# ---- block 1 ----
**Block 1: cell density map**

Bar = 100 um. The die is cut into 22 by 22 equal tiles; dark blue is low, red is high, 0 to 100% covered.
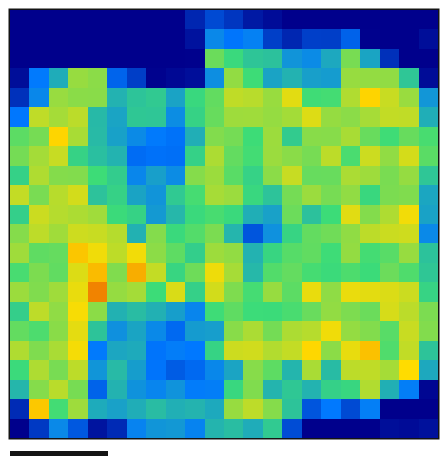

<file path="src/rtl/fft_r2sdf_stage.sv">
// rtl/fft_r2sdf_stage.sv - radix-2 DIF single-path delay-feedback FFT stage
// Optional FFT_SDF_ROUND_EN: round-half-up in butterfly and twiddle multiply instead of truncation.

package fft_pkg;
  localparam int DATA_WIDTH    = 32;
  localparam int TWIDDLE_WIDTH = 9;

  typedef struct packed {
    logic signed [DATA_WIDTH-1:0] re;
    logic signed [DATA_WIDTH-1:0] im;
  } complex_t;

  typedef struct packed {
    logic signed [TWIDDLE_WIDTH-1:0] cos;
    logic signed [TWIDDLE_WIDTH-1:0] sin;
  } twiddle_t;
endpackage

module fft_r2sdf_stage
  import fft_pkg::*;
#(
  parameter int DEPTH     = 8,
  parameter int TW_ADDR_W = 8,
  parameter int TW_STRIDE = 1
) (
  input  logic                 clk,
  input  logic                 rst,
  input  logic                 in_valid,
  input  complex_t             in_data,
  output logic [TW_ADDR_W-1:0] tw_addr,
  input  twiddle_t             tw_data,
  output logic                 out_valid,
  output complex_t             out_data,
  output logic                 out_sop
);

  localparam int CW = $clog2(2 * DEPTH);
  localparam int PW = (DEPTH > 1) ? $clog2(DEPTH) : 1;

`ifdef FFT_SDF_ROUND_EN
  localparam int BW = DATA_WIDTH + 2;
  localparam int MW = DATA_WIDTH + TWIDDLE_WIDTH + 2;
  localparam logic signed [BW-1:0] B_RND = BW'(1);
  localparam logic signed [MW-1:0] M_RND = MW'(64);
`else
  localparam int BW = DATA_WIDTH + 1;
  localparam int MW = DATA_WIDTH + TWIDDLE_WIDTH + 1;
  localparam logic signed [BW-1:0] B_RND = '0;
  localparam logic signed [MW-1:0] M_RND = '0;
`endif

  logic [CW-1:0] cnt;
  logic [PW-1:0] ptr;
  logic          phase_b;
  logic          primed;

  complex_t mem [2**PW];
  complex_t head;
  complex_t sum_c;
  complex_t diff_c;

  complex_t s1_data;
  logic     s1_valid;
  logic     s1_mul;
  logic     s1_sop;

  function automatic logic signed [DATA_WIDTH-1:0] bfly(
    input logic signed [DATA_WIDTH-1:0] f,
    input logic signed [DATA_WIDTH-1:0] x,
    input logic                         sub
  );
    logic signed [BW-1:0] t;
    t = sub ? (BW'(f) - BW'(x)) : (BW'(f) + BW'(x));
    return DATA_WIDTH'((t + B_RND) >>> 1);
  endfunction

  // W = cos - j*sin, so (a + jb)*W = (a*cos + b*sin) + j(b*cos - a*sin)
  function automatic complex_t twiddle_mul(input complex_t v, input twiddle_t w);
    logic signed [MW-1:0] acc_re;
    logic signed [MW-1:0] acc_im;
    complex_t             r;
    acc_re = MW'(v.re) * MW'(w.cos) + MW'(v.im) * MW'(w.sin) + M_RND;
    acc_im = MW'(v.im) * MW'(w.cos) - MW'(v.re) * MW'(w.sin) + M_RND;
    r.re   = DATA_WIDTH'(acc_re >>> 7);
    r.im   = DATA_WIDTH'(acc_im >>> 7);
    return r;
  endfunction

  assign phase_b = cnt[CW-1];
  assign ptr     = (DEPTH == 1) ? '0 : PW'(cnt);
  assign head    = mem[ptr];

  assign sum_c.re  = bfly(head.re, in_data.re, 1'b0);
  assign sum_c.im  = bfly(head.im, in_data.im, 1'b0);
  assign diff_c.re = bfly(head.re, in_data.re, 1'b1);
  assign diff_c.im = bfly(head.im, in_data.im, 1'b1);

  // Delay line is deliberately not reset; priming keeps stale contents from reaching the output.
  always_ff @(posedge clk) begin
    if (in_valid && !rst) begin
      mem[ptr] <= phase_b ? diff_c : in_data;
    end
  end

  always_ff @(posedge clk) begin
    if (rst) begin
      cnt       <= '0;
      primed    <= 1'b0;
      s1_data   <= '0;
      s1_valid  <= 1'b0;
      s1_mul    <= 1'b0;
      s1_sop    <= 1'b0;
      tw_addr   <= '0;
      out_valid <= 1'b0;
      out_sop   <= 1'b0;
      out_data  <= '0;
    end else begin
      s1_valid  <= 1'b0;
      out_valid <= s1_valid;
      out_sop   <= s1_valid & s1_sop;
      if (s1_valid) begin
        out_data <= s1_mul ? twiddle_mul(s1_data, tw_data) : s1_data;
      end
      if (in_valid) begin
        cnt <= cnt + CW'(1);
        if (phase_b) begin
          s1_data  <= sum_c;
          s1_mul   <= 1'b0;
          s1_valid <= 1'b1;
          s1_sop   <= (ptr == '0);
          primed   <= 1'b1;
        end else begin
          s1_data  <= head;
          s1_mul   <= 1'b1;
          s1_valid <= primed;
          s1_sop   <= 1'b0;
          tw_addr  <= TW_ADDR_W'(32'(ptr) * TW_STRIDE);
        end
      end
    end
  end

endmodule

</file>
<file path="config.mk">
export PLATFORM = sky130hd
export DESIGN_NAME = fft_r2sdf_stage
export DESIGN_NICKNAME = d
export VERILOG_FILES = /design/src/rtl/fft_r2sdf_stage.sv
export SDC_FILE = /design/constraint.sdc
export NUM_CORES = 2
export LEC_CHECK = 0
export ABC_AREA = 1
export CORE_MARGIN = 3
export CORE_UTILIZATION = 40
export CTS_CLUSTER_DIAMETER = 100
export DETAILED_ROUTE_END_ITERATION = 6
export GPL_TIMING_DRIVEN = 0
export SYNTH_ARGS = -nofsm -noshare
export SYNTH_HDL_FRONTEND = slang
export SYNTH_SLANG_ARGS = --single-unit
</file>
<file path="constraint.sdc">
create_clock -name clk -period 6.7 [get_ports clk]
set_input_delay 1.34 -clock clk [delete_from_list [all_inputs] [get_ports clk]]
set_output_delay 1.34 -clock clk [all_outputs]
set_load 0.01 [all_outputs]
</file>
# ---- block 2 ----
File: config.mk
export PLATFORM = sky130hd
export DESIGN_NAME = fir_out_requant
export DESIGN_NICKNAME = d
export VERILOG_FILES = /design/src/rtl/fir_pkg.sv /design/src/rtl/fir_sync_fifo.sv /design/src/rtl/fir_out_requant.sv
export SDC_FILE = /design/constraint.sdc
export NUM_CORES = 1
export LEC_CHECK = 0
export CAP_MARGIN = 15
export CORE_MARGIN = 8
export CORE_UTILIZATION = 61
export DETAILED_ROUTE_END_ITERATION = 6
export PLACE_DENSITY = 0.85
export RECOVER_POWER = 100
export REMOVE_ABC_BUFFERS = 1
export SLEW_MARGIN = 20
export SYNTH_ARGS = -nofsm -noshare
export SYNTH_HDL_FRONTEND = slang
export SYNTH_SLANG_ARGS = --single-unit
File: constraint.sdc
create_clock -name clk -period 2.8 [get_ports clk]
set_clock_uncertainty 0.05 [all_clocks]
set_input_delay 0.42 -clock clk [delete_from_list [all_inputs] [get_ports clk]]
set_output_delay 0.42 -clock clk [all_outputs]
set_load 0.01 [all_outputs]
File: src/rtl/fir_pkg.sv
// Shared constants and the saturation helper for the FIR output back-end.
package fir_pkg;

   localparam int FIR_DOUT_W = 30;
   localparam int DEF_OUT_W  = 16;
   localparam int DEF_SHIFT  = 14;
   localparam int DEF_DEC    = 4;

   // Clamp a value to the signed range representable in 'width' bits.
   function automatic logic signed [FIR_DOUT_W:0] sat_signed(
      input logic signed [FIR_DOUT_W:0] value,
      input int                         width
   );
      logic signed [FIR_DOUT_W:0] one;
      logic signed [FIR_DOUT_W:0] hi;
      logic signed [FIR_DOUT_W:0] lo;
      one    = '0;
      one[0] = 1'b1;
      hi     = (one <<< (width - 1)) - one;
      lo     = -hi - one;
      if (value > hi) begin
         return hi;
      end else if (value < lo) begin
         return lo;
      end else begin
         return value;
      end
   endfunction

endpackage

File: src/rtl/fir_sync_fifo.sv
// Small synchronous FIFO with a registered head word and occupancy count.
module fir_sync_fifo #(
   parameter int W     = 16,
   parameter int DEPTH = 4
) (
   input  logic                   clk,
   input  logic                   rst_n,
   input  logic                   push,
   input  logic [W-1:0]           wdata,
   input  logic                   pop,
   output logic [W-1:0]           head,
   output logic [$clog2(DEPTH):0] level,
   output logic                   empty,
   output logic                   drop
);

   localparam int AW = $clog2(DEPTH);
   localparam logic [AW:0] FULL_LVL = (AW + 1)'(DEPTH);
   localparam logic [AW:0] ONE_LVL  = (AW + 1)'(1);

   logic [W-1:0]  mem [DEPTH];
   logic [AW-1:0] rd_ptr;
   logic [AW-1:0] wr_ptr;
   logic [AW-1:0] rd_next;
   logic          full;
   logic          do_pop;
   logic          do_push;

   assign full    = (level == FULL_LVL);
   assign empty   = (level == '0);
   assign do_pop  = pop && !empty;
   // A pop frees the slot in the same edge, so a full FIFO still accepts a push.
   assign do_push = push && (!full || do_pop);
   assign drop    = push && full && !do_pop;
   assign rd_next = rd_ptr + 1'b1;

   always_ff @(posedge clk) begin
      if (do_push) begin
         mem[wr_ptr] <= wdata;
      end
   end

   always_ff @(posedge clk or negedge rst_n) begin
      if (!rst_n) begin
         rd_ptr <= '0;
         wr_ptr <= '0;
         level  <= '0;
         head   <= '0;
      end else begin
         if (do_push) begin
            wr_ptr <= wr_ptr + 1'b1;
         end
         if (do_pop) begin
            rd_ptr <= rd_next;
         end
         case ({do_push, do_pop})
            2'b10:   level <= level + 1'b1;
            2'b01:   level <= level - 1'b1;
            default: level <= level;
         endcase
         // The head register is refilled from memory or directly from the write data
         // when the incoming word becomes the new head.
         if (do_push && (empty || (do_pop && level == ONE_LVL))) begin
            head <= wdata;
         end else if (do_pop && level > ONE_LVL) begin
            head <= mem[rd_next];
         end
      end
   end

endmodule

File: src/rtl/fir_out_requant.sv
// FIR output back-end: decimate, round, shift, saturate and buffer samples
// behind a valid/ready port (dout_vld = FIFO not empty; transfer when dout_vld && dout_rdy).
module fir_out_requant
   import fir_pkg::*;
#(
   parameter int DIN_W      = FIR_DOUT_W,
   parameter int OUT_W      = DEF_OUT_W,
   parameter int SHIFT      = DEF_SHIFT,
   parameter int DEC        = DEF_DEC,
   parameter int PHASE      = 0,
   parameter int FIFO_DEPTH = 4
) (
   input  logic                        clk,
   input  logic                        rst_n,
   input  logic signed [DIN_W-1:0]     din,
   input  logic                        din_vld,
   input  logic                        clr,
   output logic signed [OUT_W-1:0]     dout,
   output logic                        dout_vld,
   input  logic                        dout_rdy,
   output logic [$clog2(FIFO_DEPTH):0] level,
   output logic                        sat_sticky,
   output logic                        drop_sticky
);

   localparam int CW = (DEC > 1) ? $clog2(DEC) : 1;
   localparam int RW = DIN_W + 1;
   localparam logic [CW-1:0]        LAST    = CW'(DEC - 1);
   localparam logic [CW-1:0]        KEEP_PH = CW'(PHASE);
   localparam logic signed [RW-1:0] RND     = RW'(1) <<< (SHIFT - 1);

   logic [CW-1:0]        cnt;
   logic                 keep;
   logic signed [RW-1:0] sum;
   logic signed [RW-1:0] r;
   logic signed [RW-1:0] s1_r;
   logic signed [RW-1:0] sat_v;
   logic                 s1_vld;
   logic                 s2_vld;
   logic [OUT_W-1:0]     s2_data;
   logic                 clip;
   logic                 fifo_empty;
   logic                 fifo_drop;
   logic [OUT_W-1:0]     fifo_head;

   assign keep  = din_vld && (cnt == KEEP_PH);
   // One guard bit keeps the rounding add from overflowing; the arithmetic shift
   // then rounds half towards +infinity.
   assign sum   = RW'(din) + RND;
   assign r     = sum >>> SHIFT;
   assign sat_v = sat_signed(s1_r, OUT_W);
   assign clip  = s1_vld && (sat_v != s1_r);

   always_ff @(posedge clk or negedge rst_n) begin
      if (!rst_n) begin
         cnt         <= '0;
         s1_vld      <= 1'b0;
         s1_r        <= '0;
         s2_vld      <= 1'b0;
         s2_data     <= '0;
         sat_sticky  <= 1'b0;
         drop_sticky <= 1'b0;
      end else begin
         if (din_vld) begin
            cnt <= (cnt == LAST) ? '0 : cnt + 1'b1;
         end
         s1_vld <= keep;
         if (keep) begin
            s1_r <= r;
         end
         s2_vld <= s1_vld;
         if (s1_vld) begin
            s2_data <= sat_v[OUT_W-1:0];
         end
         // A set event in the clearing cycle wins over clr.
         sat_sticky  <= (sat_sticky && !clr) || clip;
         drop_sticky <= (drop_sticky && !clr) || fifo_drop;
      end
   end

   fir_sync_fifo #(
      .W     (OUT_W),
      .DEPTH (FIFO_DEPTH)
   ) u_fifo (
      .clk   (clk),
      .rst_n (rst_n),
      .push  (s2_vld),
      .wdata (s2_data),
      .pop   (dout_rdy),
      .head  (fifo_head),
      .level (level),
      .empty (fifo_empty),
      .drop  (fifo_drop)
   );

   assign dout     = fifo_head;
   assign dout_vld = !fifo_empty;

endmodule

# ---- block 3 ----
$ cat config.mk
export PLATFORM = sky130hd
export DESIGN_NAME = rx_packet_ctrl_flat
export DESIGN_NICKNAME = d
export VERILOG_FILES = /design/src/rtl/rx_pkg.sv /design/src/rtl/rx_packet_ctrl_if.sv /design/src/rtl/rx_bit_timer.sv /design/src/rtl/rx_packet_ctrl.sv /design/src/flat_wrapper.sv
export SDC_FILE = /design/constraint.sdc
export NUM_CORES = 1
export LEC_CHECK = 0
export CAP_MARGIN = 20
export CORE_MARGIN = 5
export CORE_UTILIZATION = 50
export CTS_BUF_LIST = sky130_fd_sc_hd__clkbuf_4
export CTS_CLUSTER_SIZE = 28
export DETAILED_ROUTE_END_ITERATION = 6
export GPL_ROUTABILITY_DRIVEN = 0
export PLACE_DENSITY = 0.79
export SLEW_MARGIN = 20
export SYNTH_ARGS = -nofsm -noshare
export SYNTH_HDL_FRONTEND = slang
export SYNTH_HIERARCHICAL = 1
export SYNTH_SLANG_ARGS = --single-unit
$ cat constraint.sdc
create_clock -name clk -period 7.6 [get_ports clk]
set_input_delay 1.14 -clock clk [delete_from_list [all_inputs] [get_ports clk]]
set_output_delay 1.14 -clock clk [all_outputs]
set_load 0.01 [all_outputs]
$ cat src/rtl/rx_pkg.sv
// Shared types and defaults for the serial receive control stage.
package rx_pkg;

  localparam int DEFAULT_DATA_BITS    = 8;
  localparam int DEFAULT_CLKS_PER_BIT = 10;

  typedef enum logic [2:0] {
    IDLE      = 3'd0,
    START_CHK = 3'd1,
    SAMPLE    = 3'd2,
    CHECK     = 3'd3,
    LOAD      = 3'd4
  } rx_state_e;

endpackage

$ cat src/rtl/rx_packet_ctrl_if.sv
// Line, shift-register and consumer signals of the receive control stage.
interface rx_packet_ctrl_if
  import rx_pkg::*;
#(
  parameter int DATA_BITS = DEFAULT_DATA_BITS
);

  logic                 serial_in;
  logic [DATA_BITS:0]   packet_data;
  logic                 data_read;
  logic                 bit_out;
  logic                 shift_strobe;
  logic [DATA_BITS-1:0] rx_data;
  logic                 data_ready;
  logic                 overrun_error;
  logic                 framing_error;

  modport slave (
    input  serial_in, packet_data, data_read,
    output bit_out, shift_strobe, rx_data, data_ready, overrun_error, framing_error
  );

  modport master (
    output serial_in, packet_data, data_read,
    input  bit_out, shift_strobe, rx_data, data_ready, overrun_error, framing_error
  );

endinterface

$ cat src/rtl/rx_bit_timer.sv
// Bit-period counter: clear, load, enable, and a terminal-count flag that
// is programmable per cycle so one counter serves half- and full-bit waits.
module rx_bit_timer #(
  parameter int WIDTH = 4
) (
  input  logic             clk,
  input  logic             n_rst,
  input  logic             clear,
  input  logic             load,
  input  logic [WIDTH-1:0] load_value,
  input  logic             enable,
  input  logic [WIDTH-1:0] terminal,
  output logic             done
);

  logic [WIDTH-1:0] count_reg;

  // Holding at the terminal count keeps the counter from wrapping.
  always_ff @(posedge clk) begin
    if (!n_rst) begin
      count_reg <= '0;
    end else if (clear) begin
      count_reg <= '0;
    end else if (load) begin
      count_reg <= load_value;
    end else if (enable && (count_reg != terminal)) begin
      count_reg <= count_reg + 1'b1;
    end
  end

  assign done = (count_reg == terminal);

endmodule

$ cat src/rtl/rx_packet_ctrl.sv
// Serial receive control: line synchronizer, start detect, bit timing,
// shift strobes, stop-bit check and the consumer-facing output buffer.
module rx_packet_ctrl
  import rx_pkg::*;
#(
  parameter int DATA_BITS    = DEFAULT_DATA_BITS,
  parameter int CLKS_PER_BIT = DEFAULT_CLKS_PER_BIT
) (
  input  logic            clk,
  input  logic            n_rst,
  rx_packet_ctrl_if.slave bus
);

  localparam int CW = $clog2(CLKS_PER_BIT);
  localparam int BW = $clog2(DATA_BITS + 2);

  localparam logic [CW-1:0] HALF_TC  = CW'(CLKS_PER_BIT / 2 - 1);
  localparam logic [CW-1:0] FULL_TC  = CW'(CLKS_PER_BIT - 1);
  localparam logic [BW-1:0] LAST_BIT = BW'(DATA_BITS);

  // [0],[1] synchronize the line; [2] is the previous bit_out for edge detect.
  logic [2:0]           line_reg;
  logic                 bit_sync;
  logic                 start_edge;

  rx_state_e            state_reg, state_next;
  logic [BW-1:0]        bit_cnt_reg, bit_cnt_next;

  logic                 timer_clear;
  logic                 timer_load;
  logic                 timer_enable;
  logic [CW-1:0]        timer_tc;
  logic                 timer_done;
  logic                 strobe;

  logic [DATA_BITS-1:0] rx_data_reg;
  logic                 data_ready_reg;
  logic                 overrun_reg;
  logic                 framing_reg;

  always_ff @(posedge clk) begin
    if (!n_rst) begin
      line_reg <= 3'b111;
    end else begin
      line_reg <= {line_reg[1:0], bus.serial_in};
    end
  end

  assign bit_sync   = line_reg[1];
  assign start_edge = line_reg[2] & ~line_reg[1];

  assign timer_tc     = (state_reg == START_CHK) ? HALF_TC : FULL_TC;
  assign timer_enable = (state_reg == START_CHK) || (state_reg == SAMPLE);
  assign timer_clear  = ((state_reg == IDLE) && start_edge) ||
                        ((state_reg == START_CHK) && timer_done && !bit_sync);
  // Gated by reset so a mid-packet reset never leaks a strobe downstream.
  assign strobe       = n_rst && (state_reg == SAMPLE) && timer_done;
  assign timer_load   = strobe;

  rx_bit_timer #(
    .WIDTH (CW)
  ) u_timer (
    .clk        (clk),
    .n_rst      (n_rst),
    .clear      (timer_clear),
    .load       (timer_load),
    .load_value ('0),
    .enable     (timer_enable),
    .terminal   (timer_tc),
    .done       (timer_done)
  );

  always_comb begin
    state_next   = state_reg;
    bit_cnt_next = bit_cnt_reg;
    case (state_reg)
      IDLE: begin
        if (start_edge) begin
          state_next = START_CHK;
        end
      end
      START_CHK: begin
        if (timer_done) begin
          if (bit_sync) begin
            state_next = IDLE;
          end else begin
            state_next   = SAMPLE;
            bit_cnt_next = '0;
          end
        end
      end
      SAMPLE: begin
        if (timer_done) begin
          bit_cnt_next = bit_cnt_reg + 1'b1;
          if (bit_cnt_reg == LAST_BIT) begin
            state_next = CHECK;
          end
        end
      end
      CHECK: begin
        state_next = bus.packet_data[DATA_BITS] ? LOAD : IDLE;
      end
      LOAD: begin
        state_next = IDLE;
      end
      default: begin
        state_next = IDLE;
      end
    endcase
  end

  always_ff @(posedge clk) begin
    if (!n_rst) begin
      state_reg   <= IDLE;
      bit_cnt_reg <= '0;
    end else begin
      state_reg   <= state_next;
      bit_cnt_reg <= bit_cnt_next;
    end
  end

  // A load beats a same-cycle read; a read in the load cycle means the old
  // byte was consumed, so no overrun is flagged.
  always_ff @(posedge clk) begin
    if (!n_rst) begin
      rx_data_reg    <= '0;
      data_ready_reg <= 1'b0;
      overrun_reg    <= 1'b0;
      framing_reg    <= 1'b0;
    end else begin
      if ((state_reg == IDLE) && start_edge) begin
        framing_reg <= 1'b0;
      end else if ((state_reg == CHECK) && !bus.packet_data[DATA_BITS]) begin
        framing_reg <= 1'b1;
      end

      if (state_reg == LOAD) begin
        rx_data_reg    <= bus.packet_data[DATA_BITS-1:0];
        data_ready_reg <= 1'b1;
        overrun_reg    <= data_ready_reg & ~bus.data_read;
      end else if (bus.data_read) begin
        data_ready_reg <= 1'b0;
        overrun_reg    <= 1'b0;
      end
    end
  end

  assign bus.bit_out       = bit_sync;
  assign bus.shift_strobe  = strobe;
  assign bus.rx_data       = rx_data_reg;
  assign bus.data_ready    = data_ready_reg;
  assign bus.overrun_error = overrun_reg;
  assign bus.framing_error = framing_reg;

endmodule

$ cat src/flat_wrapper.sv
// flat-port wrapper written by rule: the top's interface ports become plain ports
module rx_packet_ctrl_flat import rx_pkg::*;
#(
  parameter int DATA_BITS    = DEFAULT_DATA_BITS,
  parameter int CLKS_PER_BIT = DEFAULT_CLKS_PER_BIT
)
  (clk, n_rst, bus_serial_in, bus_packet_data, bus_data_read, bus_bit_out, bus_shift_strobe, bus_rx_data, bus_data_ready, bus_overrun_error, bus_framing_error);
  rx_packet_ctrl_if #(.DATA_BITS(DATA_BITS)) bus_i ();
  input  logic clk;
  input  logic n_rst;
  input wire logic [$bits(bus_i.serial_in)-1:0] bus_serial_in;
  input wire logic [$bits(bus_i.packet_data)-1:0] bus_packet_data;
  input wire logic [$bits(bus_i.data_read)-1:0] bus_data_read;
  output wire logic [$bits(bus_i.bit_out)-1:0] bus_bit_out;
  output wire logic [$bits(bus_i.shift_strobe)-1:0] bus_shift_strobe;
  output wire logic [$bits(bus_i.rx_data)-1:0] bus_rx_data;
  output wire logic [$bits(bus_i.data_ready)-1:0] bus_data_ready;
  output wire logic [$bits(bus_i.overrun_error)-1:0] bus_overrun_error;
  output wire logic [$bits(bus_i.framing_error)-1:0] bus_framing_error;
  assign bus_i.serial_in = bus_serial_in;
  assign bus_i.packet_data = bus_packet_data;
  assign bus_i.data_read = bus_data_read;
  assign bus_bit_out = bus_i.bit_out;
  assign bus_shift_strobe = bus_i.shift_strobe;
  assign bus_rx_data = bus_i.rx_data;
  assign bus_data_ready = bus_i.data_ready;
  assign bus_overrun_error = bus_i.overrun_error;
  assign bus_framing_error = bus_i.framing_error;
  rx_packet_ctrl #(.DATA_BITS(DATA_BITS), .CLKS_PER_BIT(CLKS_PER_BIT)) u_core (.clk(clk), .n_rst(n_rst), .bus(bus_i));
endmodule
# ---- block 4 ----
$ cat config.mk
export PLATFORM = sky130hd
export DESIGN_NAME = prog_loader_flat
export DESIGN_NICKNAME = d
export VERILOG_FILES = /design/src/rtl/prog_loader_if.sv /design/src/rtl/prog_loader.sv /design/src/flat_wrapper.sv
export SDC_FILE = /design/constraint.sdc
export NUM_CORES = 1
export LEC_CHECK = 0
export CELL_PAD_IN_SITES_DETAIL_PLACEMENT = 1
export CELL_PAD_IN_SITES_GLOBAL_PLACEMENT = 1
export CORE_UTILIZATION = 35
export CTS_CLUSTER_DIAMETER = 100
export DETAILED_ROUTE_END_ITERATION = 8
export HOLD_SLACK_MARGIN = 0.06
export PLACE_DENSITY_LB_ADDON = 0.1
export SLEW_MARGIN = 10
export SYNTH_ARGS = -nofsm -noshare
export SYNTH_HDL_FRONTEND = slang
export SYNTH_SLANG_ARGS = --single-unit
export TNS_END_PERCENT = 10
$ cat constraint.sdc
create_clock -name clk -period 2.3 [get_ports clk]
set_input_delay 0.46 -clock clk [delete_from_list [all_inputs] [get_ports clk]]
set_output_delay 0.46 -clock clk [all_outputs]
set_load 0.05 [all_outputs]
$ cat src/rtl/prog_loader_if.sv
// Byte-stream and program-memory write bus for prog_loader.
// master: the host link side (drives bytes, observes the memory write bus).
// slave : the loader (accepts bytes, drives the memory write port).
interface prog_loader_if;
  logic [7:0]  rx_data;
  logic        rx_valid;
  logic        rx_ready;
  logic [31:0] pmemaddr;
  logic [31:0] pmemdata;
  logic        pmemwe;

  modport master (
    output rx_data, rx_valid,
    input  rx_ready, pmemaddr, pmemdata, pmemwe
  );

  modport slave (
    input  rx_data, rx_valid,
    output rx_ready, pmemaddr, pmemdata, pmemwe
  );
endinterface

$ cat src/rtl/prog_loader.sv
// prog_loader: framed byte-stream program loader.
// Frame: START_BYTE, LEN (4 bytes LE, word count), LEN words (4 bytes LE each),
// optionally followed by a 4-byte LE checksum when PROG_LOADER_CHECKSUM_EN is
// defined. Holds the core in reset until a complete, valid image is loaded.
module prog_loader #(
  parameter int          MEM_WORDS  = 256,
  parameter logic [7:0]  START_BYTE = 8'hA5
) (
  input  logic       clk,
  input  logic       reset,        // synchronous, active-low
  prog_loader_if.slave bus,
  output logic       core_reset,
  output logic       done,
  output logic       error
);

  localparam int IDX_W = $clog2(MEM_WORDS);

  localparam logic [2:0] S_IDLE  = 3'd0;
  localparam logic [2:0] S_LEN   = 3'd1;
  localparam logic [2:0] S_DATA  = 3'd2;
  localparam logic [2:0] S_WSTB  = 3'd3;  // word assembled, issue the write
  localparam logic [2:0] S_WACK  = 3'd4;  // write cycle, pmemwe high
  localparam logic [2:0] S_DONE  = 3'd5;
  localparam logic [2:0] S_ERROR = 3'd6;
`ifdef PROG_LOADER_CHECKSUM_EN
  localparam logic [2:0] S_CSUM  = 3'd7;
`endif

  logic [2:0]      state;
  logic [1:0]      byte_cnt;
  logic [31:0]     word_sr;
  logic [IDX_W:0]  len_words;
  logic [IDX_W:0]  idx;
`ifdef PROG_LOADER_CHECKSUM_EN
  logic [31:0]     sum;
`endif

  logic            accept;
  logic            last_byte;
  logic            is_start;
  logic [31:0]     asm_word;
  logic [IDX_W:0]  idx_next;

  assign accept    = bus.rx_valid && bus.rx_ready;
  assign last_byte = (byte_cnt == 2'd3);
  assign is_start  = (bus.rx_data == START_BYTE);
  // Little-endian assembly: each new byte enters at the top, so byte0 ends in [7:0].
  assign asm_word  = {bus.rx_data, word_sr[31:8]};
  assign idx_next  = idx + 1'b1;

  // Frame parser, word writer and all registered outputs.
  always_ff @(posedge clk) begin
    // NOTE: every state element here uses <= so all registers update from the
    // same pre-edge values; mixing in = would make results depend on statement order.
    if (!reset) begin
      state         <= S_IDLE;
      byte_cnt      <= 2'd0;
      word_sr       <= 32'd0;
      len_words     <= '0;
      idx           <= '0;
      bus.pmemaddr  <= 32'd0;
      bus.pmemdata  <= 32'd0;
      bus.pmemwe    <= 1'b0;
      bus.rx_ready  <= 1'b0;
      core_reset    <= 1'b1;
      done          <= 1'b0;
      error         <= 1'b0;
`ifdef PROG_LOADER_CHECKSUM_EN
      sum           <= 32'd0;
`endif
    end else begin
      bus.pmemwe   <= 1'b0;
      bus.rx_ready <= 1'b1;

      // NOTE: the default arm keeps an unreachable encoding from stalling the parser.
      unique case (state)
        S_IDLE, S_DONE, S_ERROR: begin
          if (accept && is_start) begin
            state      <= S_LEN;
            byte_cnt   <= 2'd0;
            done       <= 1'b0;
            error      <= 1'b0;
            core_reset <= 1'b1;
`ifdef PROG_LOADER_CHECKSUM_EN
            sum        <= 32'd0;
`endif
          end
        end

        S_LEN: begin
          if (accept) begin
            word_sr  <= asm_word;
            byte_cnt <= byte_cnt + 2'd1;
            if (last_byte) begin
              if (asm_word > 32'(MEM_WORDS)) begin
                state <= S_ERROR;
                error <= 1'b1;
              end else if (asm_word == 32'd0) begin
`ifdef PROG_LOADER_CHECKSUM_EN
                state <= S_CSUM;
`else
                state      <= S_DONE;
                done       <= 1'b1;
                core_reset <= 1'b0;
`endif
              end else begin
                state     <= S_DATA;
                len_words <= asm_word[IDX_W:0];
                idx       <= '0;
              end
            end
          end
        end

        S_DATA: begin
          if (accept) begin
            word_sr  <= asm_word;
            byte_cnt <= byte_cnt + 2'd1;
            if (last_byte) begin
              // Close the byte gate now so nothing arrives while the write is pending.
              state        <= S_WSTB;
              bus.rx_ready <= 1'b0;
            end
          end
        end

        S_WSTB: begin
          bus.pmemwe   <= 1'b1;
          bus.pmemaddr <= 32'(idx) << 2;
          bus.pmemdata <= word_sr;
          bus.rx_ready <= 1'b0;
`ifdef PROG_LOADER_CHECKSUM_EN
          sum          <= sum + word_sr;
`endif
          state        <= S_WACK;
        end

        S_WACK: begin
          if (idx_next == len_words) begin
`ifdef PROG_LOADER_CHECKSUM_EN
            state <= S_CSUM;
`else
            state      <= S_DONE;
            done       <= 1'b1;
            core_reset <= 1'b0;
`endif
          end else begin
            idx   <= idx_next;
            state <= S_DATA;
          end
        end

`ifdef PROG_LOADER_CHECKSUM_EN
        S_CSUM: begin
          if (accept) begin
            word_sr  <= asm_word;
            byte_cnt <= byte_cnt + 2'd1;
            if (last_byte) begin
              if (asm_word == sum) begin
                state      <= S_DONE;
                done       <= 1'b1;
                core_reset <= 1'b0;
              end else begin
                state <= S_ERROR;
                error <= 1'b1;
              end
            end
          end
        end
`endif

        default: state <= S_IDLE;
      endcase
    end
  end

endmodule
$ cat src/flat_wrapper.sv
// flat-port wrapper written by rule: the top's interface ports become plain ports
module prog_loader_flat 
#(
  parameter int          MEM_WORDS  = 256,
  parameter logic [7:0]  START_BYTE = 8'hA5
)
  (clk, reset, core_reset, done, error, bus_rx_data, bus_rx_valid, bus_rx_ready, bus_pmemaddr, bus_pmemdata, bus_pmemwe);
  prog_loader_if bus_i ();
  input  logic clk;
  input  logic reset;
  output logic core_reset;
  output logic done;
  output logic error;
  input wire logic [$bits(bus_i.rx_data)-1:0] bus_rx_data;
  input wire logic [$bits(bus_i.rx_valid)-1:0] bus_rx_valid;
  output wire logic [$bits(bus_i.rx_ready)-1:0] bus_rx_ready;
  output wire logic [$bits(bus_i.pmemaddr)-1:0] bus_pmemaddr;
  output wire logic [$bits(bus_i.pmemdata)-1:0] bus_pmemdata;
  output wire logic [$bits(bus_i.pmemwe)-1:0] bus_pmemwe;
  assign bus_i.rx_data = bus_rx_data;
  assign bus_i.rx_valid = bus_rx_valid;
  assign bus_rx_ready = bus_i.rx_ready;
  assign bus_pmemaddr = bus_i.pmemaddr;
  assign bus_pmemdata = bus_i.pmemdata;
  assign bus_pmemwe = bus_i.pmemwe;
  prog_loader #(.MEM_WORDS(MEM_WORDS), .START_BYTE(START_BYTE)) u_core (.clk(clk), .reset(reset), .bus(bus_i), .core_reset(core_reset), .done(done), .error(error));
endmodule
**Block 1: M2 wires**

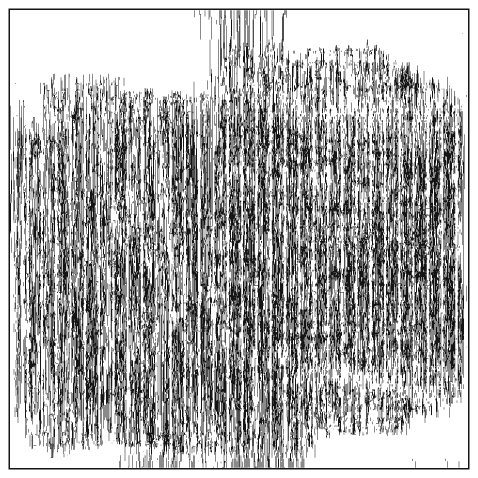
longest straight run: 169 um
nets with wire on the layer: 9045
wire length on this layer: 144 mm
main direction: vertical
met2 GRT Util: 53.0%
total wire length: 306000 um
vias: 63400

## Picture notes: 'cell density map' of block 1
emptiest ninth of the die: top left
tiles over 75% full: 2.1%
fullest tile: 85%
mean over tiles: 44%
nearly empty tiles: 11%
Core Box Area: 182000 um^2
Final Util: 47.3%

==> job_summary.md, block 1 <==
### Metrics collected by this job

| Metric | Value |
|---|---|
| Final nets | `approximately 11000` |
| Reg area | `approximately 18000 um^2` |
| Yosys stat area | `between 70000 and 80000 um^2` |
| Setup violations, final | `6` |
| GPL Wtd Cong | `about 1.0` |
| # Post-CTS Setup Buffers | `just under 60` |
| Core Rows | `156` |
| CLK BUF | `between 80 and 90` |
| Sequential share of cell area | `21.3%` |
| Post-Route M1 WL | `around 110000 um` |
| Dominant flop cell | `edfxtp_1` |
| Global-route wire length before repair | `between 400000 and 500000 um` |
| PnR worst setup slack | `-0.0747 ns` |
| Antenna violations before repair | `11` |
| Failing checks | `setup timing` |
| Outcome | `finished with violations` |
## block 1: cells in the mapped netlist, drive strengths merged (2+ instances only)
cell type,number
a22oi,2
clkbuf,293
buf,177
or2,9
fa,1035
ha,395
o31ai,2
a2111oi,2
a21oi,400
nand2,1984
o21bai,24
xor2,64
a21boi,11
o21a,16
a221oi,8
and3,3
o211ai,13
a21o,29
o21ai,536
xnor2,19
nor2,861
edfxtp,512
nand3,276
a31oi,116
nand3b,8
dfxtp,144
inv,1891
o22ai,71
nor3,39
nor4,26
o221ai,2
a211oi,4
nand4,32
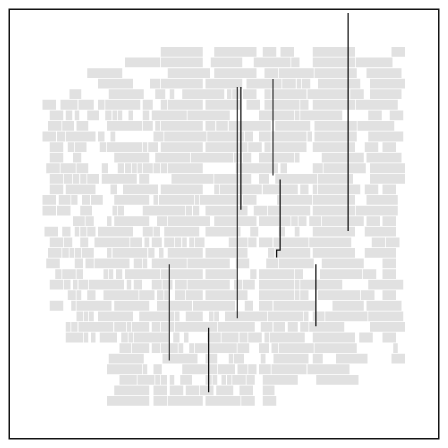
**Above:** block 2 (signal wires on met4).
Cells faint in the background.
main direction: vertical
share of all routed wire: 2.2%
wire length on this layer: 248 um
total wire length: 11100 um
vias: 3327

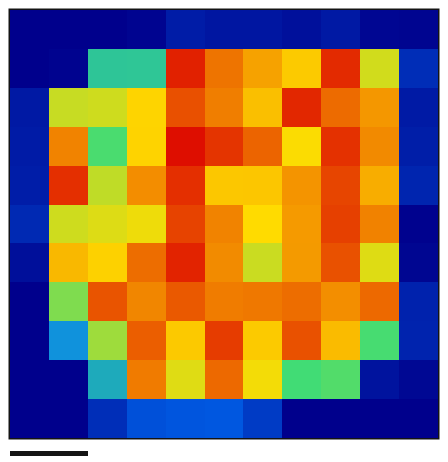
**Above:** block 2 (cell density map).
Bar = 20 um. The die is cut into 11 by 11 equal tiles; dark blue is low, red is high, 0 to 100% covered.
densest ninth of the die: middle
fullest tile: 98%
tiles over 75% full: 46%
nearly empty tiles: 17%
mean over tiles: 52%
Core Box Area: 8640 um^2
Init Core Util: 62.5%

==> job_summary.md, block 2 <==
### Metrics collected by this job

| Metric | Value |
|---|---|
| ANT cells | `0` |
| Failing checks | `capacitance limit, slew limit` |
| Worst-Margin Slew | `1.50 ns` |
| Sequential area share after synthesis | `between 60% and 70%` |
| Top reg by flops | `u_fifo.mem` |
| CTS tree | `built` |
| CTS clk-pin slew, worst paths | `approximately 0.06 ns` |
| Max-cap viol count | `1` |
| GPL Wtd Cong | `~0.75` |
| Outcome | `finished with violations` |
| Clock sink count | `around 130` |
| Top cells excl fill/tap | `edfxtp_1 (64), dfrtp_1 (62), o21ai_0 (36), inv_1 (26), dlygate4sd3_1 (23)` |
| Pins over their slew limit | `27` |
| Commonest cells in the synthesized netlist | `edfxtp_1 (64), dfrtp_1 (62), o21ai_0 (36), inv_1 (26), nand2_1 (22)` |
| Post-synth top area cell | `edfxtp_1` |
[block 2: final cells by class]
type | count | share of cell area (%)
clock inverters | 14 | 2.49
flip-flops and latches | 126 | 53.7
well taps | 108 | 2.09
clock buffers | 18 | 6.46
inverters | 29 | 1.68
multi-input cells | 201 | 26.0
repair buffers | 55 | 7.61
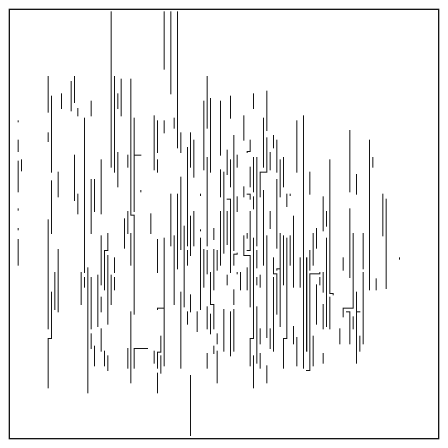
**Above:** block 3 (M2 wires).
share of all routed wire: 47%
wire length on this layer: 1260 um
longest straight run: 35.0 um
nets with wire on the layer: 142
main direction: vertical
vias: 1000
met2 GRT Util: 26.7%

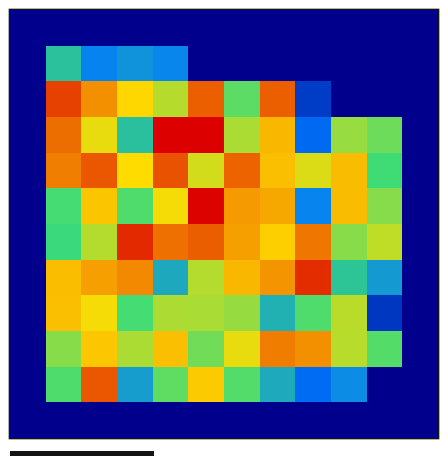
**Above:** block 3 (cell density map).
Bar = 20 um. The die is cut into 12 by 12 equal tiles; dark blue is low, red is high, 0 to 100% covered.
densest ninth of the die: middle
mean over tiles: 42%
tiles over 75% full: 27%
Final Util: 66.0%
Core Box Area: 2280 um^2
Init Core Util: 53.6%

==> job_summary.md, block 3 <==
### Metrics collected by this job

| Metric | Value |
|---|---|
| Outcome | `complete, no violations` |
| Total wire length | `~2700 um` |
| CTS tree | `built` |
| Root buffer cell | `clkbuf_4` |
| Mapped Area | `between 1000 and 1500 um^2` |
| Grt ovf | `0` |
| Largest stage delay, worst path | `approximately 0.63 ns` |
| Post-route ant nets | `0` |
| Global-route wire length before repair | `4450 um` |
| Antenna violations before repair | `0` |
| RSZ-0062 raised after global routing | `no` |
| Hold Path End | `u_core/line_reg[1]` |
| Setup violations, final | `0` |
| Mapped Cells | `around 130` |
| Port buffer count | `25` |
| Setup TNS | `0 ns` |
| Routed WL per cell | `around 14 um` |
| Combinational gate area | `around 660 um^2` |
| Worst setup endpoint | `bus_shift_strobe` |
| ANT cells | `0` |
| Number of gates resized after cts | `0` |
| Critical Path Stages | `4` |
| Arr. time, crit path | `around 3.2 ns` |
| Met3 Use GR | `around 5.4%` |
| CP endpoint kind | `primary output` |
| EDFF count, synth | `0` |
| Clk_skew | `0.00595 ns` |
block 3: layout make-up:
cell class | count | area share, %
well taps | 28 | 2.33
flip-flops and latches | 25 | 33.3
clock buffers | 3 | 1.50
repair buffers | 25 | 16.7
multi-input cells | 95 | 43.9
clock inverters | 1 | 0.333
inverters | 8 | 2.00
block 3: stage by stage:
step	hold slack, ns	cells	area [um^2]
global route	0.460	185	1500
floorplan	0.386	133	1230
detailed placement	0.394	181	1480
CTS	0.426	185	1500
global placement	0.394	181	1480
finish	0.425	185	1500
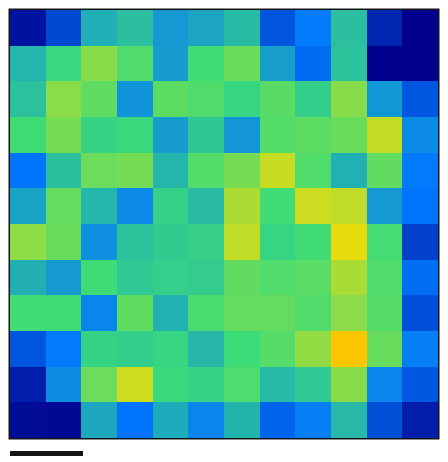
**Above:** block 4 (cell density map).
Bar = 20 um. The die is cut into 12 by 12 equal tiles; dark blue is low, red is high, 0 to 100% covered.
mean over tiles: 42%
nearly empty tiles: 2.8%
fullest tile: 77%
densest ninth of the die: middle
tiles over 75% full: 0.70%
Init Core Util: 36.1%
Core Box Area: 12700 um^2
Final Util: 46.7%

==> job_summary.md, block 4 <==
### Metrics collected by this job

| Metric | Value |
|---|---|
| Sequential share of cell area | `between 30% and 40%` |
| Io pins | `~80` |
| Fmax | `roughly 430 MHz` |
| Worst setup endpoint | `u_core.idx[8]` |
| Worst hold stages | `2` |
| Flops | `between 100 and 150` |
| Gr usage total | `around a fifth` |
| Setup violations, final | `4` |
| Core Rows | `~41` |
| Chip Footprint | `around 14000 um^2` |
| Worst-Margin Slew | `between 0.5 and 0.6 ns` |
| Most numerous logic cell after layout | `nand2_1` |
| Vias | `4047` |
| Setup TNS | `-0.0616 ns` |
| DRC Markers | `0` |
| PnR worst setup slack | `-0.0228 ns` |
| FF-to-FF setup slack | `-0.02 ns` |
| CP max stage cell | `or4_4` |
| Yosys stat area | `approximately 4600 um^2` |
| Design area | `between 5000 and 6000 um^2` |
| Syn. warnings | `0` |
| Bufs on Longest Clock Path | `2` |
| Log Warnings | `28` |
| Mux area share | `approximately 2.2%` |
| Layout cell share with drive strength beyond 1 | `a little over an eighth` |
| Crit path time final | `roughly 2.3 ns` |
| WP data required | `around 2.5 ns` |
| Reg area | `slightly above 2000 um^2` |
| Via density | `approximately 5.0` |
| Outcome | `finished with violations` |
| Mapped Cells | `around 560` |
| Clk latency of the worst-skew pair | `0.35 ns` |
| Failing checks | `setup timing` |
| Ys async rst share | `0%` |
| Clk_skew | `0.00944 ns` |
| CTS tree | `built` |
| RSZ-0062 raised after global routing | `yes` |
## block 4: layer usage
layer	GRT usage [%]	wire length (um)	vias to the layer above
met5	0	0	-
met1	23.9	5730	1971
met3	4.72	388	7
li1	-	-	2012
met4	5.23	116	0
met2	34.6	6310	57
## block 4: flip-flops by register name, indices dropped and copies added (netlist names)
signal               cells
u_core.bus.rx_ready      1
u_core.bus.pmemdata     32
u_core.byte_cnt          2
u_core.bus.pmemaddr      9
u_core.len_words         9
u_core.idx               9
u_core.done              1
u_core.state             3
u_core.core_reset        1
u_core.word_sr          32
u_core.error             1
u_core.bus.pmemwe        1

==> layout pictures side by side <==
Met1 routing.
Cells faint in the background.
(a)
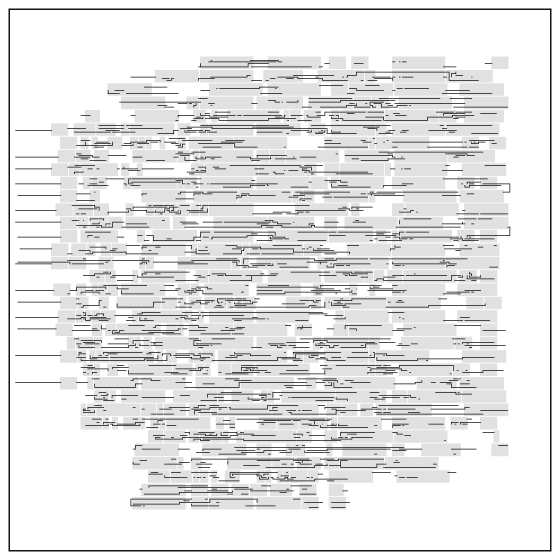
(b)
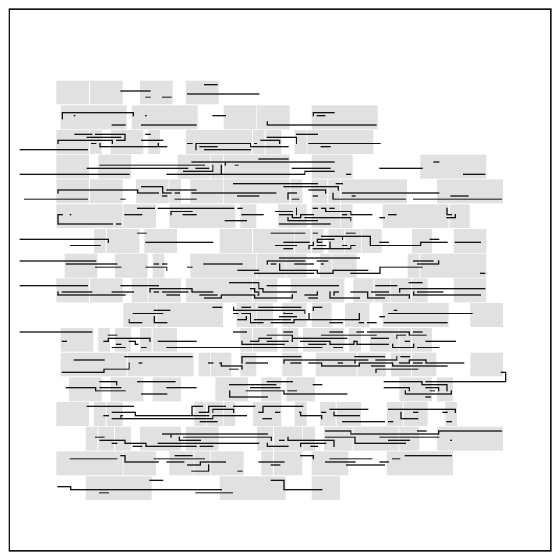
(c)
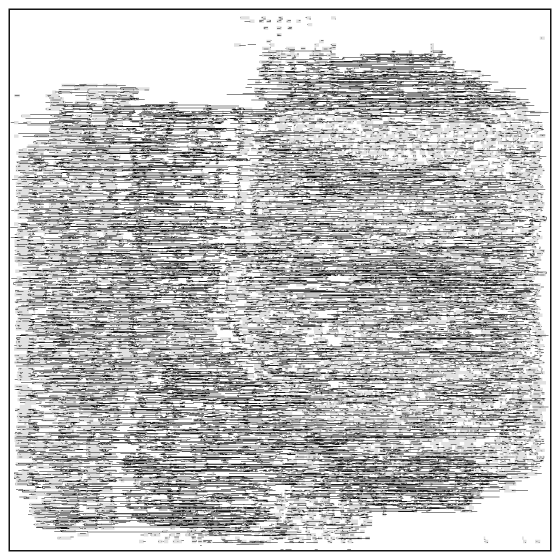
(d)
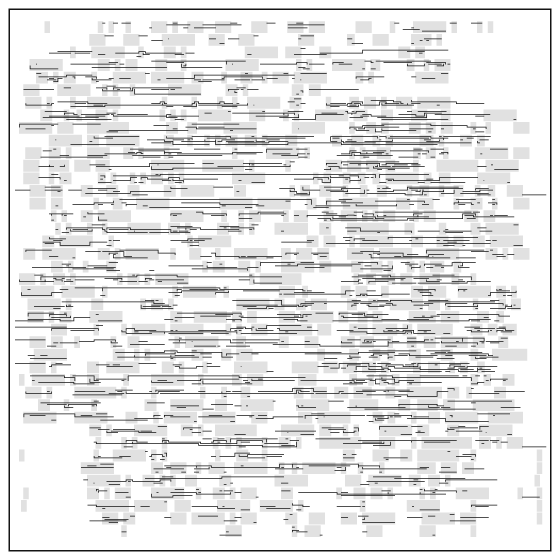
(a): block 2
(c): block 1
(b): block 3
(d): block 4

Key to (d):
main direction: horizontal
nets with wire on the layer: 585
longest straight run: 46.5 um


# ---- block 5 ----
**Block 5: cell density map**

Bar = 20 um. The die is cut into 8 by 8 equal tiles; dark blue is low, red is high, 0 to 100% covered.
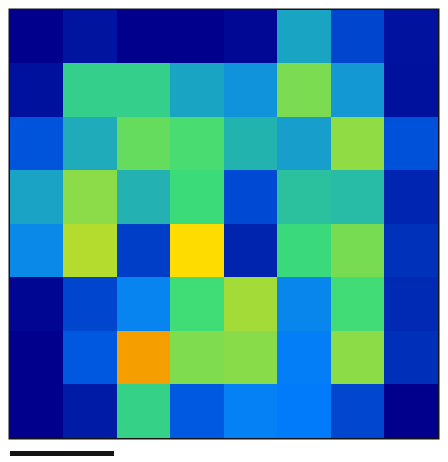

[src/rtl/lock_pkg.sv]
// lock_pkg: shared types and constants for the lock supervisor and the digital_lock core.
package lock_pkg;

  typedef enum logic [2:0] {
    IDLE,
    ENTRY,
    PREP,
    PLAY,
    CHECK,
    OPEN,
    LOCKOUT
  } sup_state_t;

  // digital_lock core state encoding; lock_y is high only in S3.
  typedef enum logic [1:0] {
    S0 = 2'b00,
    S1 = 2'b01,
    S2 = 2'b10,
    S3 = 2'b11
  } core_state_t;

  // Driving this for one edge returns the core to S0.
  localparam logic [2:0] LOCK_CLEAR = 3'b000;

  function automatic int max3(input int a, input int b, input int c);
    int m;
    m = (a > b) ? a : b;
    return (m > c) ? m : c;
  endfunction

endpackage

[src/rtl/lock_sup_timer.sv]
// lock_sup_timer: loadable down-counter that stops at zero; shared by the open,
// lockout and entry-timeout intervals.
module lock_sup_timer #(
  parameter int W = 8
) (
  input  logic         clk,
  input  logic         reset,
  input  logic         load,
  input  logic [W-1:0] load_val,
  output logic         zero
);

  logic [W-1:0] count;

  always_ff @(posedge clk or posedge reset) begin
    if (reset) begin
      count <= '0;
    end else if (load) begin
      count <= load_val;
    end else if (count != '0) begin
      count <= count - W'(1);
    end
  end

  assign zero = (count == '0);

endmodule

[src/rtl/lock_supervisor.sv]
// lock_supervisor: buffers a 3-digit keypad entry, replays it into the digital_lock core
// from S0 and applies unlock / failure / lockout policy. Entry timeout: LOCK_SUP_TIMEOUT_EN.
module lock_supervisor
  import lock_pkg::*;
#(
  parameter int MAX_FAILS      = 3,
  parameter int OPEN_CYCLES    = 500,
  parameter int LOCKOUT_CYCLES = 1000,
  parameter int TIMEOUT_CYCLES = 200
) (
  input  logic       clk,
  input  logic       reset,
  input  logic       key_valid,
  input  logic [2:0] key_code,
  output logic       key_ready,
  output logic [2:0] lock_x,
  input  logic       lock_y,
  input  logic [1:0] lock_state,
  output logic       unlock,
  output logic       alarm,
  output logic [3:0] fail_cnt
);

  localparam int TW = $clog2(max3(OPEN_CYCLES, LOCKOUT_CYCLES, TIMEOUT_CYCLES)) + 1;

  sup_state_t    state, next;
  logic [2:0]    digits [3];
  logic [1:0]    cnt;
  logic [1:0]    play_idx;
  logic          accept;
  logic          tmr_load;
  logic [TW-1:0] tmr_val;
  logic          tmr_zero;

  // Transfer happens on key_valid & key_ready at a rising edge; ready is a pure state decode.
  assign key_ready = (state == IDLE) || (state == ENTRY);
  assign accept    = key_valid && key_ready;

  lock_sup_timer #(.W(TW)) u_timer (
    .clk      (clk),
    .reset    (reset),
    .load     (tmr_load),
    .load_val (tmr_val),
    .zero     (tmr_zero)
  );

  always_comb begin
    next     = state;
    tmr_load = 1'b0;
    tmr_val  = '0;
    case (state)
      IDLE: begin
        if (accept) begin
          next = ENTRY;
`ifdef LOCK_SUP_TIMEOUT_EN
          tmr_load = 1'b1;
          tmr_val  = TW'(TIMEOUT_CYCLES);
`endif
        end
      end
      ENTRY: begin
        if (accept) begin
          if (cnt == 2'd2) next = PREP;
`ifdef LOCK_SUP_TIMEOUT_EN
          tmr_load = 1'b1;
          tmr_val  = TW'(TIMEOUT_CYCLES);
        end else if (tmr_zero) begin
          next = IDLE;
`endif
        end
      end
      PREP: next = PLAY;
      PLAY: begin
        if (play_idx == 2'd2) next = CHECK;
      end
      CHECK: begin
        if (lock_y) begin
          next     = OPEN;
          tmr_load = 1'b1;
          tmr_val  = TW'(OPEN_CYCLES - 1);
        end else if (int'(fail_cnt) + 1 < MAX_FAILS) begin
          next = IDLE;
        end else begin
          next     = LOCKOUT;
          tmr_load = 1'b1;
          tmr_val  = TW'(LOCKOUT_CYCLES - 1);
        end
      end
      OPEN, LOCKOUT: begin
        if (tmr_zero) next = IDLE;
      end
      default: next = IDLE;
    endcase
  end

  // Outputs are registered from the next state so they line up with the state they belong to.
  always_ff @(posedge clk or posedge reset) begin
    if (reset) begin
      state     <= IDLE;
      cnt       <= 2'd0;
      play_idx  <= 2'd0;
      fail_cnt  <= 4'd0;
      lock_x    <= LOCK_CLEAR;
      unlock    <= 1'b0;
      alarm     <= 1'b0;
      digits[0] <= 3'd0;
      digits[1] <= 3'd0;
      digits[2] <= 3'd0;
    end else begin
      state  <= next;
      unlock <= (next == OPEN);
      alarm  <= (next == LOCKOUT);
      lock_x <= LOCK_CLEAR;
      case (state)
        IDLE: begin
          if (accept) begin
            digits[0] <= key_code;
            cnt       <= 2'd1;
          end
        end
        ENTRY: begin
          if (accept) begin
            if (cnt == 2'd1) digits[1] <= key_code;
            else             digits[2] <= key_code;
            cnt <= cnt + 2'd1;
          end else if (next == IDLE) begin
            cnt <= 2'd0;
          end
        end
        PREP: begin
          cnt      <= 2'd0;
          play_idx <= 2'd0;
          lock_x   <= digits[0];
        end
        PLAY: begin
          if (play_idx != 2'd2) begin
            play_idx <= play_idx + 2'd1;
            lock_x   <= (play_idx == 2'd0) ? digits[1] : digits[2];
          end
        end
        CHECK: begin
          if (lock_y)                 fail_cnt <= 4'd0;
          else if (next == LOCKOUT)   fail_cnt <= 4'(MAX_FAILS);
          else                        fail_cnt <= fail_cnt + 4'd1;
        end
        LOCKOUT: begin
          if (next == IDLE) fail_cnt <= 4'd0;
        end
        default: ;
      endcase
    end
  end

  // The core's reported state must agree with its unlock flag whenever we sample it.
  lock_y_consistent: assert property (@(posedge clk) disable iff (reset)
    (state == CHECK) |-> (lock_y == (core_state_t'(lock_state) == S3)));

endmodule
[config.mk]
export PLATFORM = sky130hd
export DESIGN_NAME = lock_supervisor
export DESIGN_NICKNAME = d
export VERILOG_FILES = /design/src/rtl/lock_pkg.sv /design/src/rtl/lock_sup_timer.sv /design/src/rtl/lock_supervisor.sv
export SDC_FILE = /design/constraint.sdc
export NUM_CORES = 1
export LEC_CHECK = 0
export CAP_MARGIN = 10
export CORE_UTILIZATION = 30
export CTS_CLUSTER_SIZE = 20
export DETAILED_ROUTE_END_ITERATION = 16
export DONT_BUFFER_PORTS = 1
export HOLD_SLACK_MARGIN = 0.06
export PLACE_DENSITY = 0.41
export SLEW_MARGIN = 40
export SYNTH_ARGS = -nofsm -noshare
export SYNTH_HDL_FRONTEND = slang
export SYNTH_HIERARCHICAL = 1
export SYNTH_SLANG_ARGS = --single-unit
[constraint.sdc]
create_clock -name clk -period 2.62 [get_ports clk]
set_input_delay 0.524 -clock clk [delete_from_list [all_inputs] [get_ports clk]]
set_output_delay 0.524 -clock clk [all_outputs]
set_load 0.01 [all_outputs]
# ---- block 6 ----
### config.mk
export PLATFORM = sky130hd
export DESIGN_NAME = dmem_arbiter
export DESIGN_NICKNAME = d
export VERILOG_FILES = /design/src/rtl/dmem_pkg.sv /design/src/rtl/dmem_clear_seq.sv /design/src/rtl/dmem_arbiter.sv
export SDC_FILE = /design/constraint.sdc
export NUM_CORES = 1
export LEC_CHECK = 0
export ABC_AREA = 1
export CAP_MARGIN = 10
export CORE_MARGIN = 3
export CORE_UTILIZATION = 42
export CTS_BUF_LIST = sky130_fd_sc_hd__clkbuf_16
export CTS_CLUSTER_DIAMETER = 60
export DETAILED_ROUTE_END_ITERATION = 8
export GPL_TIMING_DRIVEN = 0
export HOLD_SLACK_MARGIN = 0.12
export PLACE_DENSITY = 0.86
export SETUP_SLACK_MARGIN = 0.02
export SKIP_CTS_REPAIR_TIMING = 1
export SYNTH_ARGS = -nofsm -noshare
export SYNTH_HDL_FRONTEND = slang
export SYNTH_SLANG_ARGS = --single-unit
### constraint.sdc
create_clock -name i_clk -period 3.5 [get_ports i_clk]
set_input_delay 0.7 -clock i_clk [delete_from_list [all_inputs] [get_ports i_clk]]
set_output_delay 0.7 -clock i_clk [all_outputs]
set_load 0.01 [all_outputs]
### src/rtl/dmem_pkg.sv
// -----------------------------------------------------------------------------
// dmem_pkg
//   Shared definitions for the data-memory arbiter slice: default widths,
//   FSM state encoding (ARB / CLEAR) and the grant encoding used by the
//   output mux.
// -----------------------------------------------------------------------------
package dmem_pkg;

  localparam int DMEM_ADDR_W = 15;
  localparam int DMEM_DATA_W = 16;

  // FSM state encoding, kept as plain constants so older tools can use it.
  localparam logic [0:0] ST_ARB   = 1'b0;
  localparam logic [0:0] ST_CLEAR = 1'b1;

  typedef enum logic [1:0] {
    GNT_NONE = 2'd0,
    GNT_A    = 2'd1,
    GNT_B    = 2'd2
  } gnt_e;

endpackage

### src/rtl/dmem_clear_seq.sv
// -----------------------------------------------------------------------------
// dmem_clear_seq
//   Zero-fill sequencer. On i_start (only while in ARB) it enters CLEAR and
//   writes one word per cycle to addresses 0..CLR_WORDS-1, then returns to
//   ARB and raises o_done for one cycle. A start seen during CLEAR is ignored.
// Ports
//   i_clk, i_rst_n   clock, asynchronous active-low reset
//   i_start          start pulse
//   o_busy           CLEAR state active
//   o_done           one-cycle pulse after the final clear write
//   o_wr_en          clear write enable toward the arbiter mux
//   o_wr_addr        clear write address toward the arbiter mux
// -----------------------------------------------------------------------------
module dmem_clear_seq
  import dmem_pkg::*;
#(
  parameter int ADDR_W    = DMEM_ADDR_W,
  parameter int CLR_WORDS = 16
) (
  input  logic              i_clk,
  input  logic              i_rst_n,
  input  logic              i_start,
  output logic              o_busy,
  output logic              o_done,
  output logic              o_wr_en,
  output logic [ADDR_W-1:0] o_wr_addr
);

  localparam int CNT_W = (CLR_WORDS > 1) ? $clog2(CLR_WORDS) : 1;

  logic [0:0]       r_state;
  logic [CNT_W-1:0] r_cnt;
  logic             r_done;
  logic             w_last;

  assign w_last = (r_cnt == CNT_W'(CLR_WORDS - 1));

  always_ff @(posedge i_clk or negedge i_rst_n) begin
    if (!i_rst_n) begin
      r_state <= ST_ARB;
      r_cnt   <= '0;
      r_done  <= 1'b0;
    end else begin
      r_done <= 1'b0;
      case (r_state)
        ST_ARB: begin
          if (i_start) begin
            r_state <= ST_CLEAR;
            r_cnt   <= '0;
          end
        end
        default: begin
          // The write to r_cnt happens this cycle; the last word ends CLEAR.
          if (w_last) begin
            r_state <= ST_ARB;
            r_cnt   <= '0;
            r_done  <= 1'b1;
          end else begin
            r_cnt <= r_cnt + 1'b1;
          end
        end
      endcase
    end
  end

  assign o_busy    = (r_state == ST_CLEAR);
  assign o_wr_en   = (r_state == ST_CLEAR);
  assign o_wr_addr = ADDR_W'(r_cnt);
  assign o_done    = r_done;

endmodule

### src/rtl/dmem_arbiter.sv
// -----------------------------------------------------------------------------
// dmem_arbiter
//   Shares a single-port data memory between port A (CPU, priority) and
//   port B (loader/debug). A wins unless B has waited through MAX_STREAK
//   consecutive A grants. A zero-fill sequencer can take the memory over.
// Ports
//   i_clk, i_rst_n                    clock, asynchronous active-low reset
//   i_a_* / o_a_*                     port A request, ready, read response
//   i_b_* / o_b_*                     port B request, ready, read response
//   i_clr_start, o_clr_busy/done      zero-fill control and status
//   o_mem_load/address/in, i_mem_out  memory interface (1-cycle read latency)
// -----------------------------------------------------------------------------
module dmem_arbiter
  import dmem_pkg::*;
#(
  parameter int ADDR_W     = DMEM_ADDR_W,
  parameter int DATA_W     = DMEM_DATA_W,
  parameter int MAX_STREAK = 4,
  parameter int CLR_WORDS  = 16
) (
  input  logic              i_clk,
  input  logic              i_rst_n,
  input  logic              i_a_valid,
  output logic              o_a_ready,
  input  logic              i_a_we,
  input  logic [ADDR_W-1:0] i_a_addr,
  input  logic [DATA_W-1:0] i_a_wdata,
  output logic              o_a_rsp_valid,
  output logic [DATA_W-1:0] o_a_rdata,
  input  logic              i_b_valid,
  output logic              o_b_ready,
  input  logic              i_b_we,
  input  logic [ADDR_W-1:0] i_b_addr,
  input  logic [DATA_W-1:0] i_b_wdata,
  output logic              o_b_rsp_valid,
  output logic [DATA_W-1:0] o_b_rdata,
  input  logic              i_clr_start,
  output logic              o_clr_busy,
  output logic              o_clr_done,
  output logic              o_mem_load,
  output logic [ADDR_W-1:0] o_mem_address,
  output logic [DATA_W-1:0] o_mem_in,
  input  logic [DATA_W-1:0] i_mem_out
);

  localparam int SW = $clog2(MAX_STREAK + 1);

  function automatic logic [SW-1:0] sat_inc(input logic [SW-1:0] v);
    return (v >= SW'(MAX_STREAK)) ? v : v + 1'b1;
  endfunction

  logic              w_clr_busy;
  logic              w_clr_done;
  logic              w_clr_en;
  logic [ADDR_W-1:0] w_clr_addr;

  gnt_e              w_gnt;
  logic              w_load;
  logic [ADDR_W-1:0] w_addr;
  logic [DATA_W-1:0] w_wdata;

  logic [SW-1:0]     r_streak;
  logic [ADDR_W-1:0] r_last_addr;
  logic [DATA_W-1:0] r_last_wdata;
  logic              r_a_rsp_vld;
  logic              r_b_rsp_vld;

  dmem_clear_seq #(
    .ADDR_W   (ADDR_W),
    .CLR_WORDS(CLR_WORDS)
  ) u_clr (
    .i_clk    (i_clk),
    .i_rst_n  (i_rst_n),
    .i_start  (i_clr_start),
    .o_busy   (w_clr_busy),
    .o_done   (w_clr_done),
    .o_wr_en  (w_clr_en),
    .o_wr_addr(w_clr_addr)
  );

  // Grant is gated by rst_n so ready and mem_load drop as soon as reset asserts.
  always_comb begin
    w_gnt = GNT_NONE;
    if (i_rst_n && !w_clr_busy) begin
      if (i_a_valid && (!i_b_valid || (r_streak < SW'(MAX_STREAK))))
        w_gnt = GNT_A;
      else if (i_b_valid)
        w_gnt = GNT_B;
    end
  end

  assign o_a_ready = (w_gnt == GNT_A);
  assign o_b_ready = (w_gnt == GNT_B);

  // Idle cycles replay the last driven address/data so the bus stays quiet.
  always_comb begin
    w_load  = 1'b0;
    w_addr  = r_last_addr;
    w_wdata = r_last_wdata;
    case (w_gnt)
      GNT_A: begin
        w_load  = i_a_we;
        w_addr  = i_a_addr;
        w_wdata = i_a_wdata;
      end
      GNT_B: begin
        w_load  = i_b_we;
        w_addr  = i_b_addr;
        w_wdata = i_b_wdata;
      end
      default: begin
        if (w_clr_en) begin
          w_load  = 1'b1;
          w_addr  = w_clr_addr;
          w_wdata = '0;
        end
      end
    endcase
  end

  always_ff @(posedge i_clk or negedge i_rst_n) begin
    if (!i_rst_n) begin
      r_streak     <= '0;
      r_last_addr  <= '0;
      r_last_wdata <= '0;
      r_a_rsp_vld  <= 1'b0;
      r_b_rsp_vld  <= 1'b0;
    end else begin
      // The streak only counts A wins that made B wait.
      if (!i_b_valid || (w_gnt == GNT_B))
        r_streak <= '0;
      else if (w_gnt == GNT_A)
        r_streak <= sat_inc(r_streak);

      if ((w_gnt != GNT_NONE) || w_clr_en) begin
        r_last_addr  <= w_addr;
        r_last_wdata <= w_wdata;
      end

      // Memory output is registered, so a read returns exactly one cycle later.
      r_a_rsp_vld <= (w_gnt == GNT_A) && !i_a_we;
      r_b_rsp_vld <= (w_gnt == GNT_B) && !i_b_we;
    end
  end

  assign o_mem_load    = w_load;
  assign o_mem_address = w_addr;
  assign o_mem_in      = w_wdata;

  assign o_a_rsp_valid = r_a_rsp_vld;
  assign o_b_rsp_valid = r_b_rsp_vld;
  assign o_a_rdata     = r_a_rsp_vld ? i_mem_out : '0;
  assign o_b_rdata     = r_b_rsp_vld ? i_mem_out : '0;

  assign o_clr_busy = w_clr_busy;
  assign o_clr_done = w_clr_done;

endmodule

# ---- block 7 ----
File: src/rtl/alu_arbiter.sv
// Two-requester front end for one shared ALU.
// A request is granted in IDLE and its operands are registered onto the ALU.
// The ALU result and zero flag are captured one cycle later, then held until
// the owning requester accepts the response. When both requesters are
// waiting, a round-robin pointer decides which one is granted.
module alu_arbiter #(
    parameter int N = 8
) (
    input  logic           clk,
    input  logic           n_reset,
    input  logic [1:0]     req_valid,
    output logic [1:0]     req_ready,
    input  logic [2*N-1:0] req_a,
    input  logic [2*N-1:0] req_b,
    input  logic [5:0]     req_func,
    output logic [N-1:0]   alu_a,
    output logic [N-1:0]   alu_b,
    output logic [2:0]     alu_func,
    input  logic [N-1:0]   alu_result,
    input  logic           alu_zf,
    output logic [1:0]     rsp_valid,
    input  logic [1:0]     rsp_ready,
    output logic [N-1:0]   rsp_result,
    output logic           rsp_zf,
    output logic           busy
);

    typedef enum logic [1:0] {
        IDLE = 2'd0,
        EXEC = 2'd1,
        RESP = 2'd2
    } state_t;

    state_t         state_reg, state_next;
    logic           owner_reg, owner_next;
    logic           ptr_reg, ptr_next;
    logic [N-1:0]   alu_a_reg, alu_a_next;
    logic [N-1:0]   alu_b_reg, alu_b_next;
    logic [2:0]     alu_func_reg, alu_func_next;
    logic [N-1:0]   rsp_result_reg, rsp_result_next;
    logic           rsp_zf_reg, rsp_zf_next;
    logic [1:0]     req_ready_c;
    logic [1:0]     rsp_valid_c;
    logic           grant_valid;
    logic           grant_id;

    // The packed request buses, split into one entry per requester
    logic [N-1:0]   req_a_arr    [2];
    logic [N-1:0]   req_b_arr    [2];
    logic [2:0]     req_func_arr [2];

    genvar gi;
    generate
        for (gi = 0; gi < 2; gi++) begin : g_unpack
            assign req_a_arr[gi]    = req_a[gi*N +: N];
            assign req_b_arr[gi]    = req_b[gi*N +: N];
            assign req_func_arr[gi] = req_func[gi*3 +: 3];
        end
    endgenerate

    // Choose which requester is granted: a lone requester always wins;
    // when both ask, the round-robin pointer decides.
    // Gating with n_reset keeps req_ready low for the whole time reset is held.
    always_comb begin
        grant_valid = (|req_valid) & n_reset;
        grant_id    = 1'b0;
        if (req_valid == 2'b11) begin
            grant_id = ptr_reg;
        end else begin
            grant_id = req_valid[1];
        end
    end

    // Next-state logic, the request/response handshakes and operand capture
    always_comb begin
        state_next      = state_reg;
        owner_next      = owner_reg;
        ptr_next        = ptr_reg;
        alu_a_next      = alu_a_reg;
        alu_b_next      = alu_b_reg;
        alu_func_next   = alu_func_reg;
        rsp_result_next = rsp_result_reg;
        rsp_zf_next     = rsp_zf_reg;
        req_ready_c     = 2'b00;
        rsp_valid_c     = 2'b00;
        case (state_reg)
            IDLE: begin
                if (grant_valid) begin
                    req_ready_c[grant_id] = 1'b1;
                    owner_next            = grant_id;
                    alu_a_next            = req_a_arr[grant_id];
                    alu_b_next            = req_b_arr[grant_id];
                    alu_func_next         = req_func_arr[grant_id];
                    state_next            = EXEC;
                end
            end
            EXEC: begin
                rsp_result_next = alu_result;
                rsp_zf_next     = alu_zf;
                state_next      = RESP;
            end
            RESP: begin
                rsp_valid_c[owner_reg] = 1'b1;
                // Only the owner's rsp_ready completes the response
                if (rsp_ready[owner_reg]) begin
                    ptr_next   = ~owner_reg;
                    state_next = IDLE;
                end
            end
            default: begin
                state_next = IDLE;
            end
        endcase
    end

    // State, operand and response registers; reset abandons any operation in flight
    always_ff @(posedge clk or negedge n_reset) begin
        if (!n_reset) begin
            state_reg      <= IDLE;
            owner_reg      <= 1'b0;
            ptr_reg        <= 1'b0;
            alu_a_reg      <= '0;
            alu_b_reg      <= '0;
            alu_func_reg   <= '0;
            rsp_result_reg <= '0;
            rsp_zf_reg     <= 1'b0;
        end else begin
            state_reg      <= state_next;
            owner_reg      <= owner_next;
            ptr_reg        <= ptr_next;
            alu_a_reg      <= alu_a_next;
            alu_b_reg      <= alu_b_next;
            alu_func_reg   <= alu_func_next;
            rsp_result_reg <= rsp_result_next;
            rsp_zf_reg     <= rsp_zf_next;
        end
    end

    assign req_ready  = req_ready_c;
    assign rsp_valid  = rsp_valid_c;
    assign alu_a      = alu_a_reg;
    assign alu_b      = alu_b_reg;
    assign alu_func   = alu_func_reg;
    assign rsp_result = rsp_result_reg;
    assign rsp_zf     = rsp_zf_reg;
    assign busy       = (state_reg != IDLE);

endmodule

File: config.mk
export PLATFORM = sky130hd
export DESIGN_NAME = alu_arbiter
export DESIGN_NICKNAME = d
export VERILOG_FILES = /design/src/rtl/alu_arbiter.sv
export SDC_FILE = /design/constraint.sdc
export NUM_CORES = 1
export LEC_CHECK = 0
export CORE_AREA = 8 8 75 77
export DETAILED_ROUTE_END_ITERATION = 6
export DIE_AREA = 0 0 83 85
export GPL_TIMING_DRIVEN = 1
export PLACE_DENSITY = 0.73
export SYNTH_ARGS = -nofsm -noshare
export SYNTH_HDL_FRONTEND = slang
export SYNTH_SLANG_ARGS = --single-unit
File: constraint.sdc
create_clock -name clk -period 1.65 [get_ports clk]
set_input_delay 0.4125 -clock clk [delete_from_list [all_inputs] [get_ports clk]]
set_output_delay 0.4125 -clock clk [all_outputs]
set_load 0.02 [all_outputs]

==> screenshots <==
Track usage over the die.
picture 1
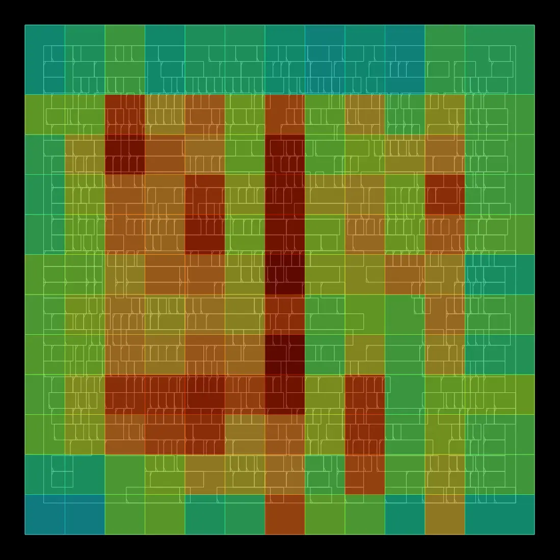
picture 2
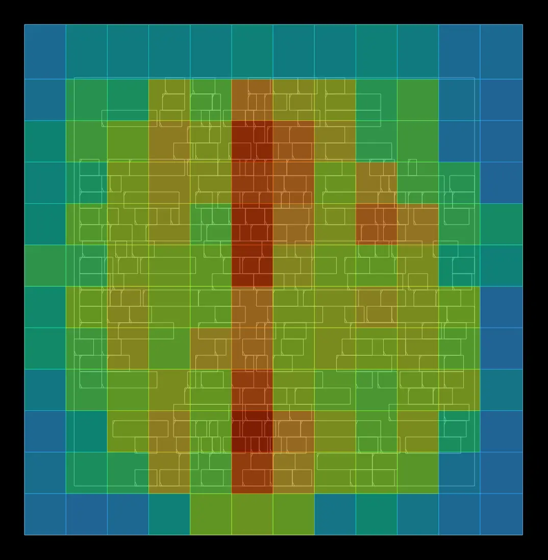
picture 3
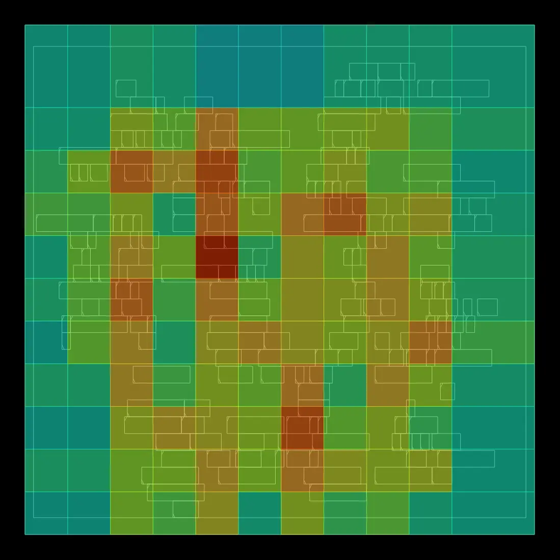
Picture 3 comes from block 5.
Picture 1 comes from block 6.
Picture 2 comes from block 7.
The one with the most wire per cell is picture 2.
The one with the highest track usage is picture 1.

**Block 6: met1 routing**

Cells faint in the background.
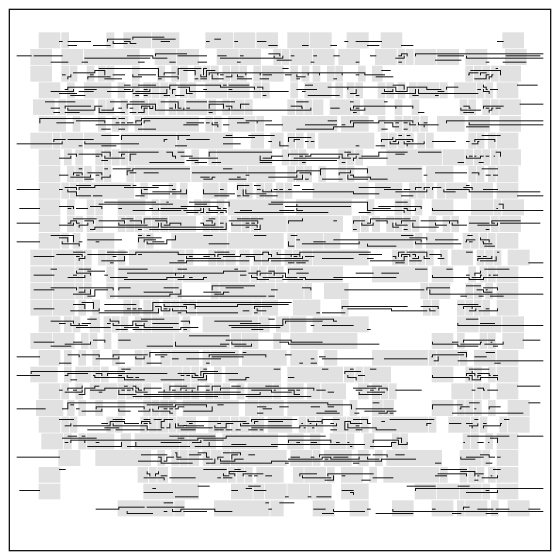
share of all routed wire: 38%
nets with wire on the layer: 631
total wire length: 9610 um
vias: 3478

==> job_summary.md, block 6 <==
### Metrics collected by this job

| Metric | Value |
|---|---|
| Syn. warnings | `0` |
| Core Rows | `29` |
| Vias in the first global route | `approximately 3300` |
| Fill cells | `approximately 520` |
| Crit path from | `i_a_valid` |
| ClkCell Share | `under 10%` |
| Met3 Use GR | `under 10%` |
| Critical Path Stages | `11` |
| Via density | `slightly below 5` |
| Grt ovf | `0` |
| Clk latency of the worst-skew pair | `around 0.28 ns` |
| Dominant flop cell | `dfrtp_1` |
| Worst Path Buf+Inv | `5` |
| Post-Route M1 WL | `roughly 3600 um` |
| XORs/XNORs by Area | `0%` |
| Met2 GRT Util | `between 40% and 50%` |
| Setup TNS | `0 ns` |
| Worst path most repeated cell | `nand2_1` |
| CTS tree | `built` |
| Top cells by area | `nand2_1 (43%), dfrtp_1 (37%), inv_1 (5.7%), buf_2 (3.0%), ha_1 (2.2%)` |
| FF-to-FF setup slack | `between 1 and 1.5 ns` |
| Mux area share | `0%` |
| Reg-to-reg startpoint | `u_clr.o_busy` |
| Metal2 WL | `4720 um` |
| Post-synthesis cell type count | `18` |
| Pins over their slew limit | `0` |
| Outcome | `complete, no violations` |
| Top logic family | `simple AND/OR/NAND/NOR gates` |
| Multi-input combinational area share | `a little under a third` |
| CP Cell Sequence | `clkdlybuf4s50_1 -> o21ai_2 -> nand4_1 -> buf_4 -> ha_4 -> inv_4 -> nor2_8 -> buf_6 -> nand2_1 -> nand2_1 -> dlymetal6s2s_1` |
| Worst Reg-to-Reg Cells | `14` |
| Ys async rst share | `100%` |
| Layout cell share with drive strength beyond 1 | `under 10%` |
| Flops after synth | `between 40 and 50` |
| CLK BUF | `5` |
| Initial DRC Count | `~180` |
| Global-route wire length before repair | `15100 um` |
| Setup violations, final | `0` |
| Port buffer count | `between 150 and 200` |
| First drt pass iteration count | `4` |
| Root buffer cell | `clkbuf_16` |
| Placed cells | `705` |
| Peak VDD IR | `between 0.0002 and 0.0003 V` |
| Number of CTS-inserted buffers | `5` |
| WP data required | `roughly 2.8 ns` |
block 6: state kept, by name, summed over array words and instances (netlist names):
name	cells
o_a_rsp_valid	1
o_b_rsp_valid	1
r_last_addr	15
r_last_wdata	16
r_streak	3
u_clr.o_busy	1
u_clr.o_done	1
u_clr.r_cnt	4
block 6: power breakdown:
group | internal (W) | switching (W) | leakage, nW
logic | 0.000315 | 0.000380 | 2.53
clock network | 0.000332 | 0.000188 | 0.0864
registers | 0.000542 | 0.0000447 | 0.566
total | 0.00119 | 0.000613 | 3.18
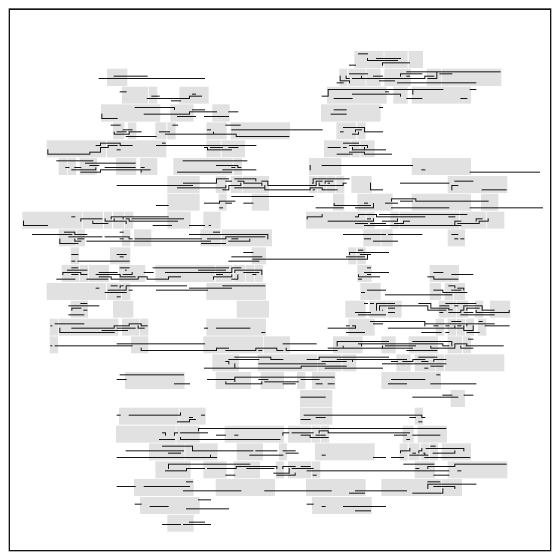
**Above:** block 5 (met1 routing).
Cells faint in the background.
nets with wire on the layer: 189
wire length on this layer: 1870 um
main direction: horizontal
met1 Usage GRT: 17.2%
vias: 1287
total wire length: 3740 um

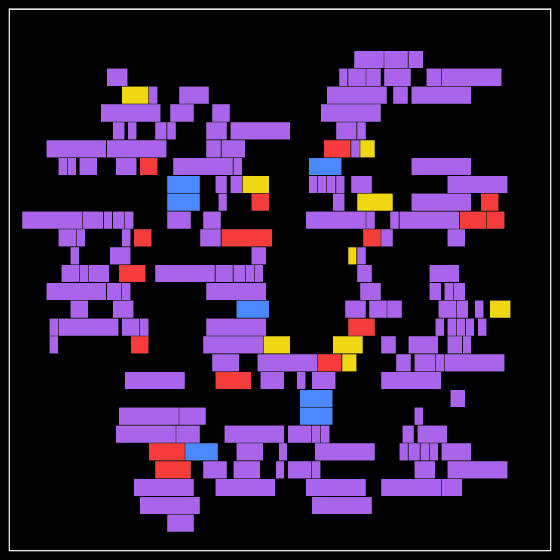
**Above:** block 5 (sizing map).
legend:
  yellow:
    size: drive 2
    cells: 9
    share: 4.7%
  purple:
    size: drive 1 or less
    cells: 159
    share: 83%
  red:
    size: drive 3 to 4
    cells: 16
    share: 8.4%
  blue:
    size: drive 6 and up
    cells: 7
    share: 3.7%
design area: 2140 um^2
Buffers, non-clock: 7
PnR worst setup slack: 0.286 ns
Synth-to-Final Area Change: 10.6%

Notes on 'cell density map' of block 5 above:
fullest tile: 82%
mean over tiles: 30%
densest ninth of the die: bottom middle
tiles over 75% full: 3.1%
Init Core Util: 32.0%
Final Util: 35.3%

==> job_summary.md, block 5 <==
### Metrics collected by this job

| Metric | Value |
|---|---|
| Post-synth top area cell | `dfrtp_1` |
| Highest metal used | `met4` |
| Sequential area share after synthesis | `46.5%` |
| Worst setup endpoint | `fail_cnt[1]` |
| RSZ-0062 raised after global routing | `no` |
| P_comb | `0.000998 W` |
| CTS tree | `built` |
| Placed cells | `between 200 and 300` |
| Worst min path class | `in -> async` |
| DRC Markers | `0` |
| Lkg Pwr | `0.941 nW` |
| Pre-CTS WS | `just under 0.3 ns` |
| Die Height | `~82 um` |
| Final Hold Viols | `0` |
| Initial DRC Count | `45` |
| Worst-Margin Slew | `0.613 ns` |
| Share of the synthesized area in the top cell type | `46.5%` |
| Adder share | `around 3.9%` |
| Largest net degree at the start of global routing | `26` |
| Outcome | `complete, no violations` |
| Grt ovf | `0` |
| Layout cell share with drive strength beyond 1 | `between 10% and 20%` |
| Top reg by flops | `u_timer/count` |
| Via density | `about 4.8` |
| Vias in the first global route | `around 1300` |
| Bufs on Longest Clock Path | `2` |
| Dominant flop cell | `dfrtp_1` |
| Syn. warnings | `6` |
block 5: cell type report:
cell class / instances / area [um^2]
Inverter: 12 / 45.0
Tap cell: 75 / 93.8
Multi-Input combinational cell: 129 / 953
Sequential cell: 36 / 901
Clock buffer: 7 / 96.3
Fill cell: 619 / 3920
Timing Repair Buffer: 7 / 52.6
block 5: worst max-delay path, stage by stage, from the launching register on:
cell	delay, ns
dfrtp_1	0.38
inv_1	0.09
ha_1	0.20
or4b_1	0.48
nor4_1	0.33
inv_1	0.12
a211o_1	0.36
a22oi_1	0.19
nand2_1	0.07
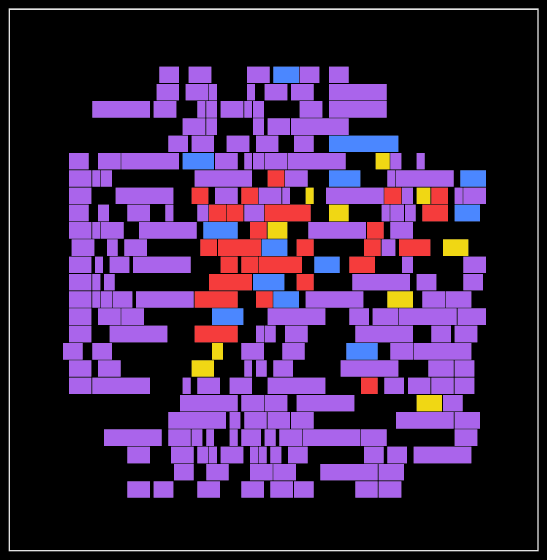
**Above:** block 7 (sizing map).
legend:
  red:
    size: drive 3 to 4
    cells: 26
    share: 11%
  yellow:
    size: drive 2
    cells: 10
    share: 4.3%
  purple:
    size: drive 1 or less
    cells: 185
    share: 79%
  blue:
    size: drive 6 and up
    cells: 13
    share: 5.6%
Buffers, non-clock: 103
PnR worst setup slack: -0.231 ns

==> job_summary.md, block 7 <==
### Metrics collected by this job

| Metric | Value |
|---|---|
| Outcome | `finished with violations` |
| Failing checks | `setup timing` |
| Gr usage total | `approximately 14%` |
| Mapped Area | `around 1500 um^2` |
| Logic Gate Count | `roughly 86` |
| Io pins | `around 86` |
| Highest metal used | `met4` |
| Worst-Margin Slew | `around 0.46 ns` |
| Metal2 WL | `2360 um` |
| Crit Path Class | `reg -> out` |
| Reg-to-reg startpoint | `state_reg[0]` |
| Worst Path Buf+Inv | `1` |
| Combinational power share | `slightly below 50%` |
| Arr. time, crit path | `between 1 and 1.5 ns` |
| WP data required | `between 1 and 1.5 ns` |
| Fin cells | `about 290` |
| Final period util | `114%` |
| Complex Gates by Area | `~17%` |
| Vias in the first global route | `1578` |
| PnR worst setup slack | `-0.231 ns` |
| ANT cells | `0` |
| Switching share of power | `between 30% and 40%` |
| Setup violations, final | `23` |
| Sequential share of cell area | `around 30%` |
| Routed WL per cell | `16.5 um` |
| Lkg Pwr | `1.19 nW` |
| Power Internal | `0.00261 W` |
| Pwr per Cell Area | `1570 nW/um^2` |
| Worst setup endpoint | `req_ready[0]` |
| Met3 WL | `327 um` |
| Total wire length | `approximately 4800 um` |
block 7: what timing repair did:
item,4_1_cts,5_1_grt
hold buffers,0,0
setup endpoints to repair,53,26
pin swaps,3,3
resized,61,11
buffers inserted,2,3
cloned,3,0
block 7: cells in the final DEF, fill, tap and decap left out, types with 2 or more instances in the layout:
master / n
dfrtp_1: 32
mux2_2: 3
o21bai_4: 4
dlygate4sd2_1: 28
a221o_1: 19
buf_4: 16
o21ai_0: 2
clkbuf_8: 5
inv_1: 4
nor3_1: 18
clkdlybuf4s50_1: 51
buf_6: 6
nand2_1: 19
mux2_1: 6

# ---- block 8 ----
**Block 8: cell density map**

Bar = 20 um. The die is cut into 8 by 6 equal tiles; dark blue is low, red is high, 0 to 100% covered.
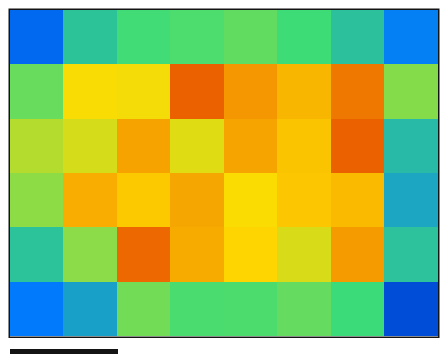

### src/rtl/ascii_to_morse_tx.sv
// ASCII to Morse keyer: one character per valid/ready handshake, keyed out with standard unit timing.
// Optional build macro MORSE_PUNCT_EN adds . , ? / = to the character table.
module ascii_to_morse_tx #(
  parameter int unsigned UNIT_CYCLES = 5_000_000
) (
  input  logic       clk,
  input  logic       reset,
  input  logic [7:0] ascii_in,
  input  logic       ascii_valid,
  output logic       ascii_ready,
  output logic       key_out,
  output logic       busy,
  output logic       invalid_char
);

  localparam int unsigned CntW = $clog2(UNIT_CYCLES + 1);
  localparam logic [CntW-1:0] LastCnt = CntW'(UNIT_CYCLES - 1);

  typedef enum logic [2:0] {StIdle, StMark, StElemGap, StLetterGap, StWordGap} state_e;

  state_e          r_state, w_state_nxt;
  logic [CntW-1:0] r_unit_cnt;
  logic [1:0]      r_units;
  logic [5:0]      r_pat;
  logic [2:0]      r_len;
  logic            r_key;
  logic            r_invalid;

  logic [7:0]      w_upper;
  logic [2:0]      w_lut_len;
  logic [5:0]      w_lut_pat;
  logic            w_accept;
  logic            w_is_space;
  logic            w_tick;
  logic [1:0]      w_need;
  logic            w_last_unit;
  logic            w_state_chg;

  assign w_accept    = ascii_valid && (r_state == StIdle);
  assign w_is_space  = (ascii_in == 8'h20);
  assign w_tick      = (r_unit_cnt == LastCnt);
  assign w_last_unit = w_tick && (r_units == w_need);
  assign w_state_chg = (w_state_nxt != r_state);

  always_comb begin
    w_upper = ascii_in;
    if (ascii_in >= 8'h61 && ascii_in <= 8'h7A) w_upper = ascii_in - 8'h20;
  end

  // Patterns are left-aligned: bit 5 is the first element, 1 = dash.
  always_comb begin
    {w_lut_len, w_lut_pat} = {3'd0, 6'b000000};
    case (w_upper)
      "A": {w_lut_len, w_lut_pat} = {3'd2, 6'b010000};
      "B": {w_lut_len, w_lut_pat} = {3'd4, 6'b100000};
      "C": {w_lut_len, w_lut_pat} = {3'd4, 6'b101000};
      "D": {w_lut_len, w_lut_pat} = {3'd3, 6'b100000};
      "E": {w_lut_len, w_lut_pat} = {3'd1, 6'b000000};
      "F": {w_lut_len, w_lut_pat} = {3'd4, 6'b001000};
      "G": {w_lut_len, w_lut_pat} = {3'd3, 6'b110000};
      "H": {w_lut_len, w_lut_pat} = {3'd4, 6'b000000};
      "I": {w_lut_len, w_lut_pat} = {3'd2, 6'b000000};
      "J": {w_lut_len, w_lut_pat} = {3'd4, 6'b011100};
      "K": {w_lut_len, w_lut_pat} = {3'd3, 6'b101000};
      "L": {w_lut_len, w_lut_pat} = {3'd4, 6'b010000};
      "M": {w_lut_len, w_lut_pat} = {3'd2, 6'b110000};
      "N": {w_lut_len, w_lut_pat} = {3'd2, 6'b100000};
      "O": {w_lut_len, w_lut_pat} = {3'd3, 6'b111000};
      "P": {w_lut_len, w_lut_pat} = {3'd4, 6'b011000};
      "Q": {w_lut_len, w_lut_pat} = {3'd4, 6'b110100};
      "R": {w_lut_len, w_lut_pat} = {3'd3, 6'b010000};
      "S": {w_lut_len, w_lut_pat} = {3'd3, 6'b000000};
      "T": {w_lut_len, w_lut_pat} = {3'd1, 6'b100000};
      "U": {w_lut_len, w_lut_pat} = {3'd3, 6'b001000};
      "V": {w_lut_len, w_lut_pat} = {3'd4, 6'b000100};
      "W": {w_lut_len, w_lut_pat} = {3'd3, 6'b011000};
      "X": {w_lut_len, w_lut_pat} = {3'd4, 6'b100100};
      "Y": {w_lut_len, w_lut_pat} = {3'd4, 6'b101100};
      "Z": {w_lut_len, w_lut_pat} = {3'd4, 6'b110000};
      "0": {w_lut_len, w_lut_pat} = {3'd5, 6'b111110};
      "1": {w_lut_len, w_lut_pat} = {3'd5, 6'b011110};
      "2": {w_lut_len, w_lut_pat} = {3'd5, 6'b001110};
      "3": {w_lut_len, w_lut_pat} = {3'd5, 6'b000110};
      "4": {w_lut_len, w_lut_pat} = {3'd5, 6'b000010};
      "5": {w_lut_len, w_lut_pat} = {3'd5, 6'b000000};
      "6": {w_lut_len, w_lut_pat} = {3'd5, 6'b100000};
      "7": {w_lut_len, w_lut_pat} = {3'd5, 6'b110000};
      "8": {w_lut_len, w_lut_pat} = {3'd5, 6'b111000};
      "9": {w_lut_len, w_lut_pat} = {3'd5, 6'b111100};
`ifdef MORSE_PUNCT_EN
      ".": {w_lut_len, w_lut_pat} = {3'd6, 6'b010101};
      ",": {w_lut_len, w_lut_pat} = {3'd6, 6'b110011};
      "?": {w_lut_len, w_lut_pat} = {3'd6, 6'b001100};
      "/": {w_lut_len, w_lut_pat} = {3'd5, 6'b100100};
      "=": {w_lut_len, w_lut_pat} = {3'd5, 6'b100010};
`else
`endif
      default: {w_lut_len, w_lut_pat} = {3'd0, 6'b000000};
    endcase
  end

  // Units still owed in the current state, minus one.
  always_comb begin
    w_need = 2'd0;
    case (r_state)
      StMark:      w_need = r_pat[5] ? 2'd2 : 2'd0;
      StElemGap:   w_need = 2'd0;
      StLetterGap: w_need = 2'd2;
      StWordGap:   w_need = 2'd3;
      default:     w_need = 2'd0;
    endcase
  end

  always_ff @(posedge clk) begin
    if (reset) r_state <= StIdle;
    else       r_state <= w_state_nxt;
  end

  always_comb begin
    w_state_nxt = r_state;
    case (r_state)
      StIdle: begin
        if (w_accept) begin
          if (w_lut_len != 3'd0) w_state_nxt = StMark;
          else if (w_is_space)   w_state_nxt = StWordGap;
        end
      end
      StMark:      if (w_last_unit) w_state_nxt = (r_len == 3'd1) ? StLetterGap : StElemGap;
      StElemGap:   if (w_last_unit) w_state_nxt = StMark;
      StLetterGap: if (w_last_unit) w_state_nxt = StIdle;
      StWordGap:   if (w_last_unit) w_state_nxt = StIdle;
      default:     w_state_nxt = StIdle;
    endcase
  end

  always_comb begin
    ascii_ready  = (r_state == StIdle);
    busy         = (r_state != StIdle);
    key_out      = r_key;
    invalid_char = r_invalid;
  end

  always_ff @(posedge clk) begin
    if (reset) begin
      r_unit_cnt <= '0;
      r_units    <= 2'd0;
      r_pat      <= 6'd0;
      r_len      <= 3'd0;
      r_key      <= 1'b0;
      r_invalid  <= 1'b0;
    end else begin
      r_key     <= (w_state_nxt == StMark);
      r_invalid <= w_accept && (w_lut_len == 3'd0) && !w_is_space;
      if (w_state_chg || r_state == StIdle) begin
        r_unit_cnt <= '0;
        r_units    <= 2'd0;
      end else if (w_tick) begin
        r_unit_cnt <= '0;
        r_units    <= r_units + 2'd1;
      end else begin
        r_unit_cnt <= r_unit_cnt + 1'b1;
      end
      if (w_accept) begin
        r_pat <= w_lut_pat;
        r_len <= w_lut_len;
      end else if (r_state == StElemGap && w_last_unit) begin
        r_pat <= {r_pat[4:0], 1'b0};
        r_len <= r_len - 3'd1;
      end
    end
  end

endmodule

### config.mk
export PLATFORM = sky130hd
export DESIGN_NAME = ascii_to_morse_tx
export DESIGN_NICKNAME = d
export VERILOG_FILES = /design/src/rtl/ascii_to_morse_tx.sv
export SDC_FILE = /design/constraint.sdc
export NUM_CORES = 1
export LEC_CHECK = 0
export ABC_CLOCK_PERIOD_IN_PS = 2840
export CORE_ASPECT_RATIO = 0.75
export CORE_MARGIN = 2
export CORE_UTILIZATION = 60
export CTS_CLUSTER_SIZE = 16
export DETAILED_ROUTE_END_ITERATION = 7
export PLACE_DENSITY = 0.76
export SLEW_MARGIN = 0
export SYNTH_ARGS = -nofsm -noshare
export SYNTH_HDL_FRONTEND = slang
export SYNTH_SLANG_ARGS = --single-unit
### constraint.sdc
create_clock -name clk -period 2.84 [get_ports clk]
set_clock_uncertainty 0.15 [all_clocks]
set_input_delay 0.568 -clock clk [delete_from_list [all_inputs] [get_ports clk]]
set_output_delay 0.568 -clock clk [all_outputs]
set_load 0.005 [all_outputs]
# ---- block 9 ----
### src/rtl/fsm_seq_pkg.sv
// Shared types and control-store entry layout for the fsm_sequencer block.
// Entry packing, MSB to LSB: {ctrl, next, br_tgt, br_en, last}.
package fsm_seq_pkg;

    typedef enum logic [1:0] {
        StIdle = 2'd0,
        StRun  = 2'd1,
        StFin  = 2'd2
    } seq_state_e;

    localparam int unsigned LastOff  = 0;
    localparam int unsigned BrEnOff  = 1;
    localparam int unsigned BrTgtOff = 2;

    function automatic int unsigned next_off(input int unsigned state_w);
        return 2 + state_w;
    endfunction

    function automatic int unsigned ctrl_off(input int unsigned state_w);
        return 2 + 2 * state_w;
    endfunction

    function automatic int unsigned entry_w(input int unsigned ctrl_w, input int unsigned state_w);
        return ctrl_w + 2 * state_w + 2;
    endfunction

endpackage

### src/rtl/fsm_sequencer_if.sv
// Host/datapath-facing signal bundle of fsm_sequencer.
// FSM_SEQ_STALL_EN adds the stall input.
interface fsm_sequencer_if
    import fsm_seq_pkg::*;
#(
    parameter int unsigned STATE_W = 4,
    parameter int unsigned CTRL_W  = 16,
    parameter int unsigned CNT_W   = 16
);
    logic                                 start;
    logic                                 busy;
    logic                                 done;
    logic                                 err;
    logic                                 cond;
    logic [CTRL_W-1:0]                    ctrl_o;
    logic [STATE_W-1:0]                   state_o;
    logic [CNT_W-1:0]                     steps_o;
    logic                                 prog_we;
    logic [STATE_W-1:0]                   prog_addr;
    logic [entry_w(CTRL_W, STATE_W)-1:0]  prog_data;
`ifdef FSM_SEQ_STALL_EN
    logic                                 stall;

    modport master (
        output start, cond, prog_we, prog_addr, prog_data, stall,
        input  busy, done, err, ctrl_o, state_o, steps_o
    );
    modport slave (
        input  start, cond, prog_we, prog_addr, prog_data, stall,
        output busy, done, err, ctrl_o, state_o, steps_o
    );
`else
    modport master (
        output start, cond, prog_we, prog_addr, prog_data,
        input  busy, done, err, ctrl_o, state_o, steps_o
    );
    modport slave (
        input  start, cond, prog_we, prog_addr, prog_data,
        output busy, done, err, ctrl_o, state_o, steps_o
    );
`endif
endinterface

### src/rtl/fsm_seq_store.sv
// Register-array control store: async clear to the default entry (last=1),
// one write port, one combinational read port. Out-of-range addresses are ignored.
module fsm_seq_store
    import fsm_seq_pkg::*;
#(
    parameter int unsigned STATE_W    = 4,
    parameter int unsigned NUM_STATES = 16,
    parameter int unsigned CTRL_W     = 16,
    localparam int unsigned EntryW    = entry_w(CTRL_W, STATE_W)
) (
    input  logic               clk,
    input  logic               reset,
    input  logic               we_i,
    input  logic [STATE_W-1:0] waddr_i,
    input  logic [EntryW-1:0]  wdata_i,
    input  logic [STATE_W-1:0] raddr_i,
    output logic [EntryW-1:0]  rdata_o
);
    // Only the last flag is set, so an unprogrammed run ends after one step.
    localparam logic [EntryW-1:0] DefaultEntry = EntryW'(1);

    logic [EntryW-1:0] mem_q [NUM_STATES];

    // Storage: clear on reset, single write port with full-width address decode.
    always_ff @(posedge clk or negedge reset) begin
        if (!reset) begin
            for (int i = 0; i < int'(NUM_STATES); i++) begin
                mem_q[i] <= DefaultEntry;
            end
        end else if (we_i) begin
            for (int i = 0; i < int'(NUM_STATES); i++) begin
                if (waddr_i == STATE_W'(i)) begin
                    mem_q[i] <= wdata_i;
                end
            end
        end
    end

    // Read mux: addresses beyond the store return the default entry.
    always_comb begin
        rdata_o = DefaultEntry;
        for (int i = 0; i < int'(NUM_STATES); i++) begin
            if (raddr_i == STATE_W'(i)) begin
                rdata_o = mem_q[i];
            end
        end
    end

endmodule

### src/rtl/fsm_sequencer.sv
// Programmable control-word sequencer feeding the datapath one store entry per cycle.
// Build option: FSM_SEQ_STALL_EN adds a stall input that freezes the RUN state.
module fsm_sequencer
    import fsm_seq_pkg::*;
#(
    parameter int unsigned STATE_W    = 4,
    parameter int unsigned NUM_STATES = 16,
    parameter int unsigned CTRL_W     = 16,
    parameter int unsigned CNT_W      = 16
) (
    input logic            clk,
    input logic            reset,
    fsm_sequencer_if.slave bus
);
    localparam int unsigned EntryW  = entry_w(CTRL_W, STATE_W);
    localparam int unsigned NextOff = next_off(STATE_W);
    localparam int unsigned CtrlOff = ctrl_off(STATE_W);

    seq_state_e         state_q, state_d;
    logic [STATE_W-1:0] pc_q, pc_d;
    logic [STATE_W-1:0] tgt;
    logic [CNT_W-1:0]   steps_q, steps_d;
    logic               err_q, err_d;
    logic [EntryW-1:0]  entry;
    logic               store_we;
    logic               stall;
    logic               busy;
    logic               done;
    logic [CTRL_W-1:0]  ctrl;

`ifdef FSM_SEQ_STALL_EN
    assign stall = bus.stall;
`else
    assign stall = 1'b0;
`endif

    fsm_seq_store #(
        .STATE_W   (STATE_W),
        .NUM_STATES(NUM_STATES),
        .CTRL_W    (CTRL_W)
    ) u_store (
        .clk    (clk),
        .reset  (reset),
        .we_i   (store_we),
        .waddr_i(bus.prog_addr),
        .wdata_i(bus.prog_data),
        .raddr_i(pc_q),
        .rdata_o(entry)
    );

    // State, program counter, step counter and sticky error registers.
    always_ff @(posedge clk or negedge reset) begin
        if (!reset) begin
            state_q <= StIdle;
            pc_q    <= '0;
            steps_q <= '0;
            err_q   <= 1'b0;
        end else begin
            state_q <= state_d;
            pc_q    <= pc_d;
            steps_q <= steps_d;
            err_q   <= err_d;
        end
    end

    // Next-state, next-pc selection and per-state outputs.
    always_comb begin
        state_d  = state_q;
        pc_d     = pc_q;
        steps_d  = steps_q;
        err_d    = err_q;
        busy     = 1'b0;
        done     = 1'b0;
        ctrl     = '0;
        store_we = 1'b0;
        tgt      = (entry[BrEnOff] && bus.cond) ? entry[BrTgtOff +: STATE_W]
                                                : entry[NextOff +: STATE_W];
        unique case (state_q)
            StIdle: begin
                // Store is writable only here; a same-cycle start sees the new entry.
                store_we = bus.prog_we;
                if (bus.start) begin
                    state_d = StRun;
                    pc_d    = '0;
                    steps_d = '0;
                    err_d   = 1'b0;
                end
            end
            StRun: begin
                busy = 1'b1;
                ctrl = entry[CtrlOff +: CTRL_W];
                // A stalled cycle defers the branch decision to the next free cycle.
                if (!stall) begin
                    if (steps_q != '1) begin
                        steps_d = steps_q + CNT_W'(1);
                    end
                    if (entry[LastOff]) begin
                        state_d = StFin;
                    end else if (32'(tgt) >= NUM_STATES) begin
                        // Bad target is never loaded, so it is never executed.
                        err_d   = 1'b1;
                        state_d = StFin;
                    end else begin
                        pc_d = tgt;
                    end
                end
            end
            StFin: begin
                done    = 1'b1;
                state_d = StIdle;
            end
            default: state_d = StIdle;
        endcase
    end

    assign bus.busy    = busy;
    assign bus.done    = done;
    assign bus.err     = err_q;
    assign bus.ctrl_o  = ctrl;
    assign bus.state_o = pc_q;
    assign bus.steps_o = steps_q;

endmodule
### src/flat_wrapper.sv
// flat-port wrapper written by rule: the top's interface ports become plain ports
module fsm_sequencer_flat import fsm_seq_pkg::*;
#(
    parameter int unsigned STATE_W    = 4,
    parameter int unsigned NUM_STATES = 16,
    parameter int unsigned CTRL_W     = 16,
    parameter int unsigned CNT_W      = 16
)
  (clk, reset, bus_start, bus_cond, bus_prog_we, bus_prog_addr, bus_prog_data, bus_busy, bus_done, bus_err, bus_ctrl_o, bus_state_o, bus_steps_o);
  fsm_sequencer_if #(.STATE_W(STATE_W), .CTRL_W(CTRL_W), .CNT_W(CNT_W)) bus_i ();
  input logic clk;
  input logic reset;
  input wire logic [$bits(bus_i.start)-1:0] bus_start;
  input wire logic [$bits(bus_i.cond)-1:0] bus_cond;
  input wire logic [$bits(bus_i.prog_we)-1:0] bus_prog_we;
  input wire logic [$bits(bus_i.prog_addr)-1:0] bus_prog_addr;
  input wire logic [$bits(bus_i.prog_data)-1:0] bus_prog_data;
  output wire logic [$bits(bus_i.busy)-1:0] bus_busy;
  output wire logic [$bits(bus_i.done)-1:0] bus_done;
  output wire logic [$bits(bus_i.err)-1:0] bus_err;
  output wire logic [$bits(bus_i.ctrl_o)-1:0] bus_ctrl_o;
  output wire logic [$bits(bus_i.state_o)-1:0] bus_state_o;
  output wire logic [$bits(bus_i.steps_o)-1:0] bus_steps_o;
  assign bus_i.start = bus_start;
  assign bus_i.cond = bus_cond;
  assign bus_i.prog_we = bus_prog_we;
  assign bus_i.prog_addr = bus_prog_addr;
  assign bus_i.prog_data = bus_prog_data;
  assign bus_busy = bus_i.busy;
  assign bus_done = bus_i.done;
  assign bus_err = bus_i.err;
  assign bus_ctrl_o = bus_i.ctrl_o;
  assign bus_state_o = bus_i.state_o;
  assign bus_steps_o = bus_i.steps_o;
  fsm_sequencer #(.STATE_W(STATE_W), .NUM_STATES(NUM_STATES), .CTRL_W(CTRL_W), .CNT_W(CNT_W)) u_core (.clk(clk), .reset(reset), .bus(bus_i));
endmodule
### config.mk
export PLATFORM = sky130hd
export DESIGN_NAME = fsm_sequencer_flat
export DESIGN_NICKNAME = d
export VERILOG_FILES = /design/src/rtl/fsm_seq_pkg.sv /design/src/rtl/fsm_sequencer_if.sv /design/src/rtl/fsm_seq_store.sv /design/src/rtl/fsm_sequencer.sv /design/src/flat_wrapper.sv
export SDC_FILE = /design/constraint.sdc
export NUM_CORES = 1
export LEC_CHECK = 0
export CELL_PAD_IN_SITES_DETAIL_PLACEMENT = 1
export CELL_PAD_IN_SITES_GLOBAL_PLACEMENT = 2
export CORE_AREA = 2 2 222 224
export DETAILED_ROUTE_END_ITERATION = 10
export DIE_AREA = 0 0 224 226
export GPL_TIMING_DRIVEN = 0
export PLACE_DENSITY = 0.89
export SETUP_SLACK_MARGIN = 0.4
export SKIP_LAST_GASP = 1
export SLEW_MARGIN = 20
export SYNTH_ARGS = -nofsm -noshare
export SYNTH_HDL_FRONTEND = slang
export SYNTH_SLANG_ARGS = --single-unit
### constraint.sdc
create_clock -name clk -period 2.5 [get_ports clk]
set_input_delay 0.25 -clock clk [delete_from_list [all_inputs] [get_ports clk]]
set_output_delay 0.25 -clock clk [all_outputs]
set_load 0.05 [all_outputs]
# ---- block 10 ----
$ cat config.mk
export PLATFORM = sky130hd
export DESIGN_NAME = libv_sadd_rr_sched
export DESIGN_NICKNAME = d
export VERILOG_FILES = /design/src/rtl/libv_pkg.sv /design/src/rtl/libv_sadd_sat_core.sv /design/src/rtl/libv_sadd_rr_sched.sv
export SDC_FILE = /design/constraint.sdc
export NUM_CORES = 1
export LEC_CHECK = 0
export ABC_AREA = 1
export CAP_MARGIN = 15
export CORE_MARGIN = 1.5
export CORE_UTILIZATION = 48
export DETAILED_ROUTE_END_ITERATION = 10
export GPL_TIMING_DRIVEN = 0
export MAX_ROUTING_LAYER = met4
export PLACE_DENSITY = 0.87
export SYNTH_ARGS = -nofsm -noshare
export SYNTH_HDL_FRONTEND = slang
export SYNTH_SLANG_ARGS = --single-unit
$ cat constraint.sdc
create_clock -name clk -period 12.89 [get_ports clk]
set_clock_uncertainty 0.05 [all_clocks]
set_input_delay 3.2225 -clock clk [delete_from_list [all_inputs] [get_ports clk]]
set_output_delay 3.2225 -clock clk [all_outputs]
set_load 0.005 [all_outputs]
$ cat src/rtl/libv_pkg.sv
// Shared helpers: ceiling log2 for index widths and the output slot state encoding.
package libv_pkg;

  typedef enum logic {
    ST_EMPTY = 1'b0,
    ST_FULL  = 1'b1
  } slot_state_t;

  function automatic int clog2(input int n);
    int r;
    r = 0;
    for (int i = 0; i < 31; i++) begin
      if ((1 << i) < n) r = i + 1;
    end
    return r;
  endfunction

endpackage

$ cat src/rtl/libv_sadd_sat_core.sv
// Combinational signed adder clipped to the WO range; zero latency, no flow control.
module libv_sadd_sat_core #(
  parameter int WIA = 10,
  parameter int WIB = 8,
  parameter int WO  = 9
) (
  input  logic [WIA-1:0] i_a,
  input  logic [WIB-1:0] i_b,
  output logic [WO-1:0]  o_sum,
  output logic           o_sat
);

  localparam int WS = ((WIA > WIB) ? WIA : WIB) + 1;

  logic [WS-1:0] w_ea;
  logic [WS-1:0] w_eb;
  logic [WS-1:0] w_sum;

  assign w_ea  = {{(WS-WIA){i_a[WIA-1]}}, i_a};
  assign w_eb  = {{(WS-WIB){i_b[WIB-1]}}, i_b};
  assign w_sum = w_ea + w_eb;

  generate
    if (WO >= WS) begin : g_wide
      assign o_sum = WO'($signed(w_sum));
      assign o_sat = 1'b0;
    end else begin : g_narrow
      // The sum fits when every bit from the WO sign position upward agrees.
      logic w_fits;
      assign w_fits = (&w_sum[WS-1:WO-1]) | ~(|w_sum[WS-1:WO-1]);
      assign o_sat  = ~w_fits;
      assign o_sum  = w_fits        ? w_sum[WO-1:0] :
                      w_sum[WS-1]   ? {1'b1, {(WO-1){1'b0}}} :
                                      {1'b0, {(WO-1){1'b1}}};
    end
  endgenerate

endmodule

$ cat src/rtl/libv_sadd_rr_sched.sv
// Round-robin share of one saturating adder; result one cycle after accept.
// One-entry output slot refills in the same cycle it drains; o_rdy=0 stalls all requesters.
module libv_sadd_rr_sched
  import libv_pkg::*;
#(
  parameter  int NREQ = 4,
  parameter  int WIA  = 10,
  parameter  int WIB  = 8,
  parameter  int WO   = 9,
  localparam int WID  = (clog2(NREQ) < 1) ? 1 : clog2(NREQ)
) (
  input  logic                clk,
  input  logic                rst_n,
  input  logic [NREQ-1:0]     req_vld,
  input  logic [NREQ*WIA-1:0] req_a,
  input  logic [NREQ*WIB-1:0] req_b,
  output logic [NREQ-1:0]     req_rdy,
  output logic                o_vld,
  input  logic                o_rdy,
  output logic [WO-1:0]       o_sum,
  output logic [WID-1:0]      o_id,
  output logic                o_sat,
  input  logic                sat_clr,
  output logic [15:0]         sat_cnt
);

  slot_state_t    r_state;
  logic [WO-1:0]  r_sum;
  logic [WID-1:0] r_id;
  logic           r_sat;
  logic [15:0]    r_cnt;
  logic [WID-1:0] r_ptr;

  logic           w_ld;
  logic           w_any;
  logic           w_acc;
  logic [WID-1:0] w_g;
  logic [WID:0]   w_idx;
  logic [WIA-1:0] w_a;
  logic [WIB-1:0] w_b;
  logic [WO-1:0]  w_sum;
  logic           w_sat;
  logic [NREQ-1:0] w_rdy;

  assign w_ld  = (r_state == ST_EMPTY) | o_rdy;
  assign w_acc = w_any & w_ld;

  // First valid requester at or after r_ptr, wrapping past NREQ-1.
  always_comb begin
    w_any = 1'b0;
    w_g   = '0;
    w_idx = '0;
    for (int k = 0; k < NREQ; k++) begin
      w_idx = {1'b0, r_ptr} + (WID+1)'(k);
      if (w_idx >= (WID+1)'(NREQ)) w_idx = w_idx - (WID+1)'(NREQ);
      if (!w_any && req_vld[w_idx[WID-1:0]]) begin
        w_any = 1'b1;
        w_g   = w_idx[WID-1:0];
      end
    end
  end

  always_comb begin
    w_a   = '0;
    w_b   = '0;
    w_rdy = '0;
    for (int i = 0; i < NREQ; i++) begin
      if (w_g == WID'(i)) begin
        w_a      = req_a[i*WIA +: WIA];
        w_b      = req_b[i*WIB +: WIB];
        w_rdy[i] = rst_n & w_acc;
      end
    end
  end

  libv_sadd_sat_core #(
    .WIA (WIA),
    .WIB (WIB),
    .WO  (WO)
  ) u_core (
    .i_a   (w_a),
    .i_b   (w_b),
    .o_sum (w_sum),
    .o_sat (w_sat)
  );

  always_ff @(posedge clk) begin
    if (!rst_n) begin
      r_state <= ST_EMPTY;
      r_sum   <= '0;
      r_id    <= '0;
      r_sat   <= 1'b0;
      r_cnt   <= '0;
      r_ptr   <= '0;
    end else begin
      if (w_acc) begin
        r_state <= ST_FULL;
        r_sum   <= w_sum;
        r_id    <= w_g;
        r_sat   <= w_sat;
        r_ptr   <= (w_g == WID'(NREQ-1)) ? '0 : w_g + 1'b1;
      end else if (o_rdy) begin
        r_state <= ST_EMPTY;
      end
      // Clear wins over the count, but a saturated accept in the same cycle still counts once.
      if (sat_clr) begin
        r_cnt <= (w_acc & w_sat) ? 16'd1 : 16'd0;
      end else if (w_acc && w_sat && r_cnt != 16'hFFFF) begin
        r_cnt <= r_cnt + 16'd1;
      end
    end
  end

  assign req_rdy = w_rdy;
  assign o_vld   = (r_state == ST_FULL);
  assign o_sum   = r_sum;
  assign o_id    = r_id;
  assign o_sat   = r_sat;
  assign sat_cnt = r_cnt;

endmodule

**Block 9: met1 routing**

Cells faint in the background.
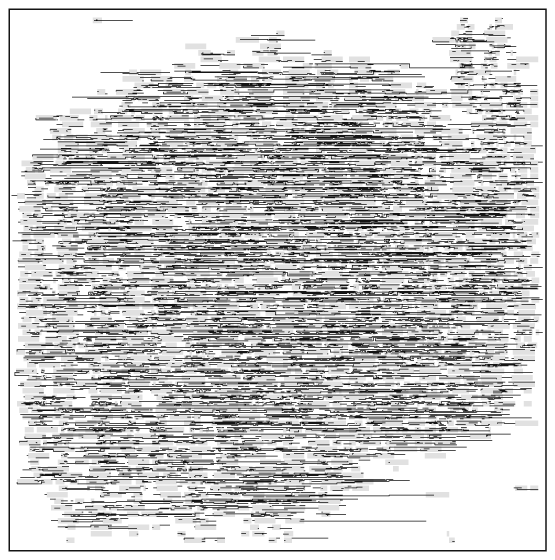
main direction: horizontal
share of all routed wire: 38%
nets with wire on the layer: 1824
total wire length: 86000 um
met1 Usage GRT: 41.1%
vias: 16400

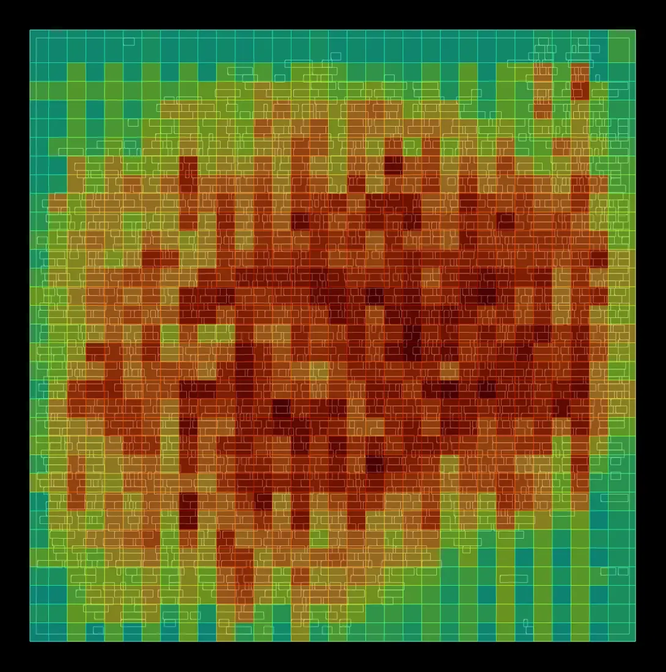
**Above:** block 9 (track usage over the die).
Final Util: 56.1%
met2 GRT Util: 51.2%
met3 Use GR: 7.21%
Routed WL per cell: 33.9 um
GR peak layer: met2

==> job_summary.md, block 9 <==
### Metrics collected by this job

| Metric | Value |
|---|---|
| Synth-to-Final Area Change | `31.6%` |
| Met3 WL | `~7900 um` |
| Largest net degree at the start of global routing | `between 80 and 90` |
| EDFF count, synth | `0` |
| PnR worst setup slack | `-0.758 ns` |
| Worst min path class | `in -> async` |
| Outcome | `finished with violations` |
| Setup violations, final | `22` |
| Worst path most repeated cell | `buf_6` |
| Critical Path Stages | `9` |
| Avg Cell Area, Syn | `~13 um^2` |
| Largest stage delay, worst path | `~0.45 ns` |
| Failing checks | `setup timing` |
| Net count after synthesis | `1652` |
| CTS clk-pin slew, worst paths | `around 0.06 ns` |
| Arr. time, crit path | `around 3.0 ns` |
==> block 9: cell type report <==
| class | instances | area, um^2 |
|---|---|---|
| inverter | 15 | 66.3 |
| tap | 622 | 778 |
| antenna | 1 | 2.50 |
| fill | 4694 | 21200 |
| clock inverter | 12 | 77.6 |
| sequential | 438 | 11000 |
| buffer | 128 | 1500 |
| multi-input combinational | 1036 | 9770 |
| clock buffer | 71 | 1460 |
| timing repair buffer | 214 | 2450 |
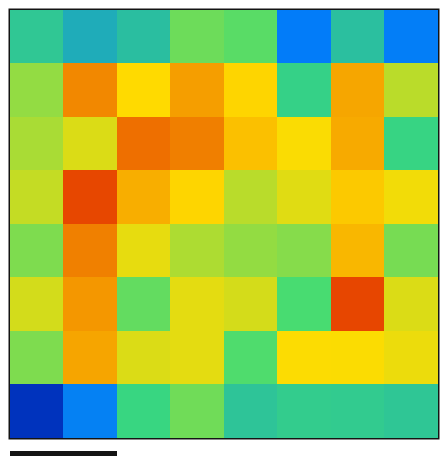
**Above:** block 10 (cell density map).
Bar = 20 um. The die is cut into 8 by 8 equal tiles; dark blue is low, red is high, 0 to 100% covered.
tiles over 75% full: 28%
fullest tile: 92%
mean over tiles: 64%
Init Core Util: 50.6%
Final Util: 74.1%
Core Box Area: 5610 um^2

==> job_summary.md, block 10 <==
### Metrics collected by this job

| Metric | Value |
|---|---|
| FF-to-FF setup slack | `~7.2 ns` |
| Synth Area in Simple Gates | `around 33%` |
| Avg Cell Area, Syn | `6.38 um^2` |
| Arr. time, crit path | `6.59 ns` |
| PnR worst setup slack | `just over 3 ns` |
| Design area | `roughly 4200 um^2` |
| Complex Gates by Area | `between 20% and 30%` |
| Final Hold Viols | `0` |
| Sequential share of cell area | `between 10% and 20%` |
| Post-route ant nets | `0` |
| Chip Footprint | `between 6000 and 7000 um^2` |
| Crit Path Class | `in -> out` |
| Io pins | `~110` |
| ClkCell Share | `roughly 2.5%` |
| Outcome | `complete, no violations` |
| Crit path max-delay family | `buffers and inverters` |
| Multi-input combinational area share | `approximately 47%` |
| Setup TNS | `0 ns` |
| Crit path from | `req_vld[0]` |
[block 10: metrics by stage]
stage	hold slack (ns)
6_report	0.430
3_5_place_dp	0.422
3_3_place_gp	0.413
2_1_floorplan	0.411
4_1_cts	0.436
5_1_grt	0.481
[block 10: metal layers]
layer	vias to the layer above	routed length [um]	global-route usage, %
li1	1719	-	-
met1	1510	3950	34.7
met2	118	4100	48.6
met3	5	657	4.57
met4	0	58	6.21
met5	-	0	-
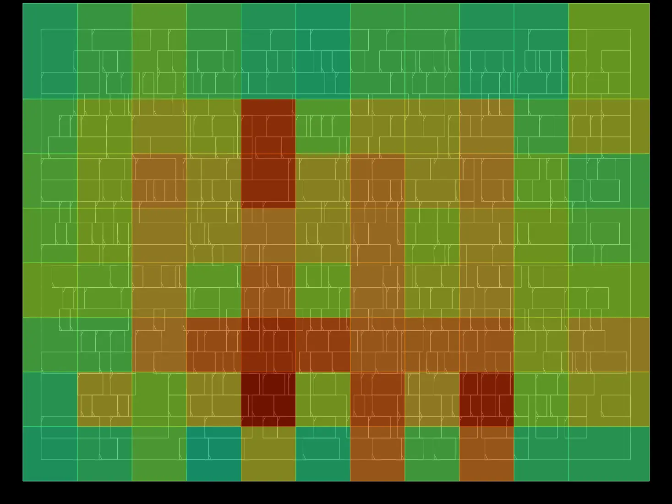
**Above:** block 8 (track usage over the die).
met2 GRT Util: 39.6%
Final Util: 74.8%
gr usage total: 25.6%
met1 Usage GRT: 35.8%
Routed WL per cell: 14.1 um

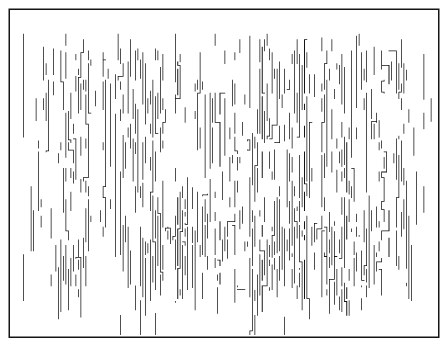
**Above:** block 8 (M2 wires).
share of all routed wire: 44%
main direction: vertical
vias: 2367
total wire length: 5830 um

Notes on 'cell density map' of block 8 above:
densest ninth of the die: middle
tiles over 75% full: 35%
fullest tile: 89%
Core Box Area: 4050 um^2
Init Core Util: 62.8%

==> job_summary.md, block 8 <==
### Metrics collected by this job

| Metric | Value |
|---|---|
| Ys async rst share | `0%` |
| Fin cells | `between 400 and 500` |
| Reg-to-reg startpoint | `r_unit_cnt[2]` |
| Arr. time, crit path | `around 2.7 ns` |
| Post-route ant nets | `0` |
| Final nets | `roughly 380` |
| Number of flip-flops in the largest register | `23` |
| Post-Route M1 WL | `between 2000 and 3000 um` |
| Core Rows | `20` |
| Layout cell share with drive strength beyond 1 | `between 15 and 20%` |
| Crit-path max FO | `6` |
| EDFF count, synth | `0` |
| Worst setup endpoint | `r_state[0]` |
| Max-cap viol count | `0` |
| Mapped Area | `2550 um^2` |
| Metal2 WL | `between 2000 and 3000 um` |
| Clock sink count | `38` |
| Clk latency of the worst-skew pair | `between 0.2 and 0.3 ns` |
| Outcome | `complete, no violations` |
| CTS tree | `built` |
| Flops | `38` |
| Final period util | `95.1%` |
| Setup violations, final | `0` |
| Worst hold stages | `2` |
| Launching element type of the critical path | `primary input` |
| Via density | `between 5 and 6` |
| Most common cell in the synthesized netlist | `nor2_1` |
-- block 8: timing repair --
item                       in CTS  in global routing
gates resized                   0                  7
setup endpoints to repair       0                  6
hold buffers                    0                  0
setup buffers                   0                  0


==> layout pictures side by side <==
Track usage over the die.
panel A
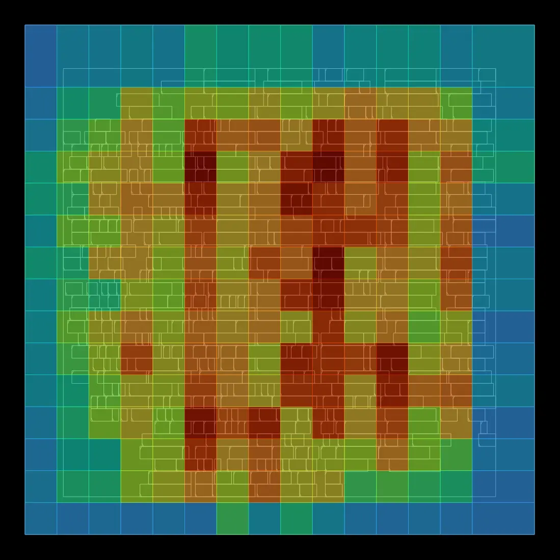
panel B
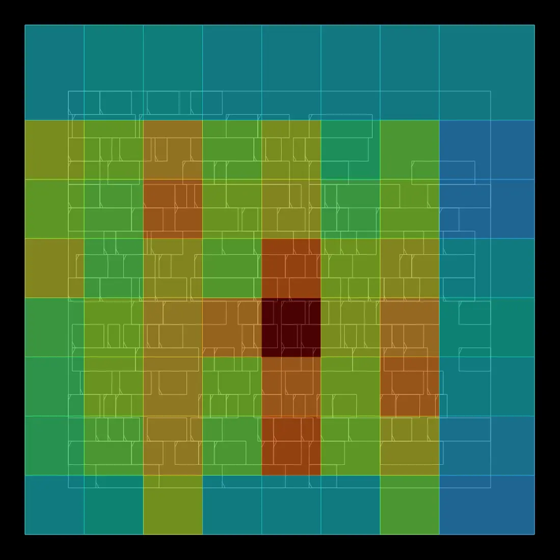
panel C
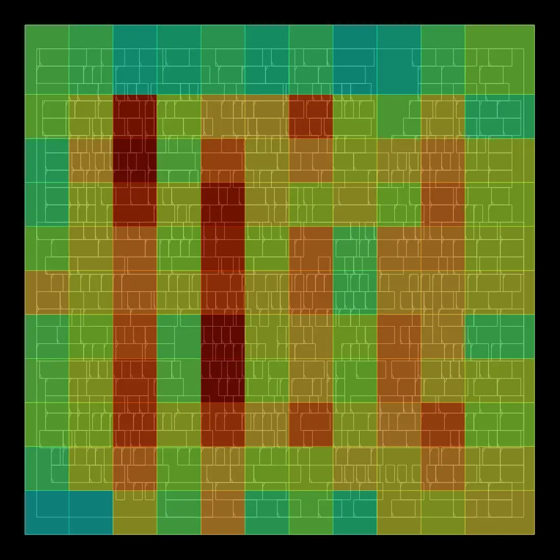
panel D
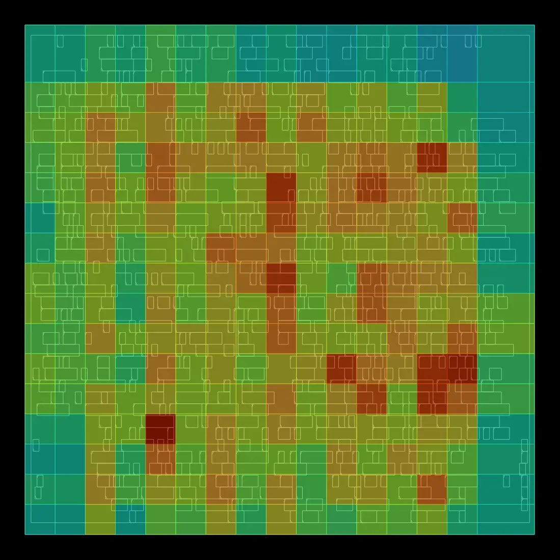
panel E
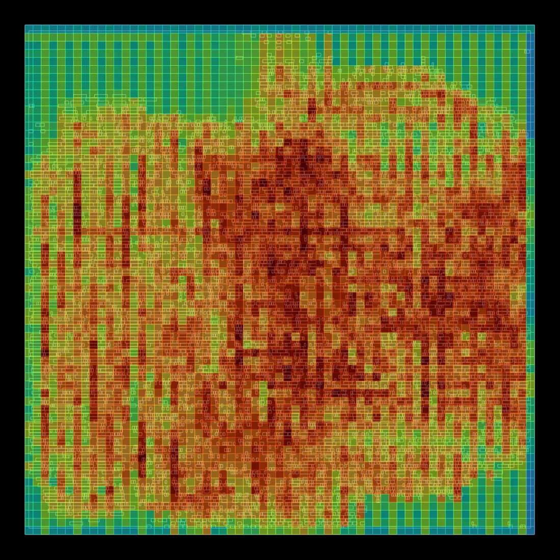
- most wire per cell: panel E
- lowest track usage: panel B
Block 1 is panel E.
Block 3 is panel B.
Block 4 is panel D.
Block 2 is panel A.
Block 10 is panel C.


==> notes/layouts.md <==
Pictures saved along the way, in no particular order.

Signal wires on met4.
Cells faint in the background.
image #1
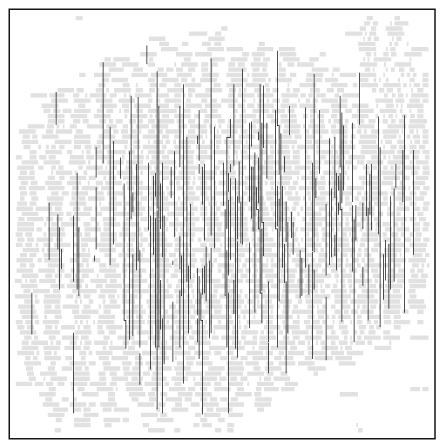
image #2
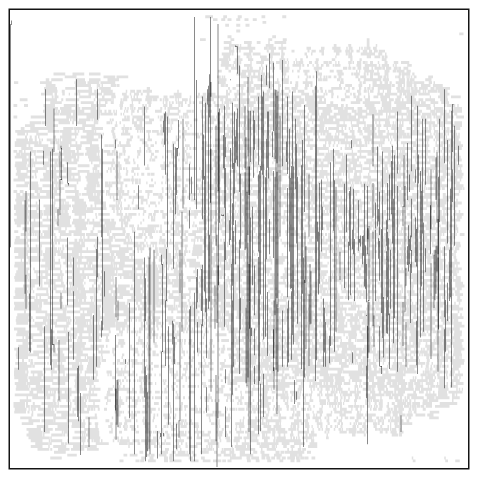
image #3
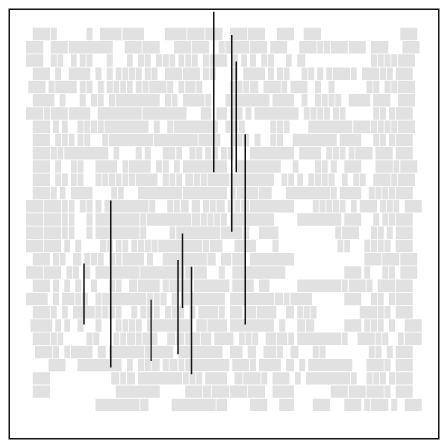
image #3 -> block 6
image #2 -> block 1
image #1 -> block 9

No activity file was given, so power comes from the tool's default toggle rates.
